==================== design 1
Fig. 1: design 1, placement by cell class
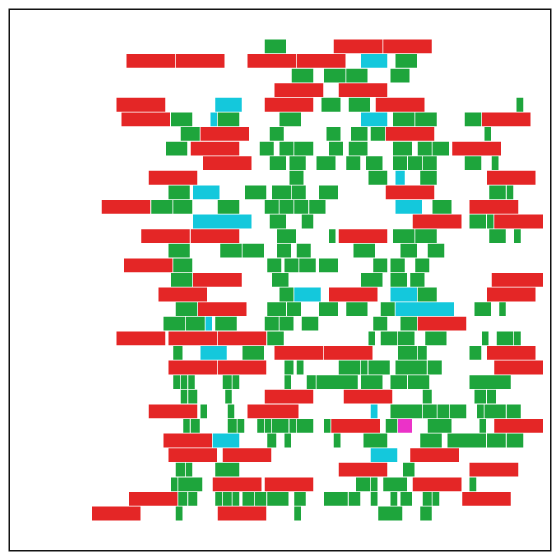
Fig. 2: design 1, sequential cells grouped by signal name
Bar = 20 um. Other sequential cells in the stronger grey, the rest of the logic in the fainter grey.
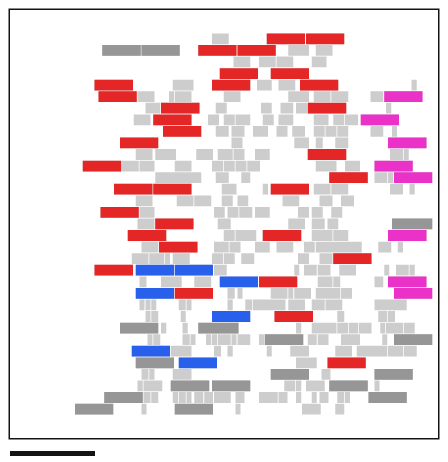
## config.mk

```make
export PLATFORM = sky130hd
export DESIGN_NAME = bit_capture_buffer_flat
export DESIGN_NICKNAME = d
export VERILOG_FILES = /design/src/rtl/bit_capture_buffer_pkg.sv /design/src/rtl/bit_capture_buffer_if.sv /design/src/rtl/bit_capture_buffer_fifo.sv /design/src/rtl/bit_capture_buffer.sv /design/src/flat_wrapper.sv
export SDC_FILE = /design/constraint.sdc
export NUM_CORES = 1
export LEC_CHECK = 0
export CAP_MARGIN = 10
export CORE_UTILIZATION = 35
export DETAILED_ROUTE_END_ITERATION = 10
export DONT_BUFFER_PORTS = 1
export PLACE_DENSITY = 0.54
export SLEW_MARGIN = 40
export SYNTH_ARGS = -nofsm -noshare
export SYNTH_HDL_FRONTEND = slang
export SYNTH_SLANG_ARGS = --single-unit
export TNS_END_PERCENT = 5
```

## constraint.sdc

```tcl
create_clock -name clk -period 8.95 [get_ports clk]
set_input_delay 0.895 -clock clk [delete_from_list [all_inputs] [get_ports clk]]
set_output_delay 0.895 -clock clk [all_outputs]
set_load 0.005 [all_outputs]
```

## src/rtl/bit_capture_buffer_pkg.sv

```systemverilog
// Shared defaults and helpers for the serial bit capture buffer.
package bit_capture_buffer_pkg;

  localparam int unsigned WORD_W_DEF      = 8;
  localparam int unsigned DEPTH_DEF       = 4;
  localparam int unsigned SYNC_STAGES_DEF = 2;
  localparam bit          SAMPLE_FALL_DEF = 1'b1;
  localparam logic [7:0]  MATCH_WORD_DEF  = 8'hAA;

  // Width needed to hold an occupancy count of 0..depth.
  function automatic int unsigned level_w(input int unsigned depth);
    return $clog2(depth + 1);
  endfunction

endpackage

```

## src/rtl/bit_capture_buffer_if.sv

```systemverilog
// Valid/ready word stream from the capture buffer to its consumer.
interface bit_capture_buffer_if
  import bit_capture_buffer_pkg::*;
#(
  parameter int unsigned WORD_W = WORD_W_DEF
);
  logic [WORD_W-1:0] word_data;
  logic              word_valid;
  logic              word_ready;

  modport master (output word_data, output word_valid, input word_ready);
  modport slave  (input word_data, input word_valid, output word_ready);
endinterface

```

## src/rtl/bit_capture_buffer_fifo.sv

```systemverilog
// First-word-fall-through word FIFO with registered head, explicit level and flush.
module bit_capture_buffer_fifo
  import bit_capture_buffer_pkg::*;
#(
  parameter int unsigned WORD_W = WORD_W_DEF,
  parameter int unsigned DEPTH  = DEPTH_DEF
) (
  input  logic                             clk,
  input  logic                             rst_n,
  input  logic                             push,
  input  logic [WORD_W-1:0]                push_data,
  input  logic                             pop,
  input  logic                             flush,
  output logic [WORD_W-1:0]                head_data,
  output logic                             head_valid,
  output logic                             full_c,
  output logic [$clog2(DEPTH+1)-1:0]       level
);

  localparam int unsigned PTR_W   = $clog2(DEPTH);
  localparam int unsigned LEVEL_W = level_w(DEPTH);

  logic [WORD_W-1:0]  mem_q [DEPTH];
  logic [WORD_W-1:0]  mem_d [DEPTH];
  logic [PTR_W-1:0]   wr_ptr_q, wr_ptr_d;
  logic [PTR_W-1:0]   rd_ptr_q, rd_ptr_d;
  logic [LEVEL_W-1:0] level_q, level_d;
  logic [WORD_W-1:0]  head_q, head_d;
  logic               valid_q, valid_d;
  logic               do_push, do_pop;

  assign full_c  = (level_q == LEVEL_W'(DEPTH));
  assign do_pop  = pop & valid_q;
  // A full FIFO still takes a word when the head leaves in the same cycle.
  assign do_push = push & (~full_c | do_pop);

  always_comb begin
    mem_d    = mem_q;
    wr_ptr_d = wr_ptr_q;
    rd_ptr_d = rd_ptr_q;
    level_d  = level_q;
    head_d   = head_q;
    valid_d  = valid_q;
    if (flush) begin
      wr_ptr_d = '0;
      rd_ptr_d = '0;
      level_d  = '0;
      valid_d  = 1'b0;
    end else begin
      if (do_push) begin
        mem_d[wr_ptr_q] = push_data;
        wr_ptr_d        = wr_ptr_q + PTR_W'(1);
      end
      if (do_pop) begin
        rd_ptr_d = rd_ptr_q + PTR_W'(1);
      end
      case ({do_push, do_pop})
        2'b10:   level_d = level_q + LEVEL_W'(1);
        2'b01:   level_d = level_q - LEVEL_W'(1);
        default: level_d = level_q;
      endcase
      valid_d = (level_d != '0);
      // Next head is the incoming word when it lands in the slot being read.
      if (valid_d) begin
        head_d = (do_push && (wr_ptr_q == rd_ptr_d)) ? push_data : mem_q[rd_ptr_d];
      end
    end
  end

  always_ff @(posedge clk or negedge rst_n) begin
    if (!rst_n) begin
      mem_q    <= '{default: '0};
      wr_ptr_q <= '0;
      rd_ptr_q <= '0;
      level_q  <= '0;
      head_q   <= '0;
      valid_q  <= 1'b0;
    end else begin
      mem_q    <= mem_d;
      wr_ptr_q <= wr_ptr_d;
      rd_ptr_q <= rd_ptr_d;
      level_q  <= level_d;
      head_q   <= head_d;
      valid_q  <= valid_d;
    end
  end

  assign head_data  = head_q;
  assign head_valid = valid_q;
  assign level      = level_q;

endmodule

```

## src/rtl/bit_capture_buffer.sv

```systemverilog
// Samples an async serial bit on edges of an async divided tick, packs MSB-first words into a FIFO.
// Optional word comparator enabled by defining CAPTURE_MATCH_EN.
module bit_capture_buffer
  import bit_capture_buffer_pkg::*;
#(
  parameter int unsigned WORD_W      = WORD_W_DEF,
  parameter int unsigned DEPTH       = DEPTH_DEF,
  parameter int unsigned SYNC_STAGES = SYNC_STAGES_DEF,
  parameter bit          SAMPLE_FALL = SAMPLE_FALL_DEF
`ifdef CAPTURE_MATCH_EN
  ,
  parameter logic [WORD_W-1:0] MATCH_WORD = WORD_W'(MATCH_WORD_DEF)
`endif
) (
  input  logic                        clk,
  input  logic                        rst_n,
  input  logic                        tick_in,
  input  logic                        bit_in,
  input  logic                        flush,
  input  logic                        ovf_clr,
  bit_capture_buffer_if.master        bus,
  output logic [$clog2(DEPTH+1)-1:0]  level,
  output logic                        overflow,
  output logic                        match_pulse
);

  localparam int unsigned CNT_W = $clog2(WORD_W);

  logic [SYNC_STAGES-1:0] tick_sync_q, tick_sync_d;
  logic [SYNC_STAGES-1:0] bit_sync_q, bit_sync_d;
  logic                   tick_q, tick_d;
  logic [WORD_W-1:0]      shift_q, shift_d;
  logic [CNT_W-1:0]       cnt_q, cnt_d;
  logic                   ovf_q, ovf_d;
  logic                   tick_s, bit_s;
  logic                   sample_c, last_c, push_c, pop_c, drop_c, full_c;
  logic [WORD_W-1:0]      word_c;
  logic [WORD_W-1:0]      fifo_data;
  logic                   fifo_valid;

  assign tick_s   = tick_sync_q[SYNC_STAGES-1];
  assign bit_s    = bit_sync_q[SYNC_STAGES-1];
  assign sample_c = SAMPLE_FALL ? (tick_q & ~tick_s) : (~tick_q & tick_s);
  assign word_c   = {shift_q[WORD_W-2:0], bit_s};
  assign last_c   = (cnt_q == CNT_W'(WORD_W - 1));
  assign push_c   = sample_c & last_c & ~flush;
  assign pop_c    = fifo_valid & bus.word_ready;
  assign drop_c   = push_c & full_c & ~pop_c;

  always_comb begin
    tick_sync_d = {tick_sync_q[SYNC_STAGES-2:0], tick_in};
    bit_sync_d  = {bit_sync_q[SYNC_STAGES-2:0], bit_in};
    tick_d      = tick_s;
    shift_d     = shift_q;
    cnt_d       = cnt_q;
    ovf_d       = ovf_q;
    if (flush) begin
      shift_d = '0;
      cnt_d   = '0;
    end else if (sample_c) begin
      shift_d = word_c;
      cnt_d   = last_c ? '0 : CNT_W'(cnt_q + 1'b1);
    end
    // A drop in the clearing cycle must leave the flag set.
    if (ovf_clr) ovf_d = 1'b0;
    if (drop_c)  ovf_d = 1'b1;
  end

  always_ff @(posedge clk or negedge rst_n) begin
    if (!rst_n) begin
      tick_sync_q <= '0;
      bit_sync_q  <= '0;
      tick_q      <= 1'b0;
      shift_q     <= '0;
      cnt_q       <= '0;
      ovf_q       <= 1'b0;
    end else begin
      tick_sync_q <= tick_sync_d;
      bit_sync_q  <= bit_sync_d;
      tick_q      <= tick_d;
      shift_q     <= shift_d;
      cnt_q       <= cnt_d;
      ovf_q       <= ovf_d;
    end
  end

`ifdef CAPTURE_MATCH_EN
  logic match_q, match_d;

  always_comb begin
    match_d = push_c & (word_c == MATCH_WORD);
  end

  always_ff @(posedge clk or negedge rst_n) begin
    if (!rst_n) match_q <= 1'b0;
    else        match_q <= match_d;
  end

  assign match_pulse = match_q;
`else
  assign match_pulse = 1'b0;
`endif

  bit_capture_buffer_fifo #(
    .WORD_W (WORD_W),
    .DEPTH  (DEPTH)
  ) u_fifo (
    .clk        (clk),
    .rst_n      (rst_n),
    .push       (push_c),
    .push_data  (word_c),
    .pop        (bus.word_ready),
    .flush      (flush),
    .head_data  (fifo_data),
    .head_valid (fifo_valid),
    .full_c     (full_c),
    .level      (level)
  );

  assign bus.word_data  = fifo_data;
  assign bus.word_valid = fifo_valid;
  assign overflow       = ovf_q;

endmodule
```

## src/flat_wrapper.sv

```systemverilog
// flat-port wrapper written by rule: the top's interface ports become plain ports
module bit_capture_buffer_flat import bit_capture_buffer_pkg::*;
#(
  parameter int unsigned WORD_W      = WORD_W_DEF,
  parameter int unsigned DEPTH       = DEPTH_DEF,
  parameter int unsigned SYNC_STAGES = SYNC_STAGES_DEF,
  parameter bit          SAMPLE_FALL = SAMPLE_FALL_DEF

)
  (clk, rst_n, tick_in, bit_in, flush, ovf_clr, level, overflow, match_pulse, bus_word_data, bus_word_valid, bus_word_ready);
  bit_capture_buffer_if #(.WORD_W(WORD_W)) bus_i ();
  input  logic clk;
  input  logic rst_n;
  input  logic tick_in;
  input  logic bit_in;
  input  logic flush;
  input  logic ovf_clr;
  output logic [$clog2(DEPTH+1)-1:0] level;
  output logic overflow;
  output logic match_pulse;
  output wire logic [$bits(bus_i.word_data)-1:0] bus_word_data;
  output wire logic [$bits(bus_i.word_valid)-1:0] bus_word_valid;
  input wire logic [$bits(bus_i.word_ready)-1:0] bus_word_ready;
  assign bus_word_data = bus_i.word_data;
  assign bus_word_valid = bus_i.word_valid;
  assign bus_i.word_ready = bus_word_ready;
  bit_capture_buffer #(.WORD_W(WORD_W), .DEPTH(DEPTH), .SYNC_STAGES(SYNC_STAGES), .SAMPLE_FALL(SAMPLE_FALL)) u_core (.clk(clk), .rst_n(rst_n), .tick_in(tick_in), .bit_in(bit_in), .flush(flush), .ovf_clr(ovf_clr), .bus(bus_i), .level(level), .overflow(overflow), .match_pulse(match_pulse));
endmodule
```

==> impl_metrics.yaml <==
# synthesis and place-and-route metrics
outcome:
  status: "finished clean"
power_and_ir_drop:
  seq_power_uw: 293
  top_power_group: "sequential cells"
  p_int_uw: 457.3
finish:
  inverters: 6
  dominant-cell-class: "multi-input combinational cells"
detailed_routing:
  drt_wl_total_um: 6907
synthesis:
  ys_cells: 293
  xor_share_pct: 1.765
  syn_nets: 308
  mux_share_pct: 15.66
  synthFlopType: "dfrtp_1"
critical_path:
  rr_endpoint: "u_core.u_fifo.head_data[6]$_DFFE_PN0P_"
  crit_family: "simple AND/OR/NAND/NOR gates"
global_routing:
  grt_max_degree: 65
  overflow: 0
floorplan:
  n_tap_cell: 129
placement:
  pre_cts_slack_ns: 5.473
cts:
  clk_pin_slew_ns: 0.07
About Fig. 1:
Key: remaining buffers and delay cells = magenta [cells 1, share of their area 0.22%]; clock drivers and dummy loads = cyan [cells 16, share of their area 6.2%]; registers = red [cells 64, share of their area 46%]; remaining logic cells = green [cells 205, share of their area 47%]

About Fig. 2:
Key: `u_core.u_fifo.mem_q` = red [sequential cells 32]; `u_core.u_fifo.head_data` = magenta [sequential cells 8]; `u_core.shift_q` = blue [sequential cells 7]
Core Util, Final: 38.93%
Flop area: 0.001604 mm2
Seq/total area: 44.18%


==================== design 2
[src/rtl/sobol_multi.sv]
// Multi-dimensional Sobol point generator: D coordinates advance in parallel by
// Gray-code order (one XOR per dimension per point) behind a valid/ready output.
module sobol_multi #(
    parameter int W = 6,
    parameter int D = 2
) (
    input  logic                                  clk,
    input  logic                                  rst,
    input  logic                                  dir_we,
    input  logic [((D > 1) ? $clog2(D) : 1)-1:0]  dir_dim,
    input  logic [((W > 1) ? $clog2(W) : 1)-1:0]  dir_bit,
    input  logic [W-1:0]                          dir_data,
    input  logic                                  start,
    input  logic                                  out_ready,
    output logic                                  out_valid,
    output logic [D*W-1:0]                        out_data,
    output logic [W-1:0]                          out_index,
    output logic                                  done,
    output logic [1:0]                            o_dbg_state
);

    // Output handshake: a point is transferred on a rising edge where
    // out_valid & out_ready are both high; out_data/out_index stay put otherwise.
    typedef enum logic [1:0] {
        ST_IDLE = 2'd0,
        ST_RUN  = 2'd1,
        ST_DONE = 2'd2
    } state_t;

    state_t         r_state;
    state_t         w_state_nxt;
    logic [W-1:0]   r_dir [D][W];
    logic [D*W-1:0] r_data;
    logic [D*W-1:0] w_data_nxt;
    logic [D*W-1:0] w_mask;
    logic [W-1:0]   r_index;
    logic [W-1:0]   w_index_nxt;
    logic           w_found;
    logic           w_last;
    logic           w_wr_ok;

    assign w_last  = &r_index;
    assign w_wr_ok = dir_we && (r_state != ST_RUN)
                     && (int'(dir_dim) < D) && (int'(dir_bit) < W);

    always_ff @(posedge clk) begin
        if (!rst) begin
            for (int d = 0; d < D; d++) begin
                for (int k = 0; k < W; k++) begin
                    r_dir[d][k] <= W'(1) << (W - 1 - k);
                end
            end
        end else if (w_wr_ok) begin
            r_dir[dir_dim][dir_bit] <= dir_data;
        end
    end

    // Column used for the step n -> n+1 is the lowest zero bit of n
    // (trailing-ones count); it is never needed for the all-ones index.
    always_comb begin
        w_mask  = '0;
        w_found = 1'b0;
        for (int k = 0; k < W; k++) begin
            if (!w_found && !r_index[k]) begin
                w_found = 1'b1;
                for (int d = 0; d < D; d++) begin
                    w_mask[d*W +: W] = r_dir[d][k];
                end
            end
        end
    end

    always_comb begin
        w_state_nxt = r_state;
        w_data_nxt  = r_data;
        w_index_nxt = r_index;
        case (r_state)
            ST_IDLE, ST_DONE: begin
                if (start) begin
                    w_state_nxt = ST_RUN;
                    w_data_nxt  = '0;
                    w_index_nxt = '0;
                end
            end
            ST_RUN: begin
                if (start) begin
                    w_data_nxt  = '0;
                    w_index_nxt = '0;
                end else if (out_ready) begin
                    if (w_last) begin
                        w_state_nxt = ST_DONE;
                    end else begin
                        w_data_nxt  = r_data ^ w_mask;
                        w_index_nxt = r_index + 1'b1;
                    end
                end
            end
            default: begin
                w_state_nxt = ST_IDLE;
            end
        endcase
    end

    always_ff @(posedge clk) begin
        if (!rst) begin
            r_state <= ST_IDLE;
            r_data  <= '0;
            r_index <= '0;
        end else begin
            r_state <= w_state_nxt;
            r_data  <= w_data_nxt;
            r_index <= w_index_nxt;
        end
    end

    assign out_valid   = (r_state == ST_RUN);
    assign done        = (r_state == ST_DONE);
    assign out_data    = r_data;
    assign out_index   = r_index;
    assign o_dbg_state = r_state;

endmodule

[config.mk]
export PLATFORM = sky130hd
export DESIGN_NAME = sobol_multi
export DESIGN_NICKNAME = d
export VERILOG_FILES = /design/src/rtl/sobol_multi.sv
export SDC_FILE = /design/constraint.sdc
export NUM_CORES = 1
export LEC_CHECK = 0
export CELL_PAD_IN_SITES_DETAIL_PLACEMENT = 1
export CELL_PAD_IN_SITES_GLOBAL_PLACEMENT = 2
export CORE_MARGIN = 4
export CORE_UTILIZATION = 42
export CTS_BUF_LIST = sky130_fd_sc_hd__clkbuf_16
export DETAILED_ROUTE_END_ITERATION = 6
export PLACE_DENSITY = 0.95
export SKIP_LAST_GASP = 1
export SYNTH_ARGS = -nofsm -noshare
export SYNTH_HDL_FRONTEND = slang
export SYNTH_SLANG_ARGS = --single-unit
[constraint.sdc]
create_clock -name clk -period 3.46 [get_ports clk]
set_input_delay 0.865 -clock clk [delete_from_list [all_inputs] [get_ports clk]]
set_output_delay 0.865 -clock clk [all_outputs]
set_load 0.01 [all_outputs]
==> impl_metrics.yaml <==
# synthesis and place-and-route metrics
cts:
  cts.sink_count: 92
  cts_tree: "done"
critical_path:
  crit_type: "reg -> reg"
  rrSetupSlack_ns: 0.57
  worst-path-max-fanout: 24
floorplan:
  die_w_um: 111.7
  core_mm2: 0.01042
  dieArea_mm2: 0.01247
synthesis:
  aoi_share_pct: 11.56
  synth_chip_area_mm2: 0.004514
global_routing:
  grt_usage_pct: 18.11
power_and_ir_drop:
  power_frac_seq_pct: 52.2
  p_clk_uw: 932
finish:
  n_all_buffers: 51
  comb_area_mm2: 0.001784
detailed_routing:
  wl_met3_um: 424
  drtAntennaViolNets: 0
outcome:
  status: "finished clean"
Fig. 3: design 2, placement by cell class
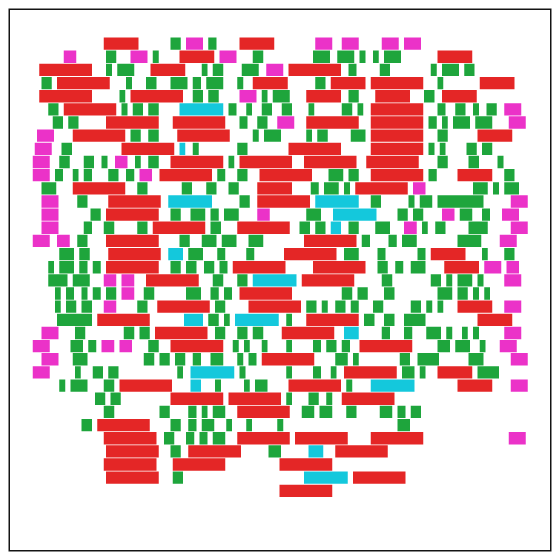
Key: remaining logic cells = green [cells 294, share of their area 35%]; remaining buffers and delay cells = magenta [cells 51, share of their area 9.2%]; clock drivers and dummy loads = cyan [cells 16, share of their area 5.4%]; registers = red [cells 92, share of their area 50%]
Core Util, Final: 50.87%
Seq/total area: 48.36%

Fig. 4: design 2, congestion heat map
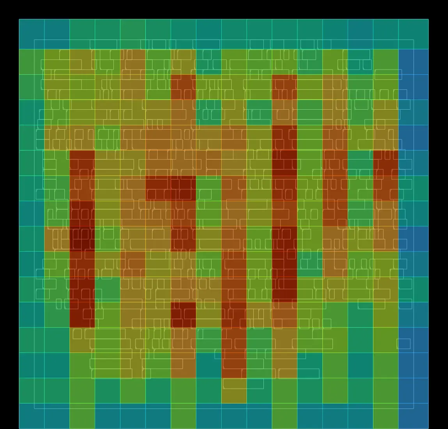
Routed WL per cell: 18.71 um
M1 GR Usage: 21.72%
GR peak layer: met2


==================== design 3
`config.mk`:
```
export PLATFORM = sky130hd
export DESIGN_NAME = mem_access_unit_flat
export DESIGN_NICKNAME = d
export VERILOG_FILES = /design/src/rtl/mem_access_if.sv /design/src/rtl/mem_access_unit.sv /design/src/flat_wrapper.sv
export SDC_FILE = /design/constraint.sdc
export NUM_CORES = 1
export LEC_CHECK = 0
export CAP_MARGIN = 10
export CORE_AREA = 2 2 133 135
export CTS_CLUSTER_SIZE = 14
export DETAILED_ROUTE_END_ITERATION = 16
export DIE_AREA = 0 0 135 137
export RECOVER_POWER = 25
export SLEW_MARGIN = 0
export SYNTH_ARGS = -nofsm -noshare
export SYNTH_HDL_FRONTEND = slang
export SYNTH_SLANG_ARGS = --single-unit
export TNS_END_PERCENT = 10
```
`constraint.sdc`:
```
create_clock -name clk -period 4.15 [get_ports clk]
set_clock_uncertainty 0.05 [all_clocks]
set_input_delay 0.6225 -clock clk [delete_from_list [all_inputs] [get_ports clk]]
set_output_delay 0.6225 -clock clk [all_outputs]
set_load 0.01 [all_outputs]
```
`src/rtl/mem_access_if.sv`:
```
// ---------------------------------------------------------------------------
// mem_access_if
// Purpose: groups the request handshake from the control FSM, the unified
//          instruction/data memory bus and the IR/MDR result registers used by
//          mem_access_unit into one bundle.
// Parameters:
//   ADDR_W  memory word-address width
//   DATA_W  data/instruction width
// Signals:
//   req_valid, req_op, pc, alu_out, store_data  control -> unit request
//   req_ready                                    unit -> control, idle/accepting
//   mem_address, mem_write, mem_write_data       unit -> memory
//   mem_read_data                                memory -> unit (combinational)
//   ir, mdr                                      captured instruction / data
//   done, fault                                  one-cycle completion status
// Modports:
//   slave   the access unit
//   master  the surrounding datapath/control plus memory
// ---------------------------------------------------------------------------
interface mem_access_if #(
  parameter int ADDR_W = 6,
  parameter int DATA_W = 32
);
  logic              req_valid;
  logic              req_ready;
  logic [1:0]        req_op;
  logic [31:0]       pc;
  logic [31:0]       alu_out;
  logic [DATA_W-1:0] store_data;
  logic [ADDR_W-1:0] mem_address;
  logic              mem_write;
  logic [DATA_W-1:0] mem_write_data;
  logic [DATA_W-1:0] mem_read_data;
  logic [DATA_W-1:0] ir;
  logic [DATA_W-1:0] mdr;
  logic              done;
  logic              fault;

  modport slave (
    input  req_valid, req_op, pc, alu_out, store_data, mem_read_data,
    output req_ready, mem_address, mem_write, mem_write_data, ir, mdr, done, fault
  );

  modport master (
    output req_valid, req_op, pc, alu_out, store_data, mem_read_data,
    input  req_ready, mem_address, mem_write, mem_write_data, ir, mdr, done, fault
  );
endinterface

```
`src/rtl/mem_access_unit.sv`:
```
// ---------------------------------------------------------------------------
// mem_access_unit
// Purpose: sequences single accesses between the multi-cycle datapath/control
//          and the unified instruction/data memory. A fetch reads the word at
//          PC into IR, a load reads the word at ALUOut into MDR, a store
//          writes store_data at ALUOut. Completion is a one-cycle done pulse,
//          with fault set when the request was rejected.
// Parameters:
//   ADDR_W     memory word-address width (depth 2**ADDR_W words)
//   DATA_W     data/instruction width
//   READ_WAIT  cycles the address is held before read data is captured (1..3)
// Ports:
//   clk      rising-edge clock
//   reset_n  synchronous active-low reset
//   bus      mem_access_if.slave: request handshake, memory bus, ir/mdr,
//            done/fault
// Build option:
//   ALIGN_CHECK_EN  when defined, misaligned addresses and addresses beyond
//                   the memory take the fault path; otherwise the low two bits
//                   are ignored and the address wraps modulo the memory size.
//                   req_op=11 faults in both builds.
// ---------------------------------------------------------------------------
module mem_access_unit #(
  parameter int ADDR_W    = 6,
  parameter int DATA_W    = 32,
  parameter int READ_WAIT = 1
) (
  input logic         clk,
  input logic         reset_n,
  mem_access_if.slave bus
);

  localparam logic [1:0] OP_FETCH  = 2'b00;
  localparam logic [1:0] OP_STORE  = 2'b10;
  localparam logic [1:0] OP_RSVD   = 2'b11;
  localparam logic [1:0] WAIT_INIT = 2'(READ_WAIT - 1);

  typedef enum logic [1:0] {
    S_IDLE,
    S_WAIT,
    S_WRITE,
    S_DONE
  } state_t;

  state_t            r_state;
  state_t            w_nextState;
  logic [1:0]        r_op;
  logic              r_fault;
  logic [1:0]        r_waitCnt;
  logic [ADDR_W-1:0] r_memAddress;
  logic [DATA_W-1:0] r_memWriteData;
  logic [DATA_W-1:0] r_ir;
  logic [DATA_W-1:0] r_mdr;

  logic              w_reqReady;
  logic              w_accept;
  logic [31:0]       w_reqAddr;
  logic [ADDR_W-1:0] w_wordAddr;
  logic              w_reqFault;

  // The unit only takes a request while idle and out of reset; fetches use
  // PC, everything else uses ALUOut as the byte address.
  assign w_reqReady = (r_state == S_IDLE) & reset_n;
  assign w_accept   = bus.req_valid & w_reqReady;
  assign w_reqAddr  = (bus.req_op == OP_FETCH) ? bus.pc : bus.alu_out;
  assign w_wordAddr = w_reqAddr[ADDR_W+1:2];

`ifdef ALIGN_CHECK_EN
  // Reject byte offsets and any address bit above the memory's reach.
  logic w_misaligned;
  logic w_outOfRange;
  assign w_misaligned = |w_reqAddr[1:0];
  assign w_outOfRange = |(w_reqAddr >> (ADDR_W + 2));
  assign w_reqFault   = (bus.req_op == OP_RSVD) | w_misaligned | w_outOfRange;
`else
  // Offset and upper bits are dropped so the address wraps around memory.
  logic w_unusedAddrBits;
  assign w_unusedAddrBits = ^{w_reqAddr[31:ADDR_W+2], w_reqAddr[1:0]};
  assign w_reqFault       = (bus.req_op == OP_RSVD);
`endif

  // Next-state logic: rejected requests go straight to DONE so control sees
  // the fault one cycle after acceptance; reads sit in WAIT until the
  // countdown expires; a store spends exactly one cycle in WRITE.
  always_comb begin
    w_nextState = r_state;
    case (r_state)
      S_IDLE: begin
        if (w_accept) begin
          if (w_reqFault)                   w_nextState = S_DONE;
          else if (bus.req_op == OP_STORE)  w_nextState = S_WRITE;
          else                              w_nextState = S_WAIT;
        end
      end
      S_WAIT:  if (r_waitCnt == 2'd0) w_nextState = S_DONE;
      S_WRITE: w_nextState = S_DONE;
      S_DONE:  w_nextState = S_IDLE;
      default: w_nextState = S_IDLE;
    endcase
  end

  // State register and datapath registers. Request fields are sampled only
  // on the accept edge; a faulting request leaves the memory address alone
  // since no access happens. The read capture lands on the edge where the
  // countdown is zero, and only the targeted register (IR or MDR) changes.
  always_ff @(posedge clk) begin
    if (!reset_n) begin
      r_state        <= S_IDLE;
      r_op           <= 2'b00;
      r_fault        <= 1'b0;
      r_waitCnt      <= 2'd0;
      r_memAddress   <= '0;
      r_memWriteData <= '0;
      r_ir           <= '0;
      r_mdr          <= '0;
    end else begin
      r_state <= w_nextState;
      case (r_state)
        S_IDLE: begin
          if (w_accept) begin
            r_op      <= bus.req_op;
            r_fault   <= w_reqFault;
            r_waitCnt <= WAIT_INIT;
            if (!w_reqFault) begin
              r_memAddress <= w_wordAddr;
              if (bus.req_op == OP_STORE) r_memWriteData <= bus.store_data;
            end
          end
        end
        S_WAIT: begin
          if (r_waitCnt == 2'd0) begin
            if (r_op == OP_FETCH) r_ir  <= bus.mem_read_data;
            else                  r_mdr <= bus.mem_read_data;
          end else begin
            r_waitCnt <= r_waitCnt - 2'd1;
          end
        end
        default: ;
      endcase
    end
  end

  // Write enable and done are gated by reset_n so a reset arriving in the
  // WRITE or DONE cycle suppresses the write and the completion pulse.
  assign bus.req_ready      = w_reqReady;
  assign bus.mem_address    = r_memAddress;
  assign bus.mem_write      = (r_state == S_WRITE) & reset_n;
  assign bus.mem_write_data = r_memWriteData;
  assign bus.ir             = r_ir;
  assign bus.mdr            = r_mdr;
  assign bus.done           = (r_state == S_DONE) & reset_n;
  assign bus.fault          = (r_state == S_DONE) & reset_n & r_fault;

endmodule

```
`src/flat_wrapper.sv`:
```
// flat-port wrapper written by rule: the top's interface ports become plain ports
module mem_access_unit_flat 
#(
  parameter int ADDR_W    = 6,
  parameter int DATA_W    = 32,
  parameter int READ_WAIT = 1
)
  (clk, reset_n, bus_req_valid, bus_req_op, bus_pc, bus_alu_out, bus_store_data, bus_mem_read_data, bus_req_ready, bus_mem_address, bus_mem_write, bus_mem_write_data, bus_ir, bus_mdr, bus_done, bus_fault);
  mem_access_if #(.ADDR_W(ADDR_W), .DATA_W(DATA_W)) bus_i ();
  input logic clk;
  input logic reset_n;
  input wire logic [$bits(bus_i.req_valid)-1:0] bus_req_valid;
  input wire logic [$bits(bus_i.req_op)-1:0] bus_req_op;
  input wire logic [$bits(bus_i.pc)-1:0] bus_pc;
  input wire logic [$bits(bus_i.alu_out)-1:0] bus_alu_out;
  input wire logic [$bits(bus_i.store_data)-1:0] bus_store_data;
  input wire logic [$bits(bus_i.mem_read_data)-1:0] bus_mem_read_data;
  output wire logic [$bits(bus_i.req_ready)-1:0] bus_req_ready;
  output wire logic [$bits(bus_i.mem_address)-1:0] bus_mem_address;
  output wire logic [$bits(bus_i.mem_write)-1:0] bus_mem_write;
  output wire logic [$bits(bus_i.mem_write_data)-1:0] bus_mem_write_data;
  output wire logic [$bits(bus_i.ir)-1:0] bus_ir;
  output wire logic [$bits(bus_i.mdr)-1:0] bus_mdr;
  output wire logic [$bits(bus_i.done)-1:0] bus_done;
  output wire logic [$bits(bus_i.fault)-1:0] bus_fault;
  assign bus_i.req_valid = bus_req_valid;
  assign bus_i.req_op = bus_req_op;
  assign bus_i.pc = bus_pc;
  assign bus_i.alu_out = bus_alu_out;
  assign bus_i.store_data = bus_store_data;
  assign bus_i.mem_read_data = bus_mem_read_data;
  assign bus_req_ready = bus_i.req_ready;
  assign bus_mem_address = bus_i.mem_address;
  assign bus_mem_write = bus_i.mem_write;
  assign bus_mem_write_data = bus_i.mem_write_data;
  assign bus_ir = bus_i.ir;
  assign bus_mdr = bus_i.mdr;
  assign bus_done = bus_i.done;
  assign bus_fault = bus_i.fault;
  mem_access_unit #(.ADDR_W(ADDR_W), .DATA_W(DATA_W), .READ_WAIT(READ_WAIT)) u_core (.clk(clk), .reset_n(reset_n), .bus(bus_i));
endmodule
```
Fig. 5: design 3, sequential cells grouped by signal name
Bar = 50 um. Other sequential cells in the stronger grey, the rest of the logic in the fainter grey.
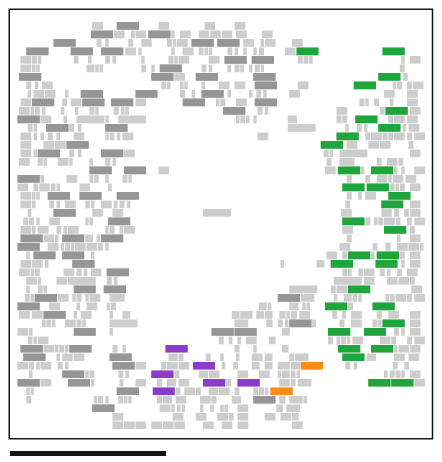
Key: `u_core.bus.mem_address` = purple [sequential cells 6, where south]; `u_core.r_state` = orange [sequential cells 2]; `u_core.bus.mem_write_data` = green [sequential cells 32, where a column on the right]
Another 69 sequential cells are not coloured.
Core Util, Final: 37.58%
Flop area: 0.002182 mm2
P_seq: 1.26 mW

Fig. 6: design 3, wire density map
Bar = 50 um. The die is cut into 27 by 27 equal tiles; dark blue is low, red is high, scaled to the fullest tile. Values are wire area over tile area, all layers added.
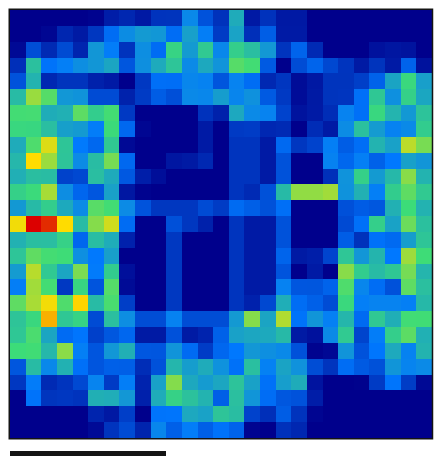
20% of the tiles are nearly empty. 8.2% of the tiles are over half the peak. The emptiest ninth of the die: centre.

Fig. 7: design 3, congestion heat map
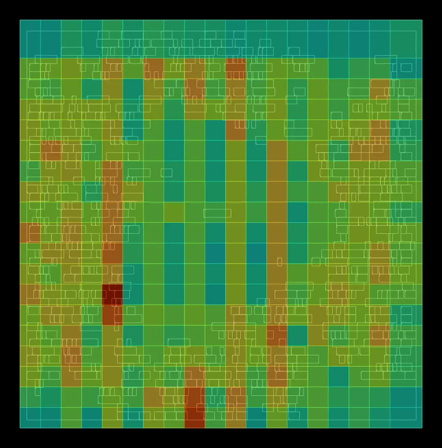
Routed WL per cell: 13.79 um
met2 Resource Use GR: 22.17%
GRT Util Overall: 13.60%

==> impl_metrics.yaml <==
# synthesis and place-and-route metrics
critical_path:
  rrSetupSlack_ns: 2.03
  startpoint: "reset_n"
  cp.arrival_ns: 2.93
  worst-path-max-fanout: 54
  path_depth: 4
cts:
  cts_setup_buffers: 0
  clock_tree.buffer_depth: 2
  cts_made_buffers: 9
global_routing:
  overflow: 0
  grt_pass1_vias: 3789
  antenna_found_initial: 1
  busiest_layer: "met2"
synthesis:
  largest_area_cell: "dfxtp_1"
  netlist.area_leader.share_pct: 52.14
  synth_chip_area_mm2: 0.004185
  synthTopCellsByCount: "nand2_1, dfxtp_1, a21oi_1"
  ys_seq_share_pct: 52.14
sta:
  period_used_pct: 66.31
  final_hold_viol_count: 0
  final_max_slew_viol_count: 55
  fin_ws_ns: 1.398
  slew_headroom_pct: -20.53
finish:
  area_growth_pct: 53.15
  comb_share_pct: 27.11
  bufAreaShareNonClock_pct: 29.77
  dominant-cell-class: "registers"
  antenna_cells: 0
  drive_gt1_share_pct: 4.367
  layoutNonFillerInstCount: 912
  layout_top_cell: "nand2_1"
run:
  drv_cap: 1
  tool_warnings: 81
detailed_routing:
  vias: 4037
  wl_met2_um: 5485
  drt_wl_total_um: 12580
power_and_ir_drop:
  p_comb_share_pct: 31.1
outcome:
  failed_checks: "capacitance limit, slew limit"
  status: "finished with violations"

==================== design 4
Fig. 8: design 4, wire density map
Bar = 20 um. The die is cut into 12 by 12 equal tiles; dark blue is low, red is high, scaled to the fullest tile. Values are wire area over tile area, all layers added.
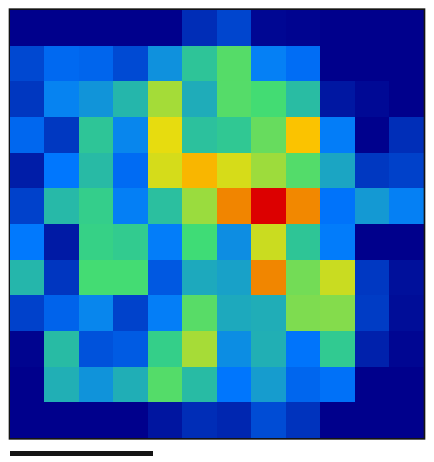
===== src/rtl/uart_tx_8n1_if.sv =====
// Byte-strobe handshake and serial-line bundle between the G-code sender and the UART transmitter.
interface uart_tx_8n1_if;
   logic       tx_valid;
   logic [7:0] tx_data;
   logic       tx_ready;
   logic       tx;
   logic       tx_done;

   modport master (output tx_valid, output tx_data, input tx_ready, input tx, input tx_done);
   modport slave  (input tx_valid, input tx_data, output tx_ready, output tx, output tx_done);
endinterface


===== src/rtl/uart_tx_8n1.sv =====
// 8N1 UART transmitter (1 or 2 stop bits): accepts a byte strobe while idle and
// shifts start, 8 data bits LSB first and the stop bit(s) onto a registered line.
module uart_tx_8n1 #(
   parameter int unsigned CLKS_PER_BIT = 868,
   parameter int unsigned STOP_BITS    = 1
) (
   input  logic          clk,
   input  logic          reset,
   uart_tx_8n1_if.slave  bus
);

   localparam int unsigned BAUD_W = (CLKS_PER_BIT > 1) ? $clog2(CLKS_PER_BIT) : 1;
   localparam int unsigned CNT_W  = 3;

   typedef enum logic [1:0] {
      ST_IDLE,
      ST_START,
      ST_DATA,
      ST_STOP
   } state_e;

   state_e             state_q, state_d;
   logic [BAUD_W-1:0]  baud_q, baud_d;
   logic [CNT_W-1:0]   bit_cnt_q, bit_cnt_d;
   logic [7:0]         shift_q, shift_d;
   logic               tx_q, tx_d;
   logic               tx_ready_q, tx_ready_d;
   logic               tx_done_q, tx_done_d;
   logic               baud_last_c;

   assign baud_last_c = (baud_q == BAUD_W'(CLKS_PER_BIT - 1));

   always_ff @(posedge clk) begin
      if (reset) begin
         state_q    <= ST_IDLE;
         baud_q     <= '0;
         bit_cnt_q  <= '0;
         shift_q    <= '0;
         tx_q       <= 1'b1;
         tx_ready_q <= 1'b1;
         tx_done_q  <= 1'b0;
      end else begin
         state_q    <= state_d;
         baud_q     <= baud_d;
         bit_cnt_q  <= bit_cnt_d;
         shift_q    <= shift_d;
         tx_q       <= tx_d;
         tx_ready_q <= tx_ready_d;
         tx_done_q  <= tx_done_d;
      end
   end

   // Next-state logic; the line level for each bit is registered one edge ahead.
   always_comb begin
      state_d    = state_q;
      baud_d     = baud_q;
      bit_cnt_d  = bit_cnt_q;
      shift_d    = shift_q;
      tx_d       = tx_q;
      tx_ready_d = tx_ready_q;
      tx_done_d  = 1'b0;

      case (state_q)
         ST_IDLE: begin
            tx_d       = 1'b1;
            tx_ready_d = 1'b1;
            if (bus.tx_valid && tx_ready_q) begin
               shift_d    = bus.tx_data;
               state_d    = ST_START;
               tx_d       = 1'b0;
               tx_ready_d = 1'b0;
               baud_d     = '0;
               bit_cnt_d  = '0;
            end
         end
         ST_START: begin
            if (baud_last_c) begin
               state_d   = ST_DATA;
               baud_d    = '0;
               bit_cnt_d = '0;
               tx_d      = shift_q[0];
            end else begin
               baud_d = baud_q + BAUD_W'(1);
            end
         end
         ST_DATA: begin
            if (baud_last_c) begin
               baud_d = '0;
               if (bit_cnt_q == CNT_W'(7)) begin
                  state_d   = ST_STOP;
                  bit_cnt_d = '0;
                  tx_d      = 1'b1;
               end else begin
                  bit_cnt_d = bit_cnt_q + CNT_W'(1);
                  tx_d      = shift_q[bit_cnt_q + CNT_W'(1)];
               end
            end else begin
               baud_d = baud_q + BAUD_W'(1);
            end
         end
         ST_STOP: begin
            tx_d = 1'b1;
            if (baud_last_c) begin
               baud_d = '0;
               if (bit_cnt_q == CNT_W'(STOP_BITS - 1)) begin
                  state_d    = ST_IDLE;
                  bit_cnt_d  = '0;
                  tx_ready_d = 1'b1;
                  tx_done_d  = 1'b1;
               end else begin
                  bit_cnt_d = bit_cnt_q + CNT_W'(1);
               end
            end else begin
               baud_d = baud_q + BAUD_W'(1);
            end
         end
         default: begin
            state_d = ST_IDLE;
         end
      endcase
   end

   assign bus.tx       = tx_q;
   assign bus.tx_ready = tx_ready_q;
   assign bus.tx_done  = tx_done_q;

endmodule

===== src/flat_wrapper.sv =====
// flat-port wrapper written by rule: the top's interface ports become plain ports
module uart_tx_8n1_flat 
#(
   parameter int unsigned CLKS_PER_BIT = 868,
   parameter int unsigned STOP_BITS    = 1
)
  (clk, reset, bus_tx_valid, bus_tx_data, bus_tx_ready, bus_tx, bus_tx_done);
  uart_tx_8n1_if bus_i ();
  input  logic clk;
  input  logic reset;
  input wire logic [$bits(bus_i.tx_valid)-1:0] bus_tx_valid;
  input wire logic [$bits(bus_i.tx_data)-1:0] bus_tx_data;
  output wire logic [$bits(bus_i.tx_ready)-1:0] bus_tx_ready;
  output wire logic [$bits(bus_i.tx)-1:0] bus_tx;
  output wire logic [$bits(bus_i.tx_done)-1:0] bus_tx_done;
  assign bus_i.tx_valid = bus_tx_valid;
  assign bus_i.tx_data = bus_tx_data;
  assign bus_tx_ready = bus_i.tx_ready;
  assign bus_tx = bus_i.tx;
  assign bus_tx_done = bus_i.tx_done;
  uart_tx_8n1 #(.CLKS_PER_BIT(CLKS_PER_BIT), .STOP_BITS(STOP_BITS)) u_core (.clk(clk), .reset(reset), .bus(bus_i));
endmodule

===== config.mk =====
export PLATFORM = sky130hd
export DESIGN_NAME = uart_tx_8n1_flat
export DESIGN_NICKNAME = d
export VERILOG_FILES = /design/src/rtl/uart_tx_8n1_if.sv /design/src/rtl/uart_tx_8n1.sv /design/src/flat_wrapper.sv
export SDC_FILE = /design/constraint.sdc
export NUM_CORES = 1
export LEC_CHECK = 0
export CAP_MARGIN = 15
export CORE_AREA = 2 2 56 58
export DETAILED_ROUTE_END_ITERATION = 10
export DIE_AREA = 0 0 58 60
export PLACE_DENSITY_LB_ADDON = 0.1
export SLEW_MARGIN = 20
export SYNTH_ARGS = -nofsm -noshare
export SYNTH_HDL_FRONTEND = slang
export SYNTH_SLANG_ARGS = --single-unit

===== constraint.sdc =====
create_clock -name clk -period 2.3 [get_ports clk]
set_clock_uncertainty 0.1 [all_clocks]
set_input_delay 0.46 -clock clk [delete_from_list [all_inputs] [get_ports clk]]
set_output_delay 0.46 -clock clk [all_outputs]
set_load 0.02 [all_outputs]

==> impl_metrics.yaml <==
# synthesis and place-and-route metrics
finish:
  reg_top3: "u_core.baud_q x10, u_core.shift_q x8, u_core.bit_cnt_q x3"
  regArea_um2: 520.5
  comb_share_pct: 50.75
  fin_util_pct: 54.44
  drive_gt1_share_pct: 9.816
  layoutNonFillerInstCount: 196
  antenna_cells: 0
  final_cell_mix: "dfxtp_1, nor2_1, clkdlybuf4s50_1"
  dominant-cell-class: "multi-input combinational cells"
global_routing:
  overflow: 0
  grt_pass1_vias: 1025
  grt_max_degree: 15
  antenna_found_initial: 0
  busiest_layer: "met2"
detailed_routing:
  drtAntennaViolNets: 0
  wl_met2_um: 1159
  top_layer: "met4"
  vias: 1084
run:
  tool_warnings: 31
cts:
  cts-htree-levels: 1
floorplan:
  die_w_um: 58
  dieArea_mm2: 0.003480
  die_y_um: 60
  initCoreUtil_pct: 46.85
power_and_ir_drop:
  p_leak_nw: 0.6386
  p_sw_uw: 544.9
  power_frac_seq_pct: 40.4
  switching_share_pct: 37.83
  totalPowerFinal_mw: 1.441
synthesis:
  yosys.area_share.simple_pct: 20.42
  synthTopCellsByCount: "dfxtp_1, nor2_1, a21oi_1, ha_1, mux2i_1"
  ys_types: 40
  aoi_share_pct: 15.73
  edf_count: 0
  synth_chip_area_mm2: 0.001360
  synth_cells: 145
  mux_share_pct: 9.936
  async_flop_share_pct: 0
  ys_seq_share_pct: 38.27
  synth-seq-cells: 26
  syn-cell-area_mm2: 0.001360
critical_path:
  crit_family: "multiplexers"
  worst-path-max-fanout: 3
  crit_end: "u_core.bus.tx$_SDFFE_PP1P_"
  critPathSlowestCell: "mux4_2"
  reg2reg_from: "u_core.bit_cnt_q[1]$_SDFFE_PP0P_"
  startpoint: "u_core.bit_cnt_q[1]$_SDFFE_PP0P_"
  path_depth: 6
outcome:
  status: "finished clean"
sta:
  fin_crit_ns: 2.138
  setup_violations: 0
  period_used_pct: 92.94
  slew_headroom_pct: 71.50
min_path:
  holdCritStartpoint: "u_core.baud_q[9]$_SDFFE_PP0P_"
## Picture notes: Fig. 8
19% of the tiles are over half the peak. The emptiest ninth of the die: north-east. 21% of the tiles are nearly empty.
Routed WL per cell: 13.13 um
WL final: 2574 um


==================== design 5
Fig. 9: design 5, congestion heat map
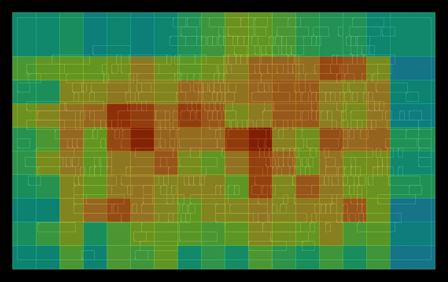
Fig. 10: design 5, signal wires by layer
Bar = 20 um.
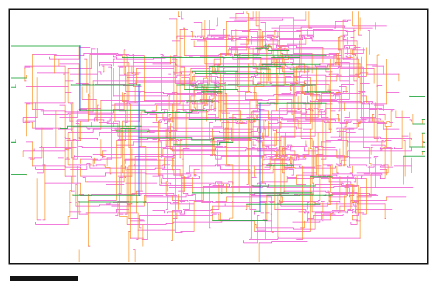
Fig. 11: design 5, placement by cell class
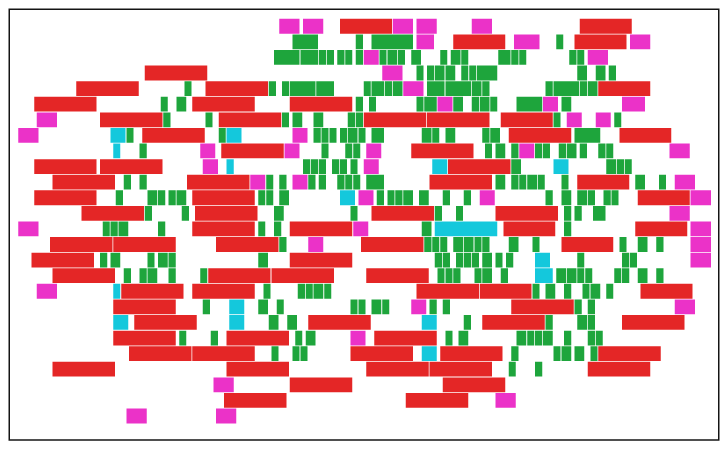
**src/rtl/param_stack_if.sv**
```systemverilog
// ---------------------------------------------------------------------------
// param_stack_if
// Handshake/status bundle between a producer/consumer and the param_stack
// LIFO core.
//   Push, Pop : push/pop requests, sampled on the rising clock edge
//   D         : data to push (WIDTH bits)
//   Q         : registered top-of-stack value, 0 when empty
//   Count     : number of valid entries, 0..DEPTH (CW bits)
//   Empty/Full: decoded from the registered Count
//   Ovf/Udf   : overflow / underflow error flags
// Modports: master = requester side, slave = stack side.
// ---------------------------------------------------------------------------
interface param_stack_if #(
  parameter int WIDTH = 8,
  parameter int DEPTH = 8
);
  localparam int CW = $clog2(DEPTH + 1);

  logic             Push;
  logic             Pop;
  logic [WIDTH-1:0] D;
  logic [WIDTH-1:0] Q;
  logic [CW-1:0]    Count;
  logic             Empty;
  logic             Full;
  logic             Ovf;
  logic             Udf;

  modport master (
    output Push, Pop, D,
    input  Q, Count, Empty, Full, Ovf, Udf
  );

  modport slave (
    input  Push, Pop, D,
    output Q, Count, Empty, Full, Ovf, Udf
  );
endinterface

```
**src/rtl/param_stack.sv**
```systemverilog
// ---------------------------------------------------------------------------
// param_stack
// Parametrised synchronous LIFO stack with push/pop handshaking, occupancy
// count, full/empty status and overflow/underflow flags.
// Ports:
//   Clk : rising-edge clock
//   Clr : asynchronous, active-high reset (clears Q/Count/flags, not storage)
//   bus : param_stack_if.slave (Push, Pop, D in; Q, Count, Empty, Full,
//         Ovf, Udf out)
// Optional build macro STACK_ERR_STICKY_EN: when defined, Ovf and Udf stay
// set until Clr; when undefined they are single-cycle pulses.
// ---------------------------------------------------------------------------
module param_stack #(
  parameter int WIDTH = 8,
  parameter int DEPTH = 8
) (
  input  logic          Clk,
  input  logic          Clr,
  param_stack_if.slave  bus
);
  localparam int CW = $clog2(DEPTH + 1);
  localparam int AW = (DEPTH > 1) ? $clog2(DEPTH) : 1;

  localparam logic [CW-1:0] CNT_ZERO  = CW'(0);
  localparam logic [CW-1:0] CNT_ONE   = CW'(1);
  localparam logic [CW-1:0] CNT_TWO   = CW'(2);
  localparam logic [CW-1:0] CNT_DEPTH = CW'(DEPTH);

  // Storage is never reset; only the pointer/count defines validity.
  logic [WIDTH-1:0] mem [DEPTH];

  logic [CW-1:0]    count_q, count_d;
  logic [WIDTH-1:0] top_q,   top_d;
  logic             ovf_q,   ovf_d;
  logic             udf_q,   udf_d;

  logic             mem_we_s;
  logic [AW-1:0]    wr_idx_s;
  logic [AW-1:0]    rd_idx_s;
  logic             is_empty_s;
  logic             is_full_s;

  assign is_empty_s = (count_q == CNT_ZERO);
  assign is_full_s  = (count_q == CNT_DEPTH);

  // Entry just below the top (mem[sp-2]) becomes the new top after a pop.
  assign rd_idx_s = AW'(count_q - CNT_TWO);

  // Next-state logic for count, top-of-stack, error flags and storage write.
  always_comb begin
    count_d  = count_q;
    top_d    = top_q;
`ifdef STACK_ERR_STICKY_EN
    ovf_d    = ovf_q;
    udf_d    = udf_q;
`else
    ovf_d    = 1'b0;
    udf_d    = 1'b0;
`endif
    mem_we_s = 1'b0;
    wr_idx_s = AW'(count_q);

    case ({bus.Push, bus.Pop})
      2'b10: begin
        if (is_full_s) begin
          ovf_d = 1'b1;
        end else begin
          mem_we_s = 1'b1;
          wr_idx_s = AW'(count_q);
          count_d  = count_q + CNT_ONE;
          top_d    = bus.D;
        end
      end
      2'b01: begin
        if (is_empty_s) begin
          udf_d = 1'b1;
        end else if (count_q == CNT_ONE) begin
          count_d = CNT_ZERO;
          top_d   = {WIDTH{1'b0}};
        end else begin
          count_d = count_q - CNT_ONE;
          top_d   = mem[rd_idx_s];
        end
      end
      2'b11: begin
        mem_we_s = 1'b1;
        top_d    = bus.D;
        if (is_empty_s) begin
          // Nothing to pop: behaves as a plain push.
          wr_idx_s = AW'(count_q);
          count_d  = CNT_ONE;
        end else begin
          // Replace the top entry in place; count is unchanged.
          wr_idx_s = AW'(count_q - CNT_ONE);
        end
      end
      default: begin
        count_d = count_q;
      end
    endcase
  end

  // Control/status registers with asynchronous clear.
  always_ff @(posedge Clk or posedge Clr) begin
    if (Clr) begin
      count_q <= CNT_ZERO;
      top_q   <= {WIDTH{1'b0}};
      ovf_q   <= 1'b0;
      udf_q   <= 1'b0;
    end else begin
      count_q <= count_d;
      top_q   <= top_d;
      ovf_q   <= ovf_d;
      udf_q   <= udf_d;
    end
  end

  // Storage write port; requests are ignored while Clr is held.
  always_ff @(posedge Clk) begin
    if (mem_we_s && !Clr) begin
      mem[wr_idx_s] <= bus.D;
    end
  end

  assign bus.Q     = top_q;
  assign bus.Count = count_q;
  assign bus.Empty = is_empty_s;
  assign bus.Full  = is_full_s;
  assign bus.Ovf   = ovf_q;
  assign bus.Udf   = udf_q;
endmodule

```
**src/flat_wrapper.sv**
```systemverilog
// flat-port wrapper written by rule: the top's interface ports become plain ports
module param_stack_flat 
#(
  parameter int WIDTH = 8,
  parameter int DEPTH = 8
)
  (Clk, Clr, bus_Push, bus_Pop, bus_D, bus_Q, bus_Count, bus_Empty, bus_Full, bus_Ovf, bus_Udf);
  param_stack_if #(.WIDTH(WIDTH), .DEPTH(DEPTH)) bus_i ();
  input  logic Clk;
  input  logic Clr;
  input wire logic [$bits(bus_i.Push)-1:0] bus_Push;
  input wire logic [$bits(bus_i.Pop)-1:0] bus_Pop;
  input wire logic [$bits(bus_i.D)-1:0] bus_D;
  output wire logic [$bits(bus_i.Q)-1:0] bus_Q;
  output wire logic [$bits(bus_i.Count)-1:0] bus_Count;
  output wire logic [$bits(bus_i.Empty)-1:0] bus_Empty;
  output wire logic [$bits(bus_i.Full)-1:0] bus_Full;
  output wire logic [$bits(bus_i.Ovf)-1:0] bus_Ovf;
  output wire logic [$bits(bus_i.Udf)-1:0] bus_Udf;
  assign bus_i.Push = bus_Push;
  assign bus_i.Pop = bus_Pop;
  assign bus_i.D = bus_D;
  assign bus_Q = bus_i.Q;
  assign bus_Count = bus_i.Count;
  assign bus_Empty = bus_i.Empty;
  assign bus_Full = bus_i.Full;
  assign bus_Ovf = bus_i.Ovf;
  assign bus_Udf = bus_i.Udf;
  param_stack #(.WIDTH(WIDTH), .DEPTH(DEPTH)) u_core (.Clk(Clk), .Clr(Clr), .bus(bus_i));
endmodule
```
**config.mk**
```make
export PLATFORM = sky130hd
export DESIGN_NAME = param_stack_flat
export DESIGN_NICKNAME = d
export VERILOG_FILES = /design/src/rtl/param_stack_if.sv /design/src/rtl/param_stack.sv /design/src/flat_wrapper.sv
export SDC_FILE = /design/constraint.sdc
export NUM_CORES = 1
export LEC_CHECK = 0
export ABC_AREA = 1
export CAP_MARGIN = 15
export CORE_ASPECT_RATIO = 0.6
export CORE_UTILIZATION = 40
export CTS_BUF_LIST = sky130_fd_sc_hd__clkbuf_4
export DETAILED_ROUTE_END_ITERATION = 10
export PLACE_DENSITY = 0.6
export RECOVER_POWER = 25
export SLEW_MARGIN = 0
export SYNTH_ARGS = -nofsm -noshare
export SYNTH_HDL_FRONTEND = slang
export SYNTH_SLANG_ARGS = --single-unit
```
**constraint.sdc**
```tcl
create_clock -name Clk -period 2.41 [get_ports Clk]
set_input_delay 0.482 -clock Clk [delete_from_list [all_inputs] [get_ports Clk]]
set_output_delay 0.482 -clock Clk [all_outputs]
set_load 0.01 [all_outputs]
```
==> impl_metrics.yaml <==
# synthesis and place-and-route metrics
outcome:
  status: "finished clean"
floorplan:
  ioPinCount: 28
cts:
  root_buffer: "clkbuf_4"
  post_cts_resized: 1
power_and_ir_drop:
  seq_power_mw: 1.73
  p_int_mw: 2.654
synthesis:
  edf_count: 64
  synth_cells: 357
sta:
  finalSetupTns_ns: 0
  period_used_pct: 92.43
finish:
  comb_area_mm2: 0.001076
  layout.nets: 422
  fin_util_pct: 48.77
  layout_top_cell: "nand2_1"
  clockBufferCount: 11
run:
  drv_cap: 0
detailed_routing:
  wl_met3_um: 680
  vias: 2592
placement:
  place_congestion: 0.8454
  pre_cts_slack_ns: 0.03730
min_path:
  whs_endpoint: "u_core.bus.Q[7]$_DFFE_PP0P_"
global_routing:
  grt_pass1_wl_um: 13740
critical_path:
  worst-path-max-fanout: 37
Notes on Fig. 9 above:
GRT Util Overall: 21.19%
met2 Resource Use GR: 26.51%
met3 usage: 5.303%
Routed WL per cell: 16.56 um
GR peak layer: met1

Notes on Fig. 10 above:
Key: M4 = blue [wire length 83.6 um]; M1 = magenta [wire length 4550 um]; M3 = green [wire length 680 um]; M2 = orange [wire length 3300 um]

Notes on Fig. 11 above:
Key: remaining logic cells = green [cells 266, share of their area 30%]; registers = red [cells 78, share of their area 56%]; clock drivers and dummy loads = cyan [cells 16, share of their area 3.3%]; remaining buffers and delay cells = magenta [cells 48, share of their area 11%]
post-route cell area: 0.004173 mm2
placement row count: 26
Seq/total area: 54.45%


==================== design 6
## src/rtl/cpu_types_pkg.sv

```systemverilog
// Shared opcode and state types for the execute-stage ALU / multiply-divide unit.
package cpu_types_pkg;

    // Single-cycle ALU opcodes.
    typedef enum logic [3:0] {
        ALU_SLL  = 4'd0,
        ALU_SRL  = 4'd1,
        ALU_AND  = 4'd2,
        ALU_OR   = 4'd3,
        ALU_XOR  = 4'd4,
        ALU_NOR  = 4'd5,
        ALU_SLT  = 4'd6,
        ALU_SLTU = 4'd7,
        ALU_ADD  = 4'd8,
        ALU_SUB  = 4'd9
    } aluop_t;

    // Full opcode set of the unit; 0-9 share the ALU encodings, 16-31 are illegal.
    typedef enum logic [4:0] {
        MDU_SLL   = 5'd0,
        MDU_SRL   = 5'd1,
        MDU_AND   = 5'd2,
        MDU_OR    = 5'd3,
        MDU_XOR   = 5'd4,
        MDU_NOR   = 5'd5,
        MDU_SLT   = 5'd6,
        MDU_SLTU  = 5'd7,
        MDU_ADD   = 5'd8,
        MDU_SUB   = 5'd9,
        MDU_MULT  = 5'd10,
        MDU_MULTU = 5'd11,
        MDU_DIV   = 5'd12,
        MDU_DIVU  = 5'd13,
        MDU_MFHI  = 5'd14,
        MDU_MFLO  = 5'd15
    } mduop_t;

    // Control states of the unit.
    typedef enum logic [1:0] {
        ST_IDLE = 2'd0,
        ST_CALC = 2'd1,
        ST_FIX  = 2'd2,
        ST_DONE = 2'd3
    } mdu_state_t;

    localparam logic [4:0] LAST_ALU_OP = 5'd9;

endpackage

```

## src/rtl/alu_core.sv

```systemverilog
// Combinational single-cycle ALU: shifts, logic, compares, add/sub and their flags.
module alu_core
    import cpu_types_pkg::*;
#(
    parameter int WIDTH   = 32,
    parameter int SHAMT_W = $clog2(WIDTH)
) (
    input  aluop_t           op,
    input  logic [WIDTH-1:0] a,
    input  logic [WIDTH-1:0] b,
    output logic [WIDTH-1:0] res,
    output logic             zero,
    output logic             negative,
    output logic             overflow
);

    logic [SHAMT_W-1:0] shamt;
    logic [WIDTH-1:0]   sum;
    logic [WIDTH-1:0]   diff;

    assign shamt = b[SHAMT_W-1:0];
    assign sum   = a + b;
    assign diff  = a - b;

    // Operation select; overflow is only meaningful for ADD/SUB.
    always_comb begin
        res      = '0;
        overflow = 1'b0;
        case (op)
            ALU_SLL:  res = a << shamt;
            ALU_SRL:  res = a >> shamt;
            ALU_AND:  res = a & b;
            ALU_OR:   res = a | b;
            ALU_XOR:  res = a ^ b;
            ALU_NOR:  res = ~(a | b);
            ALU_SLT:  res = {{(WIDTH-1){1'b0}}, ($signed(a) < $signed(b))};
            ALU_SLTU: res = {{(WIDTH-1){1'b0}}, (a < b)};
            ALU_ADD: begin
                res      = sum;
                overflow = (a[WIDTH-1] == b[WIDTH-1]) && (sum[WIDTH-1] != a[WIDTH-1]);
            end
            ALU_SUB: begin
                res      = diff;
                overflow = (a[WIDTH-1] != b[WIDTH-1]) && (diff[WIDTH-1] != a[WIDTH-1]);
            end
            default:  res = '0;
        endcase
        zero     = (res == '0);
        negative = res[WIDTH-1];
    end

endmodule

```

## src/rtl/alu_mdu.sv

```systemverilog
// Execute-stage ALU with iterative multiply/divide, HI/LO and a valid/ready handshake.
module alu_mdu
    import cpu_types_pkg::*;
#(
    parameter int WIDTH   = 32,
    parameter int SHAMT_W = $clog2(WIDTH)
) (
    input  logic             clk,
    input  logic             rst,
    input  logic             flush,
    input  logic             req_valid,
    output logic             req_ready,
    input  logic [4:0]       req_op,
    input  logic [WIDTH-1:0] port_a,
    input  logic [WIDTH-1:0] port_b,
    output logic             resp_valid,
    input  logic             resp_ready,
    output logic [WIDTH-1:0] result,
    output logic             zero,
    output logic             negative,
    output logic             overflow,
    output logic             div_by_zero
);

    localparam int CNT_W = $clog2(WIDTH);

    mdu_state_t       state_q, state_d;
    logic [4:0]       op_q, op_d;
    logic [WIDTH-1:0] a_q, a_d;
    logic [CNT_W-1:0] count_q, count_d;
    logic [WIDTH-1:0] work_hi_q, work_hi_d;
    logic [WIDTH-1:0] work_lo_q, work_lo_d;
    logic [WIDTH-1:0] mcand_q, mcand_d;
    logic             neg_q, neg_d;
    logic             negr_q, negr_d;
    logic             dz_q, dz_d;
    logic [WIDTH-1:0] hi_q, hi_d;
    logic [WIDTH-1:0] lo_q, lo_d;
    logic [WIDTH-1:0] result_q, result_d;
    logic             zero_q, zero_d;
    logic             negative_q, negative_d;
    logic             overflow_q, overflow_d;
    logic             dbz_q, dbz_d;

    logic [WIDTH-1:0] core_res;
    logic             core_zero, core_neg, core_ovf;

    logic req_is_alu, req_is_mul, req_is_div, req_signed, opq_is_mul;

    logic [WIDTH:0]     madd;
    logic [WIDTH:0]     rem_sh;
    logic [WIDTH:0]     trial;
    logic               qbit;
    logic [2*WIDTH-1:0] prod_raw, prod_fix;
    logic [WIDTH-1:0]   fix_hi, fix_lo;

    // Absolute value for signed operands, pass-through otherwise.
    function automatic logic [WIDTH-1:0] mag(input logic [WIDTH-1:0] v, input logic sgn);
        return (sgn && v[WIDTH-1]) ? -v : v;
    endfunction

    alu_core #(
        .WIDTH   (WIDTH),
        .SHAMT_W (SHAMT_W)
    ) u_core (
        .op       (aluop_t'(req_op[3:0])),
        .a        (port_a),
        .b        (port_b),
        .res      (core_res),
        .zero     (core_zero),
        .negative (core_neg),
        .overflow (core_ovf)
    );

    assign req_is_alu = (req_op <= LAST_ALU_OP);
    assign req_is_mul = (req_op == MDU_MULT) || (req_op == MDU_MULTU);
    assign req_is_div = (req_op == MDU_DIV) || (req_op == MDU_DIVU);
    assign req_signed = (req_op == MDU_MULT) || (req_op == MDU_DIV);
    assign opq_is_mul = (op_q == MDU_MULT) || (op_q == MDU_MULTU);

    // One iteration of shift-add multiply and restoring divide on the working pair.
    always_comb begin
        madd   = {1'b0, work_hi_q} + (work_lo_q[0] ? {1'b0, mcand_q} : '0);
        rem_sh = {work_hi_q, work_lo_q[WIDTH-1]};
        trial  = rem_sh - {1'b0, mcand_q};
        qbit   = ~trial[WIDTH];
    end

    // Sign correction of the finished magnitude result; divide-by-zero overrides it.
    always_comb begin
        prod_raw = {work_hi_q, work_lo_q};
        prod_fix = neg_q ? -prod_raw : prod_raw;
        if (opq_is_mul) begin
            fix_hi = prod_fix[2*WIDTH-1:WIDTH];
            fix_lo = prod_fix[WIDTH-1:0];
        end else if (dz_q) begin
            fix_hi = a_q;
            fix_lo = '1;
        end else begin
            fix_hi = negr_q ? -work_hi_q : work_hi_q;
            fix_lo = neg_q ? -work_lo_q : work_lo_q;
        end
    end

    // Next-state and datapath update; flush wins over everything and leaves HI/LO alone.
    always_comb begin
        state_d    = state_q;
        op_d       = op_q;
        a_d        = a_q;
        count_d    = count_q;
        work_hi_d  = work_hi_q;
        work_lo_d  = work_lo_q;
        mcand_d    = mcand_q;
        neg_d      = neg_q;
        negr_d     = negr_q;
        dz_d       = dz_q;
        hi_d       = hi_q;
        lo_d       = lo_q;
        result_d   = result_q;
        zero_d     = zero_q;
        negative_d = negative_q;
        overflow_d = overflow_q;
        dbz_d      = dbz_q;
        if (flush) begin
            state_d = ST_IDLE;
            count_d = '0;
        end else begin
            case (state_q)
                ST_IDLE: begin
                    if (req_valid) begin
                        op_d    = req_op;
                        a_d     = port_a;
                        count_d = '0;
                        if (req_is_mul || req_is_div) begin
                            state_d   = ST_CALC;
                            work_hi_d = '0;
                            work_lo_d = mag(port_a, req_signed);
                            mcand_d   = mag(port_b, req_signed);
                            neg_d     = req_signed && (port_a[WIDTH-1] ^ port_b[WIDTH-1]);
                            negr_d    = (req_op == MDU_DIV) && port_a[WIDTH-1];
                            dz_d      = req_is_div && (port_b == '0);
                        end else begin
                            state_d    = ST_DONE;
                            overflow_d = 1'b0;
                            dbz_d      = 1'b0;
                            if (req_is_alu) begin
                                result_d   = core_res;
                                zero_d     = core_zero;
                                negative_d = core_neg;
                                overflow_d = core_ovf;
                            end else if (req_op == MDU_MFHI) begin
                                result_d   = hi_q;
                                zero_d     = (hi_q == '0);
                                negative_d = hi_q[WIDTH-1];
                            end else if (req_op == MDU_MFLO) begin
                                result_d   = lo_q;
                                zero_d     = (lo_q == '0);
                                negative_d = lo_q[WIDTH-1];
                            end else begin
                                result_d   = '0;
                                zero_d     = 1'b0;
                                negative_d = 1'b0;
                            end
                        end
                    end
                end
                ST_CALC: begin
                    if (opq_is_mul) begin
                        work_hi_d = madd[WIDTH:1];
                        work_lo_d = {madd[0], work_lo_q[WIDTH-1:1]};
                    end else begin
                        work_hi_d = qbit ? trial[WIDTH-1:0] : rem_sh[WIDTH-1:0];
                        work_lo_d = {work_lo_q[WIDTH-2:0], qbit};
                    end
                    if (count_q == CNT_W'(WIDTH-1)) begin
                        state_d = ST_FIX;
                        count_d = '0;
                    end else begin
                        count_d = count_q + CNT_W'(1);
                    end
                end
                ST_FIX: begin
                    hi_d       = fix_hi;
                    lo_d       = fix_lo;
                    result_d   = fix_lo;
                    zero_d     = (fix_lo == '0);
                    negative_d = fix_lo[WIDTH-1];
                    overflow_d = 1'b0;
                    dbz_d      = dz_q;
                    state_d    = ST_DONE;
                end
                ST_DONE: begin
                    if (resp_ready) begin
                        state_d = ST_IDLE;
                    end
                end
                default: state_d = ST_IDLE;
            endcase
        end
    end

    // State and datapath registers with asynchronous reset.
    always_ff @(posedge clk or posedge rst) begin
        if (rst) begin
            state_q    <= ST_IDLE;
            op_q       <= '0;
            a_q        <= '0;
            count_q    <= '0;
            work_hi_q  <= '0;
            work_lo_q  <= '0;
            mcand_q    <= '0;
            neg_q      <= 1'b0;
            negr_q     <= 1'b0;
            dz_q       <= 1'b0;
            hi_q       <= '0;
            lo_q       <= '0;
            result_q   <= '0;
            zero_q     <= 1'b0;
            negative_q <= 1'b0;
            overflow_q <= 1'b0;
            dbz_q      <= 1'b0;
        end else begin
            state_q    <= state_d;
            op_q       <= op_d;
            a_q        <= a_d;
            count_q    <= count_d;
            work_hi_q  <= work_hi_d;
            work_lo_q  <= work_lo_d;
            mcand_q    <= mcand_d;
            neg_q      <= neg_d;
            negr_q     <= negr_d;
            dz_q       <= dz_d;
            hi_q       <= hi_d;
            lo_q       <= lo_d;
            result_q   <= result_d;
            zero_q     <= zero_d;
            negative_q <= negative_d;
            overflow_q <= overflow_d;
            dbz_q      <= dbz_d;
        end
    end

    assign req_ready   = (state_q == ST_IDLE);
    assign resp_valid  = (state_q == ST_DONE);
    assign result      = result_q;
    assign zero        = zero_q;
    assign negative    = negative_q;
    assign overflow    = overflow_q;
    assign div_by_zero = dbz_q;

endmodule
```

## config.mk

```make
export PLATFORM = sky130hd
export DESIGN_NAME = alu_mdu
export DESIGN_NICKNAME = d
export VERILOG_FILES = /design/src/rtl/cpu_types_pkg.sv /design/src/rtl/alu_core.sv /design/src/rtl/alu_mdu.sv
export SDC_FILE = /design/constraint.sdc
export NUM_CORES = 2
export LEC_CHECK = 0
export CAP_MARGIN = 5
export CORE_MARGIN = 2
export CORE_UTILIZATION = 50
export CTS_BUF_LIST = sky130_fd_sc_hd__clkbuf_8
export DETAILED_ROUTE_END_ITERATION = 7
export DONT_BUFFER_PORTS = 1
export PLACE_DENSITY = 0.72
export SETUP_SLACK_MARGIN = 0.3
export SYNTH_ARGS = -nofsm -noshare
export SYNTH_HDL_FRONTEND = slang
export SYNTH_SLANG_ARGS = --single-unit
```

## constraint.sdc

```tcl
create_clock -name clk -period 14.7 [get_ports clk]
set_clock_uncertainty 0.1 [all_clocks]
set_input_delay 2.94 -clock clk [delete_from_list [all_inputs] [get_ports clk]]
set_output_delay 2.94 -clock clk [all_outputs]
set_load 0.01 [all_outputs]
```

Fig. 12: design 6, congestion heat map
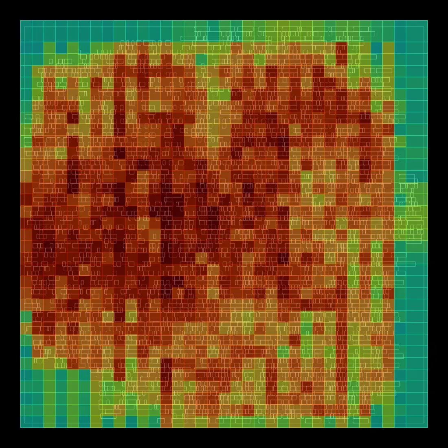
GRT Util Overall: 42.77%
M1 GR Usage: 52.64%
met3 usage: 12.51%
Routed WL per cell: 29.15 um
met2 Resource Use GR: 63.62%

==> impl_metrics.yaml <==
# synthesis and place-and-route metrics
synthesis:
  async_flop_share_pct: 100.0
  ys_types: 92
  fa_ha_area_share_pct: 8.072
  synth_chip_area_mm2: 0.02796
  synth_cells: 3746
  ys_cells: 3746
min_path:
  min_path_cells: 2
cts:
  cts_made_buffers: 43
  root_buffer: "clkbuf_8"
critical_path:
  critPathSlowestCell: "o21ai_0"
  rr_endpoint: "work_hi_q[31]$_DFFE_PP0P_"
  cp.arrival_ns: 7.38
power_and_ir_drop:
  p_comb_mw: 3.08
  p_int_mw: 2.583
  totalPowerFinal_mw: 5.222
sta:
  setup_violations: 0
placement:
  placed_area_mm2: 0.02807
  place_congestion: 1.132
outcome:
  status: "finished clean"
global_routing:
  overflow: 0
detailed_routing:
  vias_per_cell: 7.075
run:
  tool_warnings: 100
finish:
  inverters: 174
Fig. 13: design 6, wire density map
Bar = 50 um. The die is cut into 24 by 24 equal tiles; dark blue is low, red is high, scaled to the fullest tile. Values are wire area over tile area, all layers added.
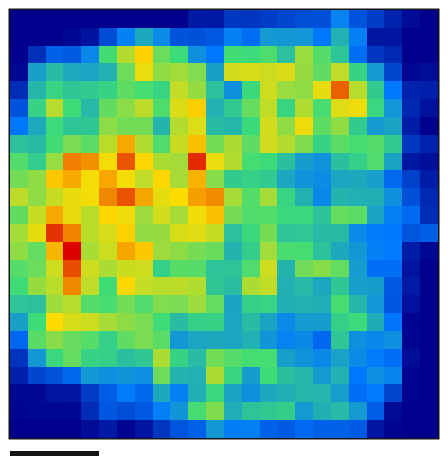
The emptiest ninth of the die: south-east. 39% of the tiles are over half the peak. 9.0% of the tiles are nearly empty.
routed vias: 30520
WL final: 125700 um


==================== design 7
Fig. 14: design 7, wire density map
Bar = 20 um. The die is cut into 19 by 19 equal tiles; dark blue is low, red is high, scaled to the fullest tile. Values are wire area over tile area, all layers added.
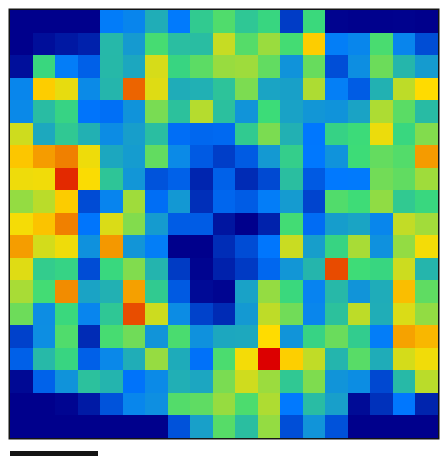
**src/rtl/memory_access_ctrl_pkg.sv**
```systemverilog
// Shared constants and encodings for the Mini SRC memory port controller.
package mini_src_mem_pkg;

  localparam int MEM_ADDR_W = 9;
  localparam int MEM_DATA_W = 32;
  localparam int WAIT_CNT_W = 4;

  typedef enum logic [2:0] {
    ST_IDLE    = 3'd0,
    ST_SETUP   = 3'd1,
    ST_STROBE  = 3'd2,
    ST_WAIT    = 3'd3,
    ST_CAPTURE = 3'd4
  } mem_state_e;

  localparam logic OP_LOAD  = 1'b0;
  localparam logic OP_STORE = 1'b1;

endpackage

```
**src/rtl/memory_access_ctrl_wait_counter.sv**
```systemverilog
// Loadable down-counter that times the extra idle cycles after a strobe.
module mem_wait_counter
  import mini_src_mem_pkg::*;
(
  input  logic                  clk_i,
  input  logic                  clear_i,
  input  logic                  load_i,
  input  logic [WAIT_CNT_W-1:0] load_val_i,
  input  logic                  dec_i,
  output logic [WAIT_CNT_W-1:0] count_o,
  output logic                  zero_o
);

  logic [WAIT_CNT_W-1:0] cnt_q, cnt_d;

  // Load has priority; decrement saturates at zero.
  always_comb begin
    cnt_d = cnt_q;
    if (load_i) begin
      cnt_d = load_val_i;
    end else if (dec_i && (cnt_q != '0)) begin
      cnt_d = cnt_q - 1'b1;
    end
  end

  // Counter register.
  always_ff @(posedge clk_i or posedge clear_i) begin
    if (clear_i) begin
      cnt_q <= '0;
    end else begin
      cnt_q <= cnt_d;
    end
  end

  assign count_o = cnt_q;
  assign zero_o  = (cnt_q == '0);

endmodule

```
**src/rtl/memory_access_ctrl.sv**
```systemverilog
// Initiator side of the Mini SRC RAM port: one load or store per request,
// single-cycle strobe, optional wait cycles before capture.
//
// state   | meaning
// IDLE    | waiting for req; MAR/MDR hold their last values
// SETUP   | address stable one cycle for the RAM address latch
// STROBE  | one-cycle read or write strobe
// WAIT    | WAIT_CYCLES idle cycles for slower memory models
// CAPTURE | done pulse; load data written into rdata
module memory_access_ctrl
  import mini_src_mem_pkg::*;
#(
  parameter int ADDR_W      = MEM_ADDR_W,
  parameter int DATA_W      = MEM_DATA_W,
  parameter int WAIT_CYCLES = 0
) (
  input  logic              clk,
  input  logic              clear,
  input  logic              req,
  input  logic              we,
  input  logic [ADDR_W-1:0] addr,
  input  logic [DATA_W-1:0] wdata,
  output logic              busy,
  output logic              done,
  output logic [DATA_W-1:0] rdata,
  output logic [ADDR_W-1:0] mem_address,
  output logic              mem_read,
  output logic              mem_write,
  output logic [DATA_W-1:0] mem_wdata,
  input  logic [DATA_W-1:0] mem_rdata
);

  localparam logic [WAIT_CNT_W-1:0] WAIT_LOAD = WAIT_CNT_W'(WAIT_CYCLES);

  mem_state_e        state_q, state_d;
  logic              op_q, op_d;
  logic [ADDR_W-1:0] mar_q, mar_d;
  logic [DATA_W-1:0] wd_q, wd_d;
  logic [DATA_W-1:0] rdata_q, rdata_d;
  logic [DATA_W-1:0] hold_q, hold_d;
  logic              rd_pend_q, rd_pend_d;

  logic                  cnt_load, cnt_dec, cnt_zero;
  logic [WAIT_CNT_W-1:0] cnt_count;

  mem_wait_counter u_wait_cnt (
    .clk_i      (clk),
    .clear_i    (clear),
    .load_i     (cnt_load),
    .load_val_i (WAIT_LOAD),
    .dec_i      (cnt_dec),
    .count_o    (cnt_count),
    .zero_o     (cnt_zero)
  );

  // Next-state, datapath updates and strobe/status outputs.
  always_comb begin
    state_d   = state_q;
    op_d      = op_q;
    mar_d     = mar_q;
    wd_d      = wd_q;
    rdata_d   = rdata_q;
    cnt_load  = 1'b0;
    cnt_dec   = 1'b0;
    done      = 1'b0;
    mem_read  = 1'b0;
    mem_write = 1'b0;
    busy      = (state_q != ST_IDLE);
    // The RAM output is only valid the cycle after a read strobe, so with
    // wait cycles the value is parked here until CAPTURE.
    rd_pend_d = (state_q == ST_STROBE) && (op_q == OP_LOAD);
    hold_d    = rd_pend_q ? mem_rdata : hold_q;

    case (state_q)
      ST_IDLE: begin
        if (req) begin
          mar_d   = addr;
          wd_d    = wdata;
          op_d    = we;
          state_d = ST_SETUP;
        end
      end
      ST_SETUP: begin
        state_d = ST_STROBE;
      end
      ST_STROBE: begin
        mem_write = (op_q == OP_STORE);
        mem_read  = (op_q == OP_LOAD);
        if (WAIT_CYCLES == 0) begin
          state_d = ST_CAPTURE;
        end else begin
          cnt_load = 1'b1;
          state_d  = ST_WAIT;
        end
      end
      ST_WAIT: begin
        // zero is a guard against a stuck counter; count==1 is the normal exit.
        if ((cnt_count == WAIT_CNT_W'(1)) || cnt_zero) begin
          state_d = ST_CAPTURE;
        end else begin
          cnt_dec = 1'b1;
        end
      end
      ST_CAPTURE: begin
        done = 1'b1;
        if (op_q == OP_LOAD) begin
          rdata_d = (WAIT_CYCLES == 0) ? mem_rdata : hold_q;
        end
        state_d = ST_IDLE;
      end
      default: begin
        state_d = ST_IDLE;
      end
    endcase
  end

  // State and datapath registers; clear aborts any transaction in flight.
  always_ff @(posedge clk or posedge clear) begin
    if (clear) begin
      state_q   <= ST_IDLE;
      op_q      <= OP_LOAD;
      mar_q     <= '0;
      wd_q      <= '0;
      rdata_q   <= '0;
      hold_q    <= '0;
      rd_pend_q <= 1'b0;
    end else begin
      state_q   <= state_d;
      op_q      <= op_d;
      mar_q     <= mar_d;
      wd_q      <= wd_d;
      rdata_q   <= rdata_d;
      hold_q    <= hold_d;
      rd_pend_q <= rd_pend_d;
    end
  end

  assign rdata       = rdata_q;
  assign mem_address = mar_q;
  assign mem_wdata   = wd_q;

endmodule

```
**config.mk**
```make
export PLATFORM = sky130hd
export DESIGN_NAME = memory_access_ctrl
export DESIGN_NICKNAME = d
export VERILOG_FILES = /design/src/rtl/memory_access_ctrl_pkg.sv /design/src/rtl/memory_access_ctrl_wait_counter.sv /design/src/rtl/memory_access_ctrl.sv
export SDC_FILE = /design/constraint.sdc
export NUM_CORES = 1
export LEC_CHECK = 0
export CORE_MARGIN = 4
export CORE_UTILIZATION = 40
export DETAILED_ROUTE_END_ITERATION = 7
export GPL_ROUTABILITY_DRIVEN = 0
export PLACE_DENSITY = 0.79
export SLEW_MARGIN = 20
export SYNTH_ARGS = -nofsm -noshare
export SYNTH_HDL_FRONTEND = slang
export SYNTH_SLANG_ARGS = --single-unit
```
**constraint.sdc**
```tcl
create_clock -name clk -period 4.1 [get_ports clk]
set_input_delay 1.23 -clock clk [delete_from_list [all_inputs] [get_ports clk]]
set_output_delay 1.23 -clock clk [all_outputs]
set_load 0.005 [all_outputs]
```
==> impl_metrics.yaml <==
# synthesis and place-and-route metrics
outcome:
  status: "finished clean"
power_and_ir_drop:
  p_sw_uw: 966.2
  p_comb_share_pct: 45.1
  ir_drop_mv: 0.4659
  seq_power_mw: 1.40
  p_clk_share_pct: 15.9
min_path:
  hold_class: "reg -> reg"
  min_path_cells: 1
  holdCritStartpoint: "rdata[24]$_DFFE_PP0P_"
sta:
  slew_headroom_pct: 50.26
  max_freq_mhz: 339.1
placement:
  port_buffers: 153
  placed_area_mm2: 0.004755
  placedCellCount: 443
synthesis:
  largest_area_cell: "dfrtp_1"
  yosys.area_share.simple_pct: 3.492
  yosys_warnings: 0
  syn_area_per_cell_um2: 16.34
  synth_chip_area_mm2: 0.003153
  aoi_share_pct: 0.9127
  mux_share_pct: 26.43
global_routing:
  grtUsageMet1_pct: 19.47
  grt_pass1_wl_um: 11830
  use_met3_pct: 5.407
  grt_max_degree: 45
  grt_usage_pct: 15.51
critical_path:
  crit_buf_inv: 1
  crit_type: "reg -> out"
  crit_end: "mem_write"
  worst-path-max-fanout: 5
  reg2reg_from: "state_q[0]$_DFFE_PP0P_"
  cpPeakStageDelay_ns: 0.54
  rr_endpoint: "mem_wdata[20]$_DFFE_PP0P_"
finish:
  regArea_mm2: 0.002027
  fillers: 605
  drive_gt1_share_pct: 26.61
  area_growth_pct: 57.06
  dominant-cell-class: "registers"
  clock_area_share_pct: 3.992
  clockBufferCount: 12
  final_cell_mix: "clkdlybuf4s50_1, dfrtp_1, mux2_2"
  fin_util_pct: 64.42
floorplan:
  ioPinCount: 154
  initCoreUtil_pct: 41.02
detailed_routing:
  vias_per_cell: 4.693
  wl_met3_um: 525
  wl_met2_um: 3440
  wl_per_cell_um: 15.37
run:
  drv_cap: 0
  tool_warnings: 27
cts:
  root_buffer: "clkbuf_8"
  postCtsHoldBufs: 0
  cts_setup_buffers: 0
Notes on Fig. 14 above:
8.3% of the tiles are nearly empty. The densest ninth of the die: west. The emptiest ninth of the die: centre.


==================== design 8
### src/rtl/mem_arbiter.sv
// Shares one RAM port between instruction fetch and data access. Data wins
// ties, but a data-grant streak counter guarantees instruction fetch progress.
module mem_arbiter #(
  parameter int WORD_W       = 32,
  parameter int STARVE_LIMIT = 4
) (
  input  logic              CLK,
  input  logic              RST,
  input  logic              imemREN,
  input  logic [WORD_W-1:0] imemaddr,
  input  logic              dmemREN,
  input  logic              dmemWEN,
  input  logic [WORD_W-1:0] dmemaddr,
  input  logic [WORD_W-1:0] dmemstore,
  input  logic [1:0]        ramstate,
  input  logic [WORD_W-1:0] ramload,
  output logic              iwait,
  output logic              dwait,
  output logic [WORD_W-1:0] iload,
  output logic [WORD_W-1:0] dload,
  output logic              ramREN,
  output logic              ramWEN,
  output logic [WORD_W-1:0] ramaddr,
  output logic [WORD_W-1:0] ramstore
);

  localparam int SW = $clog2(STARVE_LIMIT + 1);
  localparam logic [SW-1:0] STREAK_MAX = SW'(STARVE_LIMIT);

  localparam logic [1:0] RAM_FREE   = 2'd0;
  localparam logic [1:0] RAM_BUSY   = 2'd1;
  localparam logic [1:0] RAM_ACCESS = 2'd2;
  localparam logic [1:0] RAM_ERROR  = 2'd3;

  typedef enum logic [1:0] {
    IDLE = 2'd0,
    IREQ = 2'd1,
    DREQ = 2'd2
  } state_t;

  state_t            state_reg, state_next;
  logic [WORD_W-1:0] lat_addr_reg, lat_addr_next;
  logic [WORD_W-1:0] lat_store_reg, lat_store_next;
  logic              lat_wen_reg, lat_wen_next;
  logic [SW-1:0]     dstreak_reg, dstreak_next;

  logic dreq;
  logic ram_done;

  assign dreq     = dmemREN | dmemWEN;
  assign ram_done = (ramstate == RAM_ACCESS);

  always_ff @(posedge CLK) begin
    if (RST) begin
      state_reg     <= IDLE;
      lat_addr_reg  <= '0;
      lat_store_reg <= '0;
      lat_wen_reg   <= 1'b0;
      dstreak_reg   <= '0;
    end else begin
      state_reg     <= state_next;
      lat_addr_reg  <= lat_addr_next;
      lat_store_reg <= lat_store_next;
      lat_wen_reg   <= lat_wen_next;
      dstreak_reg   <= dstreak_next;
    end
  end

  always_comb begin
    state_next     = state_reg;
    lat_addr_next  = lat_addr_reg;
    lat_store_next = lat_store_reg;
    lat_wen_next   = lat_wen_reg;
    dstreak_next   = dstreak_reg;

    unique case (state_reg)
      IDLE: begin
        if (dreq && imemREN && (dstreak_reg == STREAK_MAX)) begin
          // Streak exhausted: the pending fetch takes this grant.
          state_next    = IREQ;
          lat_addr_next = imemaddr;
          dstreak_next  = '0;
        end else if (dreq) begin
          state_next     = DREQ;
          lat_addr_next  = dmemaddr;
          lat_store_next = dmemstore;
          lat_wen_next   = dmemWEN;
          if (!imemREN)
            dstreak_next = '0;
          else if (dstreak_reg != STREAK_MAX)
            dstreak_next = dstreak_reg + SW'(1);
        end else if (imemREN) begin
          state_next    = IREQ;
          lat_addr_next = imemaddr;
          dstreak_next  = '0;
        end
      end
      IREQ: begin
        // ACCESS outranks a simultaneous redirect: the fetch completed.
        if (ram_done)
          state_next = IDLE;
        else if (!imemREN || (imemaddr != lat_addr_reg))
          state_next = IDLE;
      end
      DREQ: begin
        if (ram_done)
          state_next = IDLE;
      end
      default: state_next = IDLE;
    endcase
  end

  always_comb begin
    ramREN = 1'b0;
    ramWEN = 1'b0;
    unique case (state_reg)
      IREQ:    ramREN = 1'b1;
      DREQ: begin
        ramREN = ~lat_wen_reg;
        ramWEN = lat_wen_reg;
      end
      default: ;
    endcase
  end

  assign ramaddr  = lat_addr_reg;
  assign ramstore = lat_store_reg;

  assign iwait = imemREN & ~((state_reg == IREQ) & ram_done);
  assign dwait = dreq & ~((state_reg == DREQ) & ram_done);

  assign iload = ramload;
  assign dload = ramload;

endmodule

### config.mk
export PLATFORM = sky130hd
export DESIGN_NAME = mem_arbiter
export DESIGN_NICKNAME = d
export VERILOG_FILES = /design/src/rtl/mem_arbiter.sv
export SDC_FILE = /design/constraint.sdc
export NUM_CORES = 1
export LEC_CHECK = 0
export CORE_ASPECT_RATIO = 0.8
export CORE_MARGIN = 2
export CORE_UTILIZATION = 38
export CTS_CLUSTER_SIZE = 16
export DETAILED_ROUTE_END_ITERATION = 16
export PLACE_DENSITY = 0.87
export SLEW_MARGIN = 20
export SYNTH_ARGS = -nofsm -noshare
export SYNTH_HDL_FRONTEND = slang
export SYNTH_SLANG_ARGS = --single-unit
### constraint.sdc
create_clock -name CLK -period 2.65 [get_ports CLK]
set_input_delay 0.6625 -clock CLK [delete_from_list [all_inputs] [get_ports CLK]]
set_output_delay 0.6625 -clock CLK [all_outputs]
set_load 0.02 [all_outputs]
Fig. 15: design 8, wire density map
Bar = 20 um. The die is cut into 23 by 18 equal tiles; dark blue is low, red is high, scaled to the fullest tile. Values are wire area over tile area, all layers added.
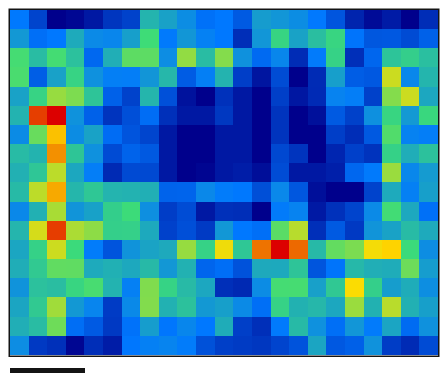
13% of the tiles are over half the peak. The densest ninth of the die: west. 5.6% of the tiles are nearly empty. The fullest tile reaches 0.55. The emptiest ninth of the die: centre. The mean over all tiles is 0.17.
routed vias: 3604
GRT Util Overall: 19.62%

Fig. 16: design 8, placement by cell class
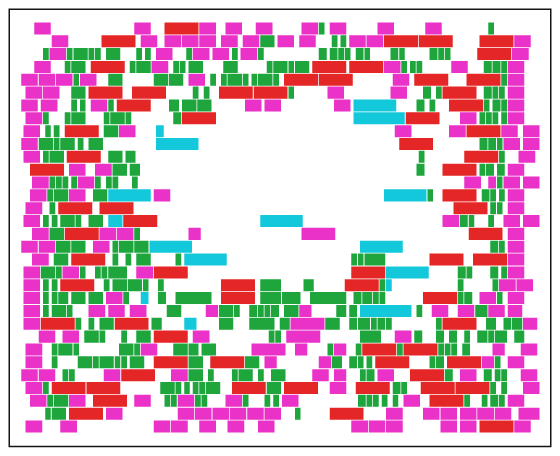
Key: registers = red [cells 70, share of their area 26%]; remaining logic cells = green [cells 320, share of their area 33%]; clock drivers and dummy loads = cyan [cells 16, share of their area 5.9%]; remaining buffers and delay cells = magenta [cells 184, share of their area 35%]

Fig. 17: design 8, congestion heat map
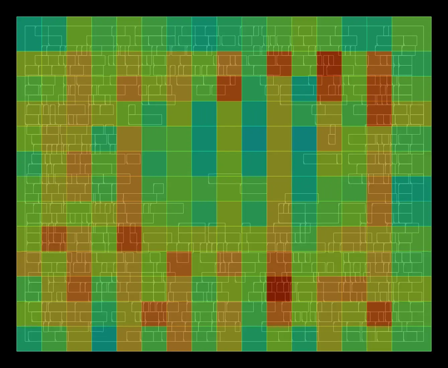
M1 GR Usage: 23.30%
Core Util, Final: 57.03%
GR peak layer: met2
Routed WL per cell: 14.88 um

==> impl_metrics.yaml <==
# synthesis and place-and-route metrics
finish:
  layoutNonFillerInstCount: 709
  fillers: 880
  clock_area_share_pct: 5.777
  final_cell_mix: "clkdlybuf4s50_1, nand2_1, dfxtp_1"
  layout.comb_gates.multi_input: 315
  drive_gt1_share_pct: 6.102
cts:
  root_buffer: "clkbuf_16"
  cts.sink_count: 70
  cts_setup_buffers: 0
synthesis:
  ys_cells: 482
  synthTopCellsByCount: "nand2_1, dfxtp_1, buf_4"
  xor_share_pct: 7.568
  synth_chip_area_mm2: 0.003704
  yosys.area_share.simple_pct: 22.06
  synthFlopType: "dfxtp_1"
  ys_top_logic_family: "simple AND/OR/NAND/NOR gates"
  syn_nets: 622
critical_path:
  required_ns: 1.99
  startpoint: "ramstate[1]"
  crit_family: "buffers and inverters"
  crit_path_end_kind: "primary output"
  crit_type: "in -> out"
  start_kind: "primary input"
  rrSetupSlack_ns: 0.71
  rr_endpoint: "state_reg[1]$_SDFFE_PP0P_"
  critPathSlowestCell: "clkdlybuf4s50_1"
  crit_end: "iwait"
detailed_routing:
  drt_wl_total_um: 10550
  wl_met3_um: 1032
  vias_per_cell: 5.083
  drtIter0Drc: 163
sta:
  final_max_slew_viol_count: 0
  final_hold_viol_count: 0
  tightest_slew_ns: 0.5146
  rsz0062_at_grt: "false"
  setup_violations: 0
power_and_ir_drop:
  powerDensity_mw_per_mm2: 678.4
  totalPowerFinal_mw: 3.703
  p_comb_share_pct: 30.9
  switching_share_pct: 30.62
  p_comb_mw: 1.15
  p_sw_mw: 1.134
global_routing:
  grt_pass1_vias: 3487
  overflow: 0
  grt_max_degree: 53
min_path:
  hold_class: "reg -> reg"
  whs_endpoint: "ramstore[17]$_SDFFE_PP0P_"
  min_path_cells: 2
  holdCritStartpoint: "ramstore[17]$_SDFFE_PP0P_"
placement:
  place_congestion: 0.8973
  placed_area_mm2: 0.005140
  port_buffers: 170
outcome:
  status: "finished clean"
floorplan:
  n_tap_cell: 119
  die_w_um: 114.4
run:
  drv_cap: 0

==================== design 9
--- src/rtl/fp_add_arbiter.sv ---
// fp_add_arbiter
//   Round-robin arbiter that shares one multi-cycle FloatAdder among NREQ
//   requesters. A granted request is latched onto the adder operands, issued
//   with a one-cycle InputValid pulse, and the adder result is held for the
//   granted requester until it is consumed. One operation in flight at a time.
//
// Parameters
//   NREQ     number of requesters (2..8)
//   TIMEOUT  WAIT cycles before an abort (only with FPARB_TIMEOUT_EN)
//
// Optional feature macro: FPARB_TIMEOUT_EN
//   Defined: a WAIT-cycle counter aborts a stuck operation with a qNaN result
//   and RespError=1. Undefined: WAIT lasts until the adder answers.
//
// Ports
//   Clock, Reset              clock; synchronous active-high reset
//   ReqValid/ReqReady         per-requester request handshake (ReqReady one-hot)
//   ReqOp1/ReqOp2             packed operands, requester i at [32i+31:32i]
//   RespValid/RespReady       per-requester response handshake (RespValid one-hot)
//   RespResult/RespError      result for the RespValid holder, abort flag
//   AdderOp1/AdderOp2         operands to the FloatAdder
//   AdderInValid              one-cycle issue pulse to the FloatAdder
//   AdderResult/AdderResValid result from the FloatAdder
//   Busy                      high whenever the arbiter is not idle
module fp_add_arbiter #(
  parameter int NREQ    = 4,
  parameter int TIMEOUT = 64
) (
  input  logic                Clock,
  input  logic                Reset,
  input  logic [NREQ-1:0]     ReqValid,
  output logic [NREQ-1:0]     ReqReady,
  input  logic [NREQ*32-1:0]  ReqOp1,
  input  logic [NREQ*32-1:0]  ReqOp2,
  output logic [NREQ-1:0]     RespValid,
  input  logic [NREQ-1:0]     RespReady,
  output logic [31:0]         RespResult,
  output logic                RespError,
  output logic [31:0]         AdderOp1,
  output logic [31:0]         AdderOp2,
  output logic                AdderInValid,
  input  logic [31:0]         AdderResult,
  input  logic                AdderResValid,
  output logic                Busy
);

  localparam int GW = $clog2(NREQ);

  typedef enum logic [1:0] {
    S_IDLE  = 2'd0,
    S_ISSUE = 2'd1,
    S_WAIT  = 2'd2,
    S_RESP  = 2'd3
  } state_t;

  state_t          state_r, state_nxt_s;
  logic [GW-1:0]   rr_r, grant_r, pick_s, idx_s;
  logic            pick_found_s, accept_s;
  logic            wait_first_r;
  logic            take_result_s, take_timeout_s, timeout_s;
  logic [NREQ-1:0] one_hot_base_s;
  logic [31:0]     op1_arr_s [NREQ];
  logic [31:0]     op2_arr_s [NREQ];

  assign one_hot_base_s = {{(NREQ-1){1'b0}}, 1'b1};

  // Unpack the per-requester operand slices
  for (genvar i = 0; i < NREQ; i++) begin : g_unpack
    assign op1_arr_s[i] = ReqOp1[32*i +: 32];
    assign op2_arr_s[i] = ReqOp2[32*i +: 32];
  end

  // Round-robin search: first valid requester at or above rr_r, wrapping
  always_comb begin
    pick_s       = {GW{1'b0}};
    idx_s        = {GW{1'b0}};
    pick_found_s = 1'b0;
    for (int k = 0; k < NREQ; k++) begin
      idx_s        = GW'((int'(rr_r) + k) % NREQ);
      pick_s       = (!pick_found_s && ReqValid[idx_s]) ? idx_s : pick_s;
      pick_found_s = pick_found_s | ReqValid[idx_s];
    end
  end

`ifdef FPARB_TIMEOUT_EN
  localparam int CW = $clog2(TIMEOUT + 1);
  logic [CW-1:0] wait_cnt_r;

  // WAIT-cycle counter; zero outside WAIT so it starts clean on every entry
  always_ff @(posedge Clock) begin
    if (Reset || (state_r != S_WAIT)) begin
      wait_cnt_r <= {CW{1'b0}};
    end else begin
      wait_cnt_r <= wait_cnt_r + CW'(1);
    end
  end

  // Fires in the TIMEOUT-th WAIT cycle
  assign timeout_s = (state_r == S_WAIT) && (wait_cnt_r == CW'(TIMEOUT - 1));
`else
  assign timeout_s = 1'b0;
  // TIMEOUT only sizes the abort counter, which this build does not have
  if (TIMEOUT < 1) begin : g_timeout_unused
  end
`endif

  // Next-state logic and the combinational accept strobe
  always_comb begin
    state_nxt_s    = state_r;
    ReqReady       = {NREQ{1'b0}};
    accept_s       = 1'b0;
    take_result_s  = 1'b0;
    take_timeout_s = 1'b0;
    case (state_r)
      S_IDLE: begin
        if (pick_found_s && !Reset) begin
          accept_s    = 1'b1;
          ReqReady    = one_hot_base_s << pick_s;
          state_nxt_s = S_ISSUE;
        end else begin
          state_nxt_s = S_IDLE;
        end
      end
      S_ISSUE: begin
        state_nxt_s = S_WAIT;
      end
      S_WAIT: begin
        // First WAIT cycle may still see ResultValid left over from the last op;
        // a real result beats a simultaneous timeout.
        if (!wait_first_r && AdderResValid) begin
          take_result_s = 1'b1;
          state_nxt_s   = S_RESP;
        end else if (timeout_s) begin
          take_timeout_s = 1'b1;
          state_nxt_s    = S_RESP;
        end else begin
          state_nxt_s = S_WAIT;
        end
      end
      S_RESP: begin
        if (RespReady[grant_r]) begin
          state_nxt_s = S_IDLE;
        end else begin
          state_nxt_s = S_RESP;
        end
      end
      default: begin
        state_nxt_s = S_IDLE;
      end
    endcase
  end

  // State, grant bookkeeping and registered outputs
  always_ff @(posedge Clock) begin
    if (Reset) begin
      state_r      <= S_IDLE;
      rr_r         <= {GW{1'b0}};
      grant_r      <= {GW{1'b0}};
      wait_first_r <= 1'b0;
      AdderOp1     <= 32'h0000_0000;
      AdderOp2     <= 32'h0000_0000;
      AdderInValid <= 1'b0;
      Busy         <= 1'b0;
      RespValid    <= {NREQ{1'b0}};
      RespResult   <= 32'h0000_0000;
    end else begin
      state_r      <= state_nxt_s;
      wait_first_r <= (state_r == S_ISSUE);
      AdderInValid <= (state_nxt_s == S_ISSUE);
      Busy         <= (state_nxt_s != S_IDLE);
      RespValid    <= (state_nxt_s == S_RESP) ? (one_hot_base_s << grant_r) : {NREQ{1'b0}};
      if (accept_s) begin
        grant_r  <= pick_s;
        rr_r     <= (pick_s == GW'(NREQ - 1)) ? {GW{1'b0}} : (pick_s + GW'(1));
        AdderOp1 <= op1_arr_s[pick_s];
        AdderOp2 <= op2_arr_s[pick_s];
      end
      if (take_result_s) begin
        RespResult <= AdderResult;
      end else if (take_timeout_s) begin
        RespResult <= 32'h7FC0_0000;
      end
    end
  end

`ifdef FPARB_TIMEOUT_EN
  // Abort flag travels with the captured result
  always_ff @(posedge Clock) begin
    if (Reset) begin
      RespError <= 1'b0;
    end else if (take_result_s) begin
      RespError <= 1'b0;
    end else if (take_timeout_s) begin
      RespError <= 1'b1;
    end
  end
`else
  assign RespError = 1'b0;
`endif

endmodule

--- config.mk ---
export PLATFORM = sky130hd
export DESIGN_NAME = fp_add_arbiter
export DESIGN_NICKNAME = d
export VERILOG_FILES = /design/src/rtl/fp_add_arbiter.sv
export SDC_FILE = /design/constraint.sdc
export NUM_CORES = 1
export LEC_CHECK = 0
export ABC_CLOCK_PERIOD_IN_PS = 2700
export CORE_AREA = 8 8 150 152
export CTS_BUF_LIST = sky130_fd_sc_hd__clkbuf_8
export DETAILED_ROUTE_END_ITERATION = 8
export DIE_AREA = 0 0 158 160
export PLACE_DENSITY = 0.76
export SLEW_MARGIN = 10
export SYNTH_ARGS = -nofsm -noshare
export SYNTH_HDL_FRONTEND = slang
export SYNTH_SLANG_ARGS = --single-unit
--- constraint.sdc ---
create_clock -name Clock -period 2.7 [get_ports Clock]
set_input_delay 0.405 -clock Clock [delete_from_list [all_inputs] [get_ports Clock]]
set_output_delay 0.405 -clock Clock [all_outputs]
set_load 0.1 [all_outputs]
Fig. 18: design 9, wire density map
Bar = 50 um. The die is cut into 32 by 32 equal tiles; dark blue is low, red is high, scaled to the fullest tile. Values are wire area over tile area, all layers added.
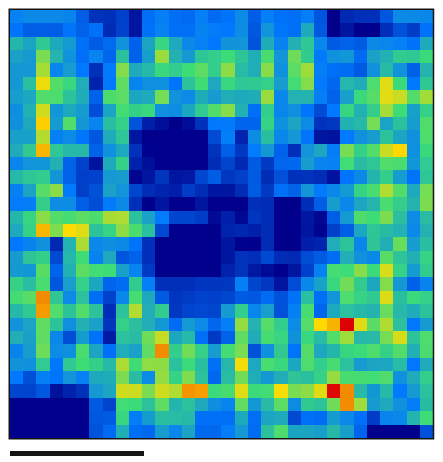
The emptiest ninth of the die: centre. The densest ninth of the die: south-east. 17% of the tiles are over half the peak. The mean over all tiles is 0.20. The fullest tile reaches 0.62. 8.0% of the tiles are nearly empty.
GRT Util Overall: 22.14%
Routed WL per cell: 21.53 um
routed vias: 7029
WL final: 29570 um

Fig. 19: design 9, placement by cell class
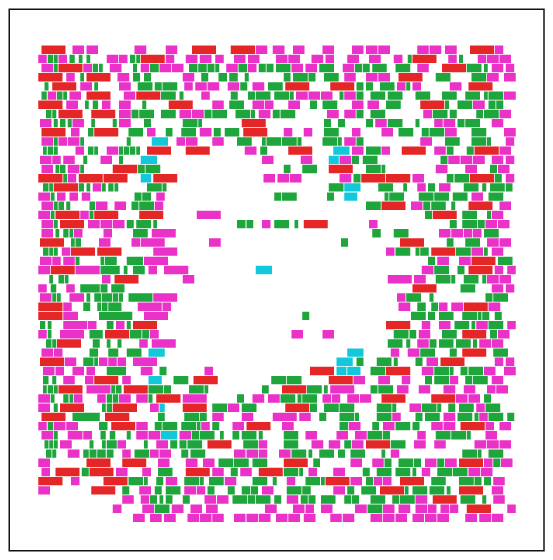
Key: clock drivers and dummy loads = cyan [cells 16, share of their area 1.7%]; remaining buffers and delay cells = magenta [cells 442, share of their area 40%]; registers = red [cells 109, share of their area 20%]; remaining logic cells = green [cells 535, share of their area 39%]

Fig. 20: design 9, sequential cells grouped by signal name
Bar = 50 um. Other sequential cells in the stronger grey, the rest of the logic in the fainter grey.
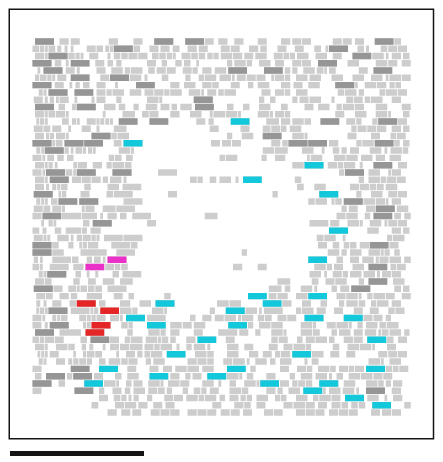
Key: `AdderOp2` = cyan [sequential cells 32]; `RespValid` = red [sequential cells 4, where south-west]; `rr_r` = magenta [sequential cells 2]
Another 71 sequential cells are not coloured.

==> impl_metrics.yaml <==
# synthesis and place-and-route metrics
synthesis:
  synthMostInstantiatedCell: "and3_1"
  yosys.area_share.simple_pct: 21.66
  ys_top_logic_family: "AND-OR/OR-AND gates"
  synth_chip_area_mm2: 0.006847
  synthTopCellsByCount: "and3_1, nand2_1, a211oi_2"
  aoi_share_pct: 37.41
  synth-seq-cells: 109
  yosys_warnings: 0
  mux_share_pct: 0.7675
  ys_seq_share_pct: 31.87
cts:
  postCtsHoldBufs: 0
  cts_setup_buffers: 0
  clkLatencyLatePin_ns: 0.40
  cts-htree-levels: 3
  clk_pin_slew_ns: 0.11
detailed_routing:
  drtAntennaViolNets: 0
  m1WireLength_um: 11220
  route.detailed.drc: 0
finish:
  seq_cells: 109
  layout.comb_gates.multi_input: 528
  clockBufferCount: 9
  layoutNonFillerInstCount: 1373
  drive_gt1_share_pct: 32.12
  inverters: 7
  n_all_buffers: 442
  fin_area_mm2: 0.01122
  layout_top_cell: "clkdlybuf4s50_1"
global_routing:
  grt_pass1_vias: 7104
  antenna_found_initial: 4
  grtUsageMet2_pct: 38.24
  grt_max_degree: 89
critical_path:
  cp.arrival_ns: 2.24
  worst-path-max-fanout: 4
  startpoint: "ReqValid[3]"
  critPathSlowestCell: "or4_4"
  required_ns: 2.30
  crit_path_end_kind: "primary output"
  crit_end: "ReqReady[3]"
  rr_endpoint: "AdderOp2[28]$_SDFFE_PP0P_"
  crit_type: "in -> out"
  crit_buf_inv: 2
  ff2ff_path_depth: 7
  path_cells: "clkdlybuf4s50_1, nor2_1, or4_4, nand2_8, ha_1, and2_2, buf_12"
  reg2reg_from: "rr_r[1]$_SDFFE_PP0P_"
power_and_ir_drop:
  powerDensity_mw_per_mm2: 745.7
  p_clk_mw: 1.04
  p_clk_share_pct: 12.4
  seq_power_mw: 2.05
  ir_drop_mv: 0.4357
  p_comb_mw: 5.28
min_path:
  whs_endpoint: "RespResult[0]$_SDFFE_PP0P_"
run:
  drv_cap: 0
sta:
  timing.hold.ws_ns: 0.4612
  finalSetupTns_ns: 0
  finClkSkew_ns: 0.01816
  fin_crit_ns: 2.643
floorplan:
  initCoreUtil_pct: 34.17
outcome:
  status: "finished clean"
placement:
  placedCellCount: 1355
  port_buffers: 404

==================== design 10
Fig. 21: design 10, sequential cells grouped by signal name
Bar = 20 um. Other sequential cells in the stronger grey, the rest of the logic in the fainter grey.
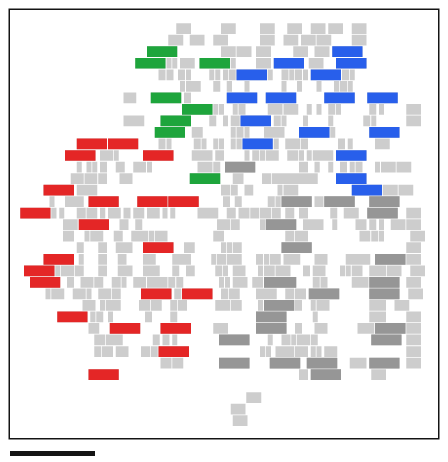
Fig. 22: design 10, placement by cell class
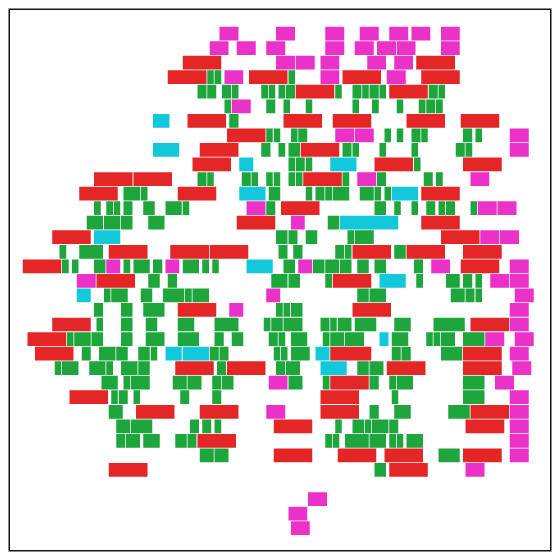
Fig. 23: design 10, signal wires by layer
Bar = 20 um.
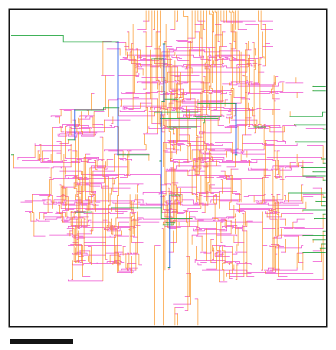
--- src/rtl/uart_cmd_pkg.sv ---
// Shared definitions for the UART debug command engine:
// host command codes, FSM state encoding and the read-error reply byte.
package uart_cmd_pkg;

    localparam logic [7:0] CMD_HALT  = 8'h00;
    localparam logic [7:0] CMD_RUN   = 8'h01;
    localparam logic [7:0] CMD_WRITE = 8'h02;
    localparam logic [7:0] CMD_READ  = 8'h03;

    localparam logic [7:0] DEF_ERR_BYTE = 8'hEE;

    typedef enum logic [2:0] {
        ST_IDLE,
        ST_ADDR_HI,
        ST_ADDR_LO,
        ST_DATA,
        ST_BUS_WAIT,
        ST_TX_ARM,
        ST_TX_WAIT
    } state_t;

endpackage

--- src/rtl/uart_cmd_decoder.sv ---
// UART debug command engine: parses host bytes into CPU halt/run
// control and single memory bus reads/writes, replying to reads over UART.
module uart_cmd_decoder
    import uart_cmd_pkg::*;
#(
    parameter int unsigned TIMEOUT_CYCLES = 2_000_000,
    parameter int unsigned BUS_TIMEOUT    = 64,
    parameter logic [7:0]  ERR_BYTE       = DEF_ERR_BYTE
) (
    input  logic        clk,
    input  logic        rst,
    input  logic        rx_valid,
    input  logic [7:0]  rx_data,
    output logic        tx_start,
    output logic [7:0]  tx_data,
    input  logic        tx_active,
    input  logic        tx_done,
    output logic        cpu_halt,
    output logic        bus_req,
    output logic        bus_we,
    output logic [15:0] bus_addr,
    output logic [7:0]  bus_wdata,
    input  logic        bus_ack,
    input  logic [7:0]  bus_rdata,
    output logic        cmd_err,
    output logic        busy
);

    localparam int TW = $clog2(TIMEOUT_CYCLES + 1);
    localparam int BW = $clog2(BUS_TIMEOUT + 1);

    localparam logic [TW-1:0] BYTE_LAST = TW'(TIMEOUT_CYCLES - 1);
    localparam logic [BW-1:0] BUS_LAST  = BW'(BUS_TIMEOUT - 1);

    state_t        state;
    logic [TW-1:0] byte_tmr;
    logic [BW-1:0] bus_tmr;
    logic          in_cmd;
    logic          byte_expired;

    assign in_cmd = (state == ST_ADDR_HI) ||
                    (state == ST_ADDR_LO) ||
                    (state == ST_DATA);

    // An arriving byte always beats an expiring inter-byte timer.
    assign byte_expired = in_cmd && !rx_valid && (byte_tmr == BYTE_LAST);

    assign busy = (state != ST_IDLE);

    always_ff @(posedge clk) begin
        if (rst) begin
            state     <= ST_IDLE;
            byte_tmr  <= '0;
            bus_tmr   <= '0;
            tx_start  <= 1'b0;
            tx_data   <= '0;
            cpu_halt  <= 1'b0;
            bus_req   <= 1'b0;
            bus_we    <= 1'b0;
            bus_addr  <= '0;
            bus_wdata <= '0;
            cmd_err   <= 1'b0;
        end else begin
            tx_start <= 1'b0;
            cmd_err  <= 1'b0;
            bus_tmr  <= '0;

            if (in_cmd && !rx_valid && !byte_expired) begin
                byte_tmr <= byte_tmr + TW'(1);
            end else begin
                byte_tmr <= '0;
            end

            case (state)
                ST_IDLE: begin
                    if (rx_valid) begin
                        case (rx_data)
                            CMD_HALT: cpu_halt <= 1'b1;
                            CMD_RUN:  cpu_halt <= 1'b0;
                            CMD_WRITE, CMD_READ: begin
                                bus_we <= (rx_data == CMD_WRITE);
                                state  <= ST_ADDR_HI;
                            end
                            default:  cmd_err <= 1'b1;
                        endcase
                    end
                end

                ST_ADDR_HI: begin
                    if (rx_valid) begin
                        bus_addr[15:8] <= rx_data;
                        state          <= ST_ADDR_LO;
                    end
                end

                ST_ADDR_LO: begin
                    if (rx_valid) begin
                        bus_addr[7:0] <= rx_data;
                        if (bus_we) begin
                            state <= ST_DATA;
                        end else begin
                            bus_req <= 1'b1;
                            state   <= ST_BUS_WAIT;
                        end
                    end
                end

                ST_DATA: begin
                    if (rx_valid) begin
                        bus_wdata <= rx_data;
                        bus_req   <= 1'b1;
                        state     <= ST_BUS_WAIT;
                    end
                end

                ST_BUS_WAIT: begin
                    if (rx_valid) begin
                        cmd_err <= 1'b1;
                    end
                    // A late ack on the expiry cycle still completes cleanly.
                    if (bus_ack) begin
                        bus_req <= 1'b0;
                        if (bus_we) begin
                            state <= ST_IDLE;
                        end else begin
                            tx_data <= bus_rdata;
                            state   <= ST_TX_ARM;
                        end
                    end else if (bus_tmr == BUS_LAST) begin
                        bus_req <= 1'b0;
                        cmd_err <= 1'b1;
                        if (bus_we) begin
                            state <= ST_IDLE;
                        end else begin
                            tx_data <= ERR_BYTE;
                            state   <= ST_TX_ARM;
                        end
                    end else begin
                        bus_tmr <= bus_tmr + BW'(1);
                    end
                end

                ST_TX_ARM: begin
                    if (rx_valid) begin
                        cmd_err <= 1'b1;
                    end
                    if (!tx_active) begin
                        tx_start <= 1'b1;
                        state    <= ST_TX_WAIT;
                    end
                end

                ST_TX_WAIT: begin
                    if (rx_valid) begin
                        cmd_err <= 1'b1;
                    end
                    if (tx_done) begin
                        state <= ST_IDLE;
                    end
                end

                default: state <= ST_IDLE;
            endcase

            if (byte_expired) begin
                state   <= ST_IDLE;
                cmd_err <= 1'b1;
            end
        end
    end

endmodule

--- config.mk ---
export PLATFORM = sky130hd
export DESIGN_NAME = uart_cmd_decoder
export DESIGN_NICKNAME = d
export VERILOG_FILES = /design/src/rtl/uart_cmd_pkg.sv /design/src/rtl/uart_cmd_decoder.sv
export SDC_FILE = /design/constraint.sdc
export NUM_CORES = 1
export LEC_CHECK = 0
export CAP_MARGIN = 20
export CORE_UTILIZATION = 30
export CTS_CLUSTER_DIAMETER = 80
export CTS_CLUSTER_SIZE = 16
export DETAILED_ROUTE_END_ITERATION = 8
export SETUP_SLACK_MARGIN = 0.1
export SKIP_LAST_GASP = 1
export SLEW_MARGIN = 25
export SYNTH_ARGS = -nofsm -noshare
export SYNTH_HDL_FRONTEND = slang
export SYNTH_SLANG_ARGS = --single-unit
--- constraint.sdc ---
create_clock -name clk -period 2.2 [get_ports clk]
set_input_delay 0.22 -clock clk [delete_from_list [all_inputs] [get_ports clk]]
set_output_delay 0.22 -clock clk [all_outputs]
set_load 0.01 [all_outputs]
==> impl_metrics.yaml <==
# synthesis and place-and-route metrics
outcome:
  status: "finished clean"
synthesis:
  syn_area_per_cell_um2: 8.590
  syn-cell-area_mm2: 0.002938
  ys_types: 50
  yosys.area_share.simple_pct: 28.75
  yosys_warnings: 0
  ys_seq_share_pct: 46.34
power_and_ir_drop:
  p_comb_uw: 95.9
  totalPowerFinal_mw: 2.369
detailed_routing:
  vias_per_cell: 4.854
critical_path:
  required_ns: 1.98
  critPathSlowestCell: "clkdlybuf4s50_1"
  crit_path_end_kind: "primary output"
cts:
  cts_setup_buffers: 0
floorplan:
  dieArea_mm2: 0.01019
  floorplan.rows: 35
sta:
  max_freq_mhz: 500.6
  finClkSkew_ns: 0.009550
  tightest_slew_ns: 0.6704
finish:
  antenna_cells: 0
  largest_reg_flops: 21
min_path:
  hold_class: "in -> reg"
  whs_endpoint: "tx_data[0]$_SDFFE_PP0P_"
global_routing:
  antenna_found_initial: 0
run:
  tool_warnings: 26
  drv_cap: 0
Notes on Fig. 21 above:
Key: `byte_tmr` = red [sequential cells 21]; `bus_addr` = blue [sequential cells 16, where north-east]; `bus_wdata` = green [sequential cells 8]
Another 23 sequential cells are not coloured.
Core Util, Final: 40.95%
Seq/total area: 35.51%
P_seq: 1.24 mW

Notes on Fig. 22 above:
Key: clock drivers and dummy loads = cyan [cells 16, share of their area 5.4%]; remaining logic cells = green [cells 255, share of their area 40%]; registers = red [cells 68, share of their area 37%]; remaining buffers and delay cells = magenta [cells 65, share of their area 17%]

Notes on Fig. 23 above:
Key: M1 = magenta [wire length 3220 um]; M4 = blue [wire length 134 um]; M2 = orange [wire length 3290 um]; M3 = green [wire length 296 um]
GRT Util Overall: 14.38%
WL final: 6946 um
Routed WL per cell: 13.03 um


==================== design 11
Fig. 24: design 11, congestion heat map
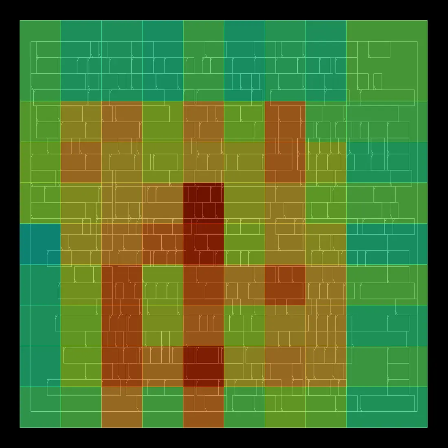
Fig. 25: design 11, wire density map
Bar = 20 um. The die is cut into 14 by 14 equal tiles; dark blue is low, red is high, scaled to the fullest tile. Values are wire area over tile area, all layers added.
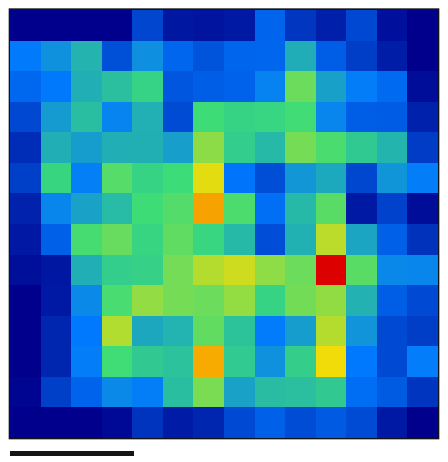
**config.mk**
```make
export PLATFORM = sky130hd
export DESIGN_NAME = lif_neuron_driver
export DESIGN_NICKNAME = d
export VERILOG_FILES = /design/src/rtl/lif_drv_pkg.sv /design/src/rtl/lif_neuron_driver_tally.sv /design/src/rtl/lif_neuron_driver.sv
export SDC_FILE = /design/constraint.sdc
export NUM_CORES = 1
export LEC_CHECK = 0
export ABC_CLOCK_PERIOD_IN_PS = 5500
export CORE_MARGIN = 1.5
export CORE_UTILIZATION = 59
export CTS_BUF_LIST = sky130_fd_sc_hd__clkbuf_8
export DETAILED_ROUTE_END_ITERATION = 10
export PLACE_DENSITY = 0.87
export SYNTH_ARGS = -nofsm -noshare
export SYNTH_HDL_FRONTEND = slang
export SYNTH_HIERARCHICAL = 1
export SYNTH_SLANG_ARGS = --single-unit
```
**constraint.sdc**
```tcl
create_clock -name clk -period 5.5 [get_ports clk]
set_clock_uncertainty 0.2 [all_clocks]
set_input_delay 0.825 -clock clk [delete_from_list [all_inputs] [get_ports clk]]
set_output_delay 0.825 -clock clk [all_outputs]
set_load 0.02 [all_outputs]
```
**src/rtl/lif_drv_pkg.sv**
```systemverilog
// Shared definitions for the LIF neuron driver.
//   - command opcodes carried on cmd_op
//   - driver FSM state encoding
//   - FIRST_NONE: "no spike yet" marker; modules slice it to CNT_BITS
package lif_drv_pkg;

  localparam logic [1:0] OP_LOAD_W = 2'd0;
  localparam logic [1:0] OP_LOAD_I = 2'd1;
  localparam logic [1:0] OP_RUN    = 2'd2;
  localparam logic [1:0] OP_NOP    = 2'd3;

  typedef enum logic [1:0] {
    S_IDLE   = 2'd0,
    S_LOAD   = 2'd1,
    S_RUN    = 2'd2,
    S_REPORT = 2'd3
  } drv_state_e;

  localparam logic [31:0] FIRST_NONE = '1;

endpackage

```
**src/rtl/lif_neuron_driver_tally.sv**
```systemverilog
// Spike tally for one integration run.
//   clk, reset   : clock, async active-high reset
//   clear        : start of a run; zero count/step, first = all-ones
//   sample_en    : an integration step ends on this edge
//   spike        : neuron spike for that step
//   count        : spikes seen so far
//   first        : step index of the first spike, all-ones if none
//   step         : number of steps sampled so far
module lif_spike_tally
  import lif_drv_pkg::*;
#(
  parameter int CNT_BITS = 8
) (
  input  logic                clk,
  input  logic                reset,
  input  logic                clear,
  input  logic                sample_en,
  input  logic                spike,
  output logic [CNT_BITS-1:0] count,
  output logic [CNT_BITS-1:0] first,
  output logic [CNT_BITS-1:0] step
);

  localparam logic [CNT_BITS-1:0] NONE = FIRST_NONE[CNT_BITS-1:0];

  always_ff @(posedge clk or posedge reset) begin
    if (reset) begin
      count <= '0;
      first <= NONE;
      step  <= '0;
    end else if (clear) begin
      count <= '0;
      first <= NONE;
      step  <= '0;
    end else if (sample_en) begin
      if (spike) begin
        count <= count + 1'b1;
        if (first == NONE) first <= step;
      end
      step <= step + 1'b1;
    end
  end

endmodule

```
**src/rtl/lif_neuron_driver.sv**
```systemverilog
// Host-side sequencer for the LIF neuron tile pin protocol.
//   clk, reset          : clock, async active-high reset
//   cmd_valid/ready     : command handshake; ready only in IDLE
//   cmd_op, cmd_data    : opcode and load byte / run length
//   nrn_data            : neuron ui_in (registered)
//   nrn_sel_w           : neuron uio_in[0], 1 = weights (registered)
//   nrn_hold            : neuron uio_in[1], 1 = integrate (registered)
//   nrn_spike           : neuron uo_out[0]
//   res_valid/ready     : run-result handshake
//   res_count, res_first: spikes in run, first spike step (all-ones if none)
module lif_neuron_driver
  import lif_drv_pkg::*;
#(
  parameter int N_STAGES = 3,
  parameter int CNT_BITS = 8
) (
  input  logic                clk,
  input  logic                reset,
  input  logic                cmd_valid,
  output logic                cmd_ready,
  input  logic [1:0]          cmd_op,
  input  logic [7:0]          cmd_data,
  output logic [7:0]          nrn_data,
  output logic                nrn_sel_w,
  output logic                nrn_hold,
  input  logic                nrn_spike,
  output logic                res_valid,
  input  logic                res_ready,
  output logic [CNT_BITS-1:0] res_count,
  output logic [CNT_BITS-1:0] res_first
);

  // Bits above the neuron's input count are driven low on the bus.
  localparam logic [7:0] LOAD_MASK = 8'((1 << (2 ** N_STAGES)) - 1);

  drv_state_e          state;
  logic [7:0]          in_shadow;
  logic [CNT_BITS-1:0] run_len;
  logic [CNT_BITS-1:0] step;
  logic                accept;
  logic                last_sample;

  assign cmd_ready = (state == S_IDLE);
  assign res_valid = (state == S_REPORT);
  assign accept    = cmd_valid & cmd_ready;
  // The registered hold marks the edges on which a step completes.
  assign last_sample = nrn_hold && (step == run_len - 1'b1);

  lif_spike_tally #(.CNT_BITS(CNT_BITS)) u_tally (
    .clk       (clk),
    .reset     (reset),
    .clear     (accept && (cmd_op == OP_RUN)),
    .sample_en (nrn_hold),
    .spike     (nrn_spike),
    .count     (res_count),
    .first     (res_first),
    .step      (step)
  );

  always_ff @(posedge clk or posedge reset) begin
    if (reset) begin
      state     <= S_IDLE;
      nrn_hold  <= 1'b0;
      nrn_sel_w <= 1'b0;
      nrn_data  <= '0;
      in_shadow <= '0;
      run_len   <= '0;
    end else begin
      case (state)
        S_IDLE: begin
          // Keep re-loading the current inputs so the membrane stays frozen.
          nrn_hold  <= 1'b0;
          nrn_sel_w <= 1'b0;
          nrn_data  <= in_shadow & LOAD_MASK;
          if (accept) begin
            case (cmd_op)
              OP_LOAD_W: begin
                state     <= S_LOAD;
                nrn_sel_w <= 1'b1;
                nrn_data  <= cmd_data & LOAD_MASK;
              end
              OP_LOAD_I: begin
                state     <= S_LOAD;
                nrn_data  <= cmd_data & LOAD_MASK;
                in_shadow <= cmd_data;
              end
              OP_RUN: begin
                run_len <= cmd_data[CNT_BITS-1:0];
                if (cmd_data[CNT_BITS-1:0] == '0) begin
                  state <= S_REPORT;
                end else begin
                  state    <= S_RUN;
                  nrn_hold <= 1'b1;
                end
              end
              default: ;
            endcase
          end
        end
        S_LOAD: begin
          state     <= S_IDLE;
          nrn_sel_w <= 1'b0;
          nrn_data  <= in_shadow & LOAD_MASK;
        end
        S_RUN: begin
          if (last_sample) begin
            nrn_hold <= 1'b0;
            state    <= S_REPORT;
          end
        end
        S_REPORT: begin
          if (res_ready) state <= S_IDLE;
        end
        default: state <= S_IDLE;
      endcase
    end
  end

endmodule

```
==> impl_metrics.yaml <==
# synthesis and place-and-route metrics
outcome:
  status: "finished clean"
finish:
  comb_share_pct: 37.86
  drive_gt1_share_pct: 13.57
  comb_area_mm2: 0.001172
  clockBufferCount: 6
  dominant-cell-class: "registers"
  regArea_mm2: 0.001311
  seq_cells: 52
  layout.comb_gates.multi_input: 168
  inverters: 10
  antenna_cells: 0
sta:
  timing.hold.ws_ns: 0.2846
  setup_violations: 0
  slew_headroom_pct: 31.84
  final_hold_viol_count: 0
  finalSetupTns_ns: 0
  rsz0062_at_grt: "false"
  period_used_pct: 66.52
  fin_ws_ns: 1.841
  tightest_slew_ns: 1.021
global_routing:
  grt_pass1_wl_um: 8493
  busiest_layer: "met2"
  grtUsageMet1_pct: 33.69
synthesis:
  synthMostInstantiatedCell: "dfrtp_1"
  synthTopCellsByCount: "dfrtp_1, mux2_2, nand2_1"
  ys_cells: 237
  fa_ha_area_share_pct: 1.468
  syn_nets: 255
  yosys-top-cells-area: "dfrtp_1, dfstp_2, mux2_2"
  ys_types: 44
  xor_share_pct: 4.795
  syn-cell-area_mm2: 0.002557
  yosys_warnings: 6
power_and_ir_drop:
  totalPowerFinal_mw: 1.580
  powerDensity_mw_per_mm2: 510.2
  ir_drop_mv: 0.3582
  p_clk_uw: 223
  top_power_group: "sequential cells"
  seq_power_uw: 726
  p_comb_share_pct: 39.9
min_path:
  holdCritStartpoint: "nrn_sel_w$_DFFE_PP0P_"
  whs_endpoint: "nrn_sel_w$_DFFE_PP0P_"
  hold_class: "reg -> reg"
floorplan:
  die_w_um: 68.84
  initCoreUtil_pct: 62.58
detailed_routing:
  top_layer: "met4"
  vias_per_cell: 6.088
critical_path:
  crit_buf_inv: 2
  ff2ff_path_depth: 6
  required_ns: 5.52
  crit_family: "buffers and inverters"
  rrSetupSlack_ns: 2.22
  cpPeakStageDelay_ns: 0.76
  startpoint: "cmd_op[1]"
  worst-path-max-fanout: 28
  cp_common_cell: "a21oi_1"
placement:
  dp_hpwl_um: 3859
  port_buffers: 42
  place_congestion: 0.7686
cts:
  cts_tree: "done"
  root_buffer: "clkbuf_8"
  cts-htree-levels: 2
run:
  tool_warnings: 26
## Picture notes: Fig. 24
Core Util, Final: 75.78%
met3 usage: 4.870%
met2 Resource Use GR: 39.30%
GRT Util Overall: 24.36%

## Picture notes: Fig. 25
7.7% of the tiles are nearly empty. The mean over all tiles is 0.18. 20% of the tiles are over half the peak. The fullest tile reaches 0.57. The densest ninth of the die: centre.
WL final: 5287 um
Routed WL per cell: 16.02 um
routed vias: 2009



==> layout pictures side by side <==
Sequential cells grouped by signal name.
Bar = 20 um. Other sequential cells in the stronger grey, the rest of the logic in the fainter grey.
picture 1
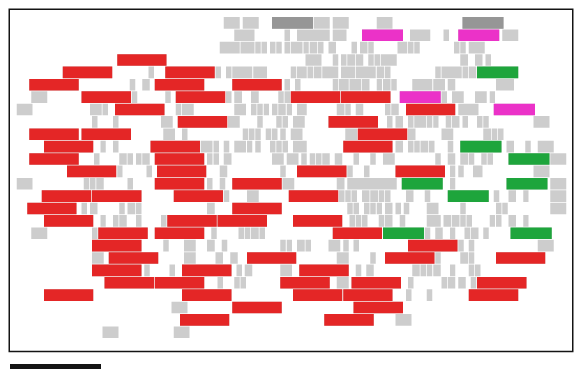
picture 2
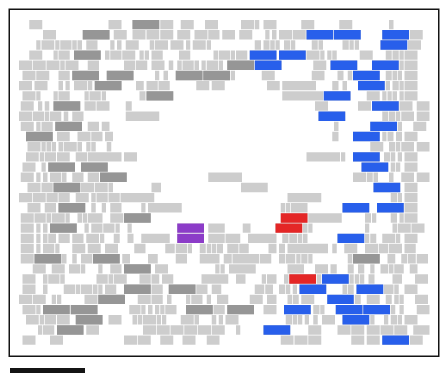
picture 3
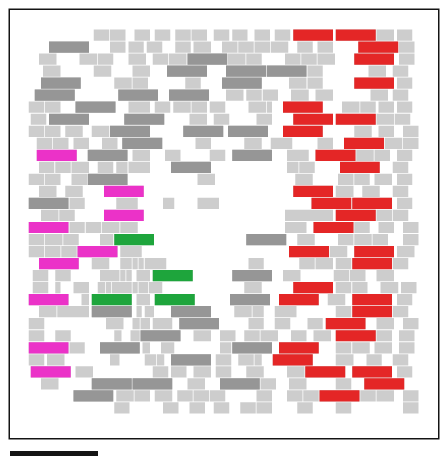
picture 4
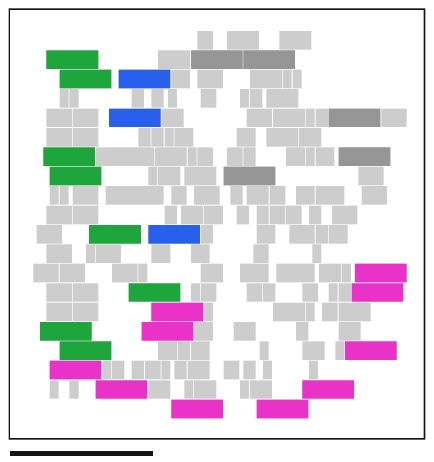
picture 5
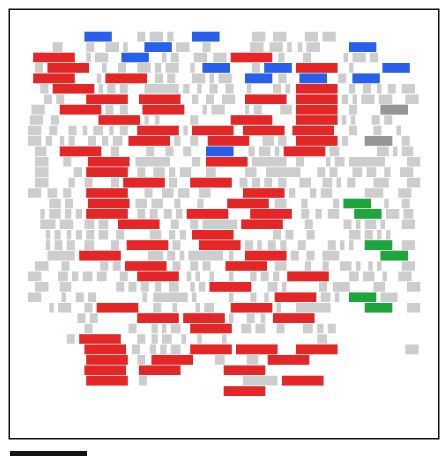
Picture 1 comes from design 5.
Picture 2 comes from design 8.
Picture 5 comes from design 2.
Picture 4 comes from design 4.
Picture 3 comes from design 7.

Key to picture 2:
Key: `dstreak_reg` = red [sequential cells 3]; `ramstore` = blue [sequential cells 32, where a column on the right]; `state_reg` = purple [sequential cells 2]


==> layout pictures side by side <==
Placement by cell class.
Plate I
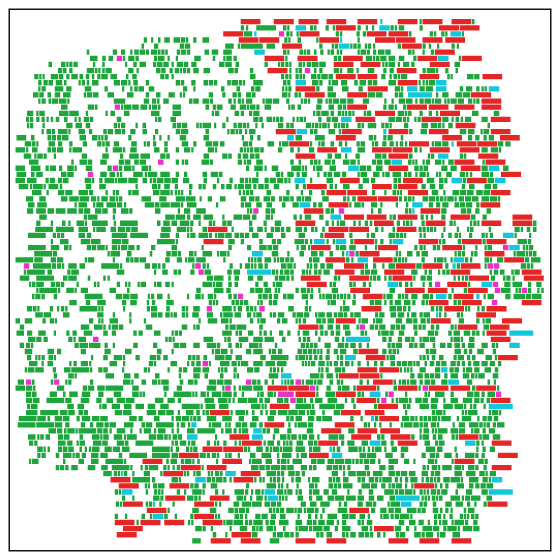
Plate II
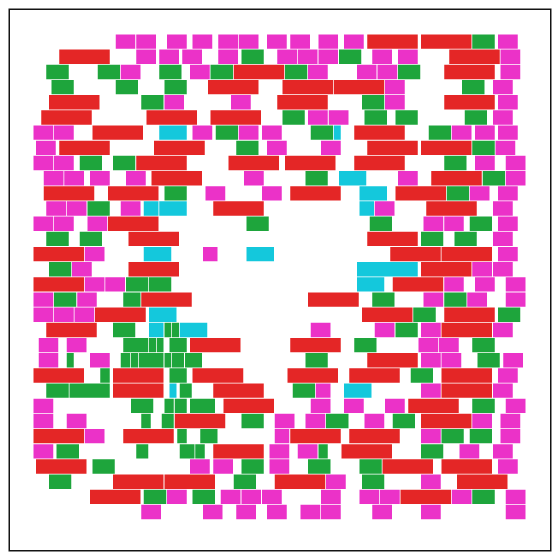
Plate III
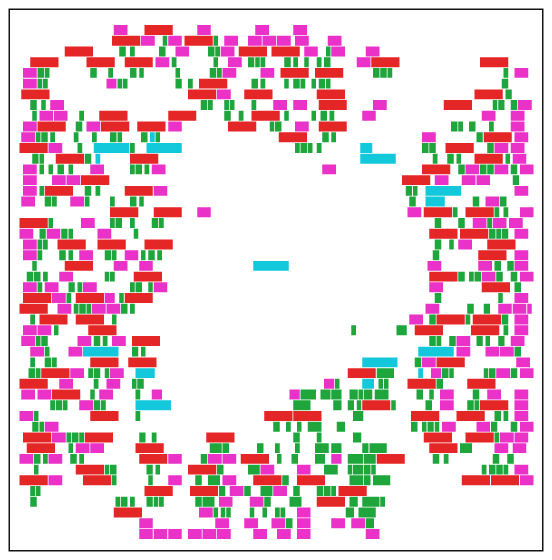
Plate IV
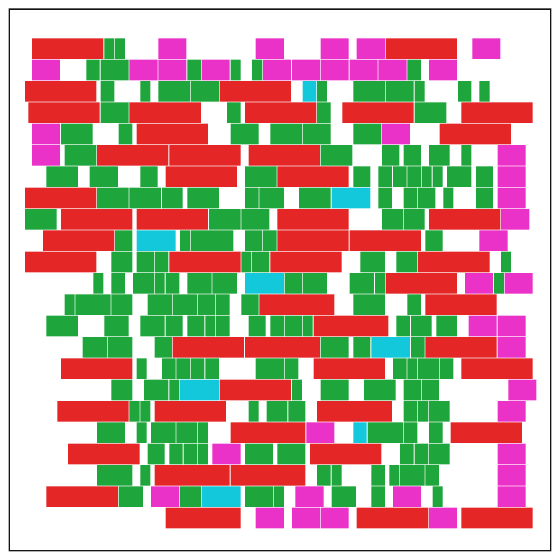
Plate V
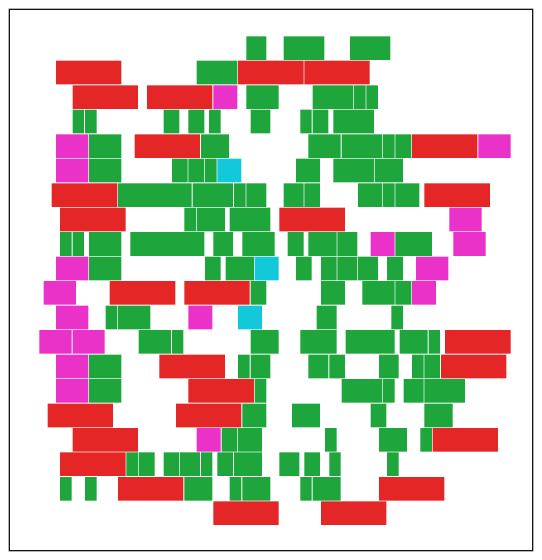
design 3: Plate III
design 11: Plate IV
design 6: Plate I
design 4: Plate V
design 7: Plate II
Of these, most cells: Plate I

Key to Plate III:
Key: registers = red [cells 109, share of their area 36%]; remaining buffers and delay cells = magenta [cells 193, share of their area 31%]; clock drivers and dummy loads = cyan [cells 16, share of their area 4.6%]; remaining logic cells = green [cells 369, share of their area 29%]

Power figures rest on the tool's default switching activity, not on a simulated workload.
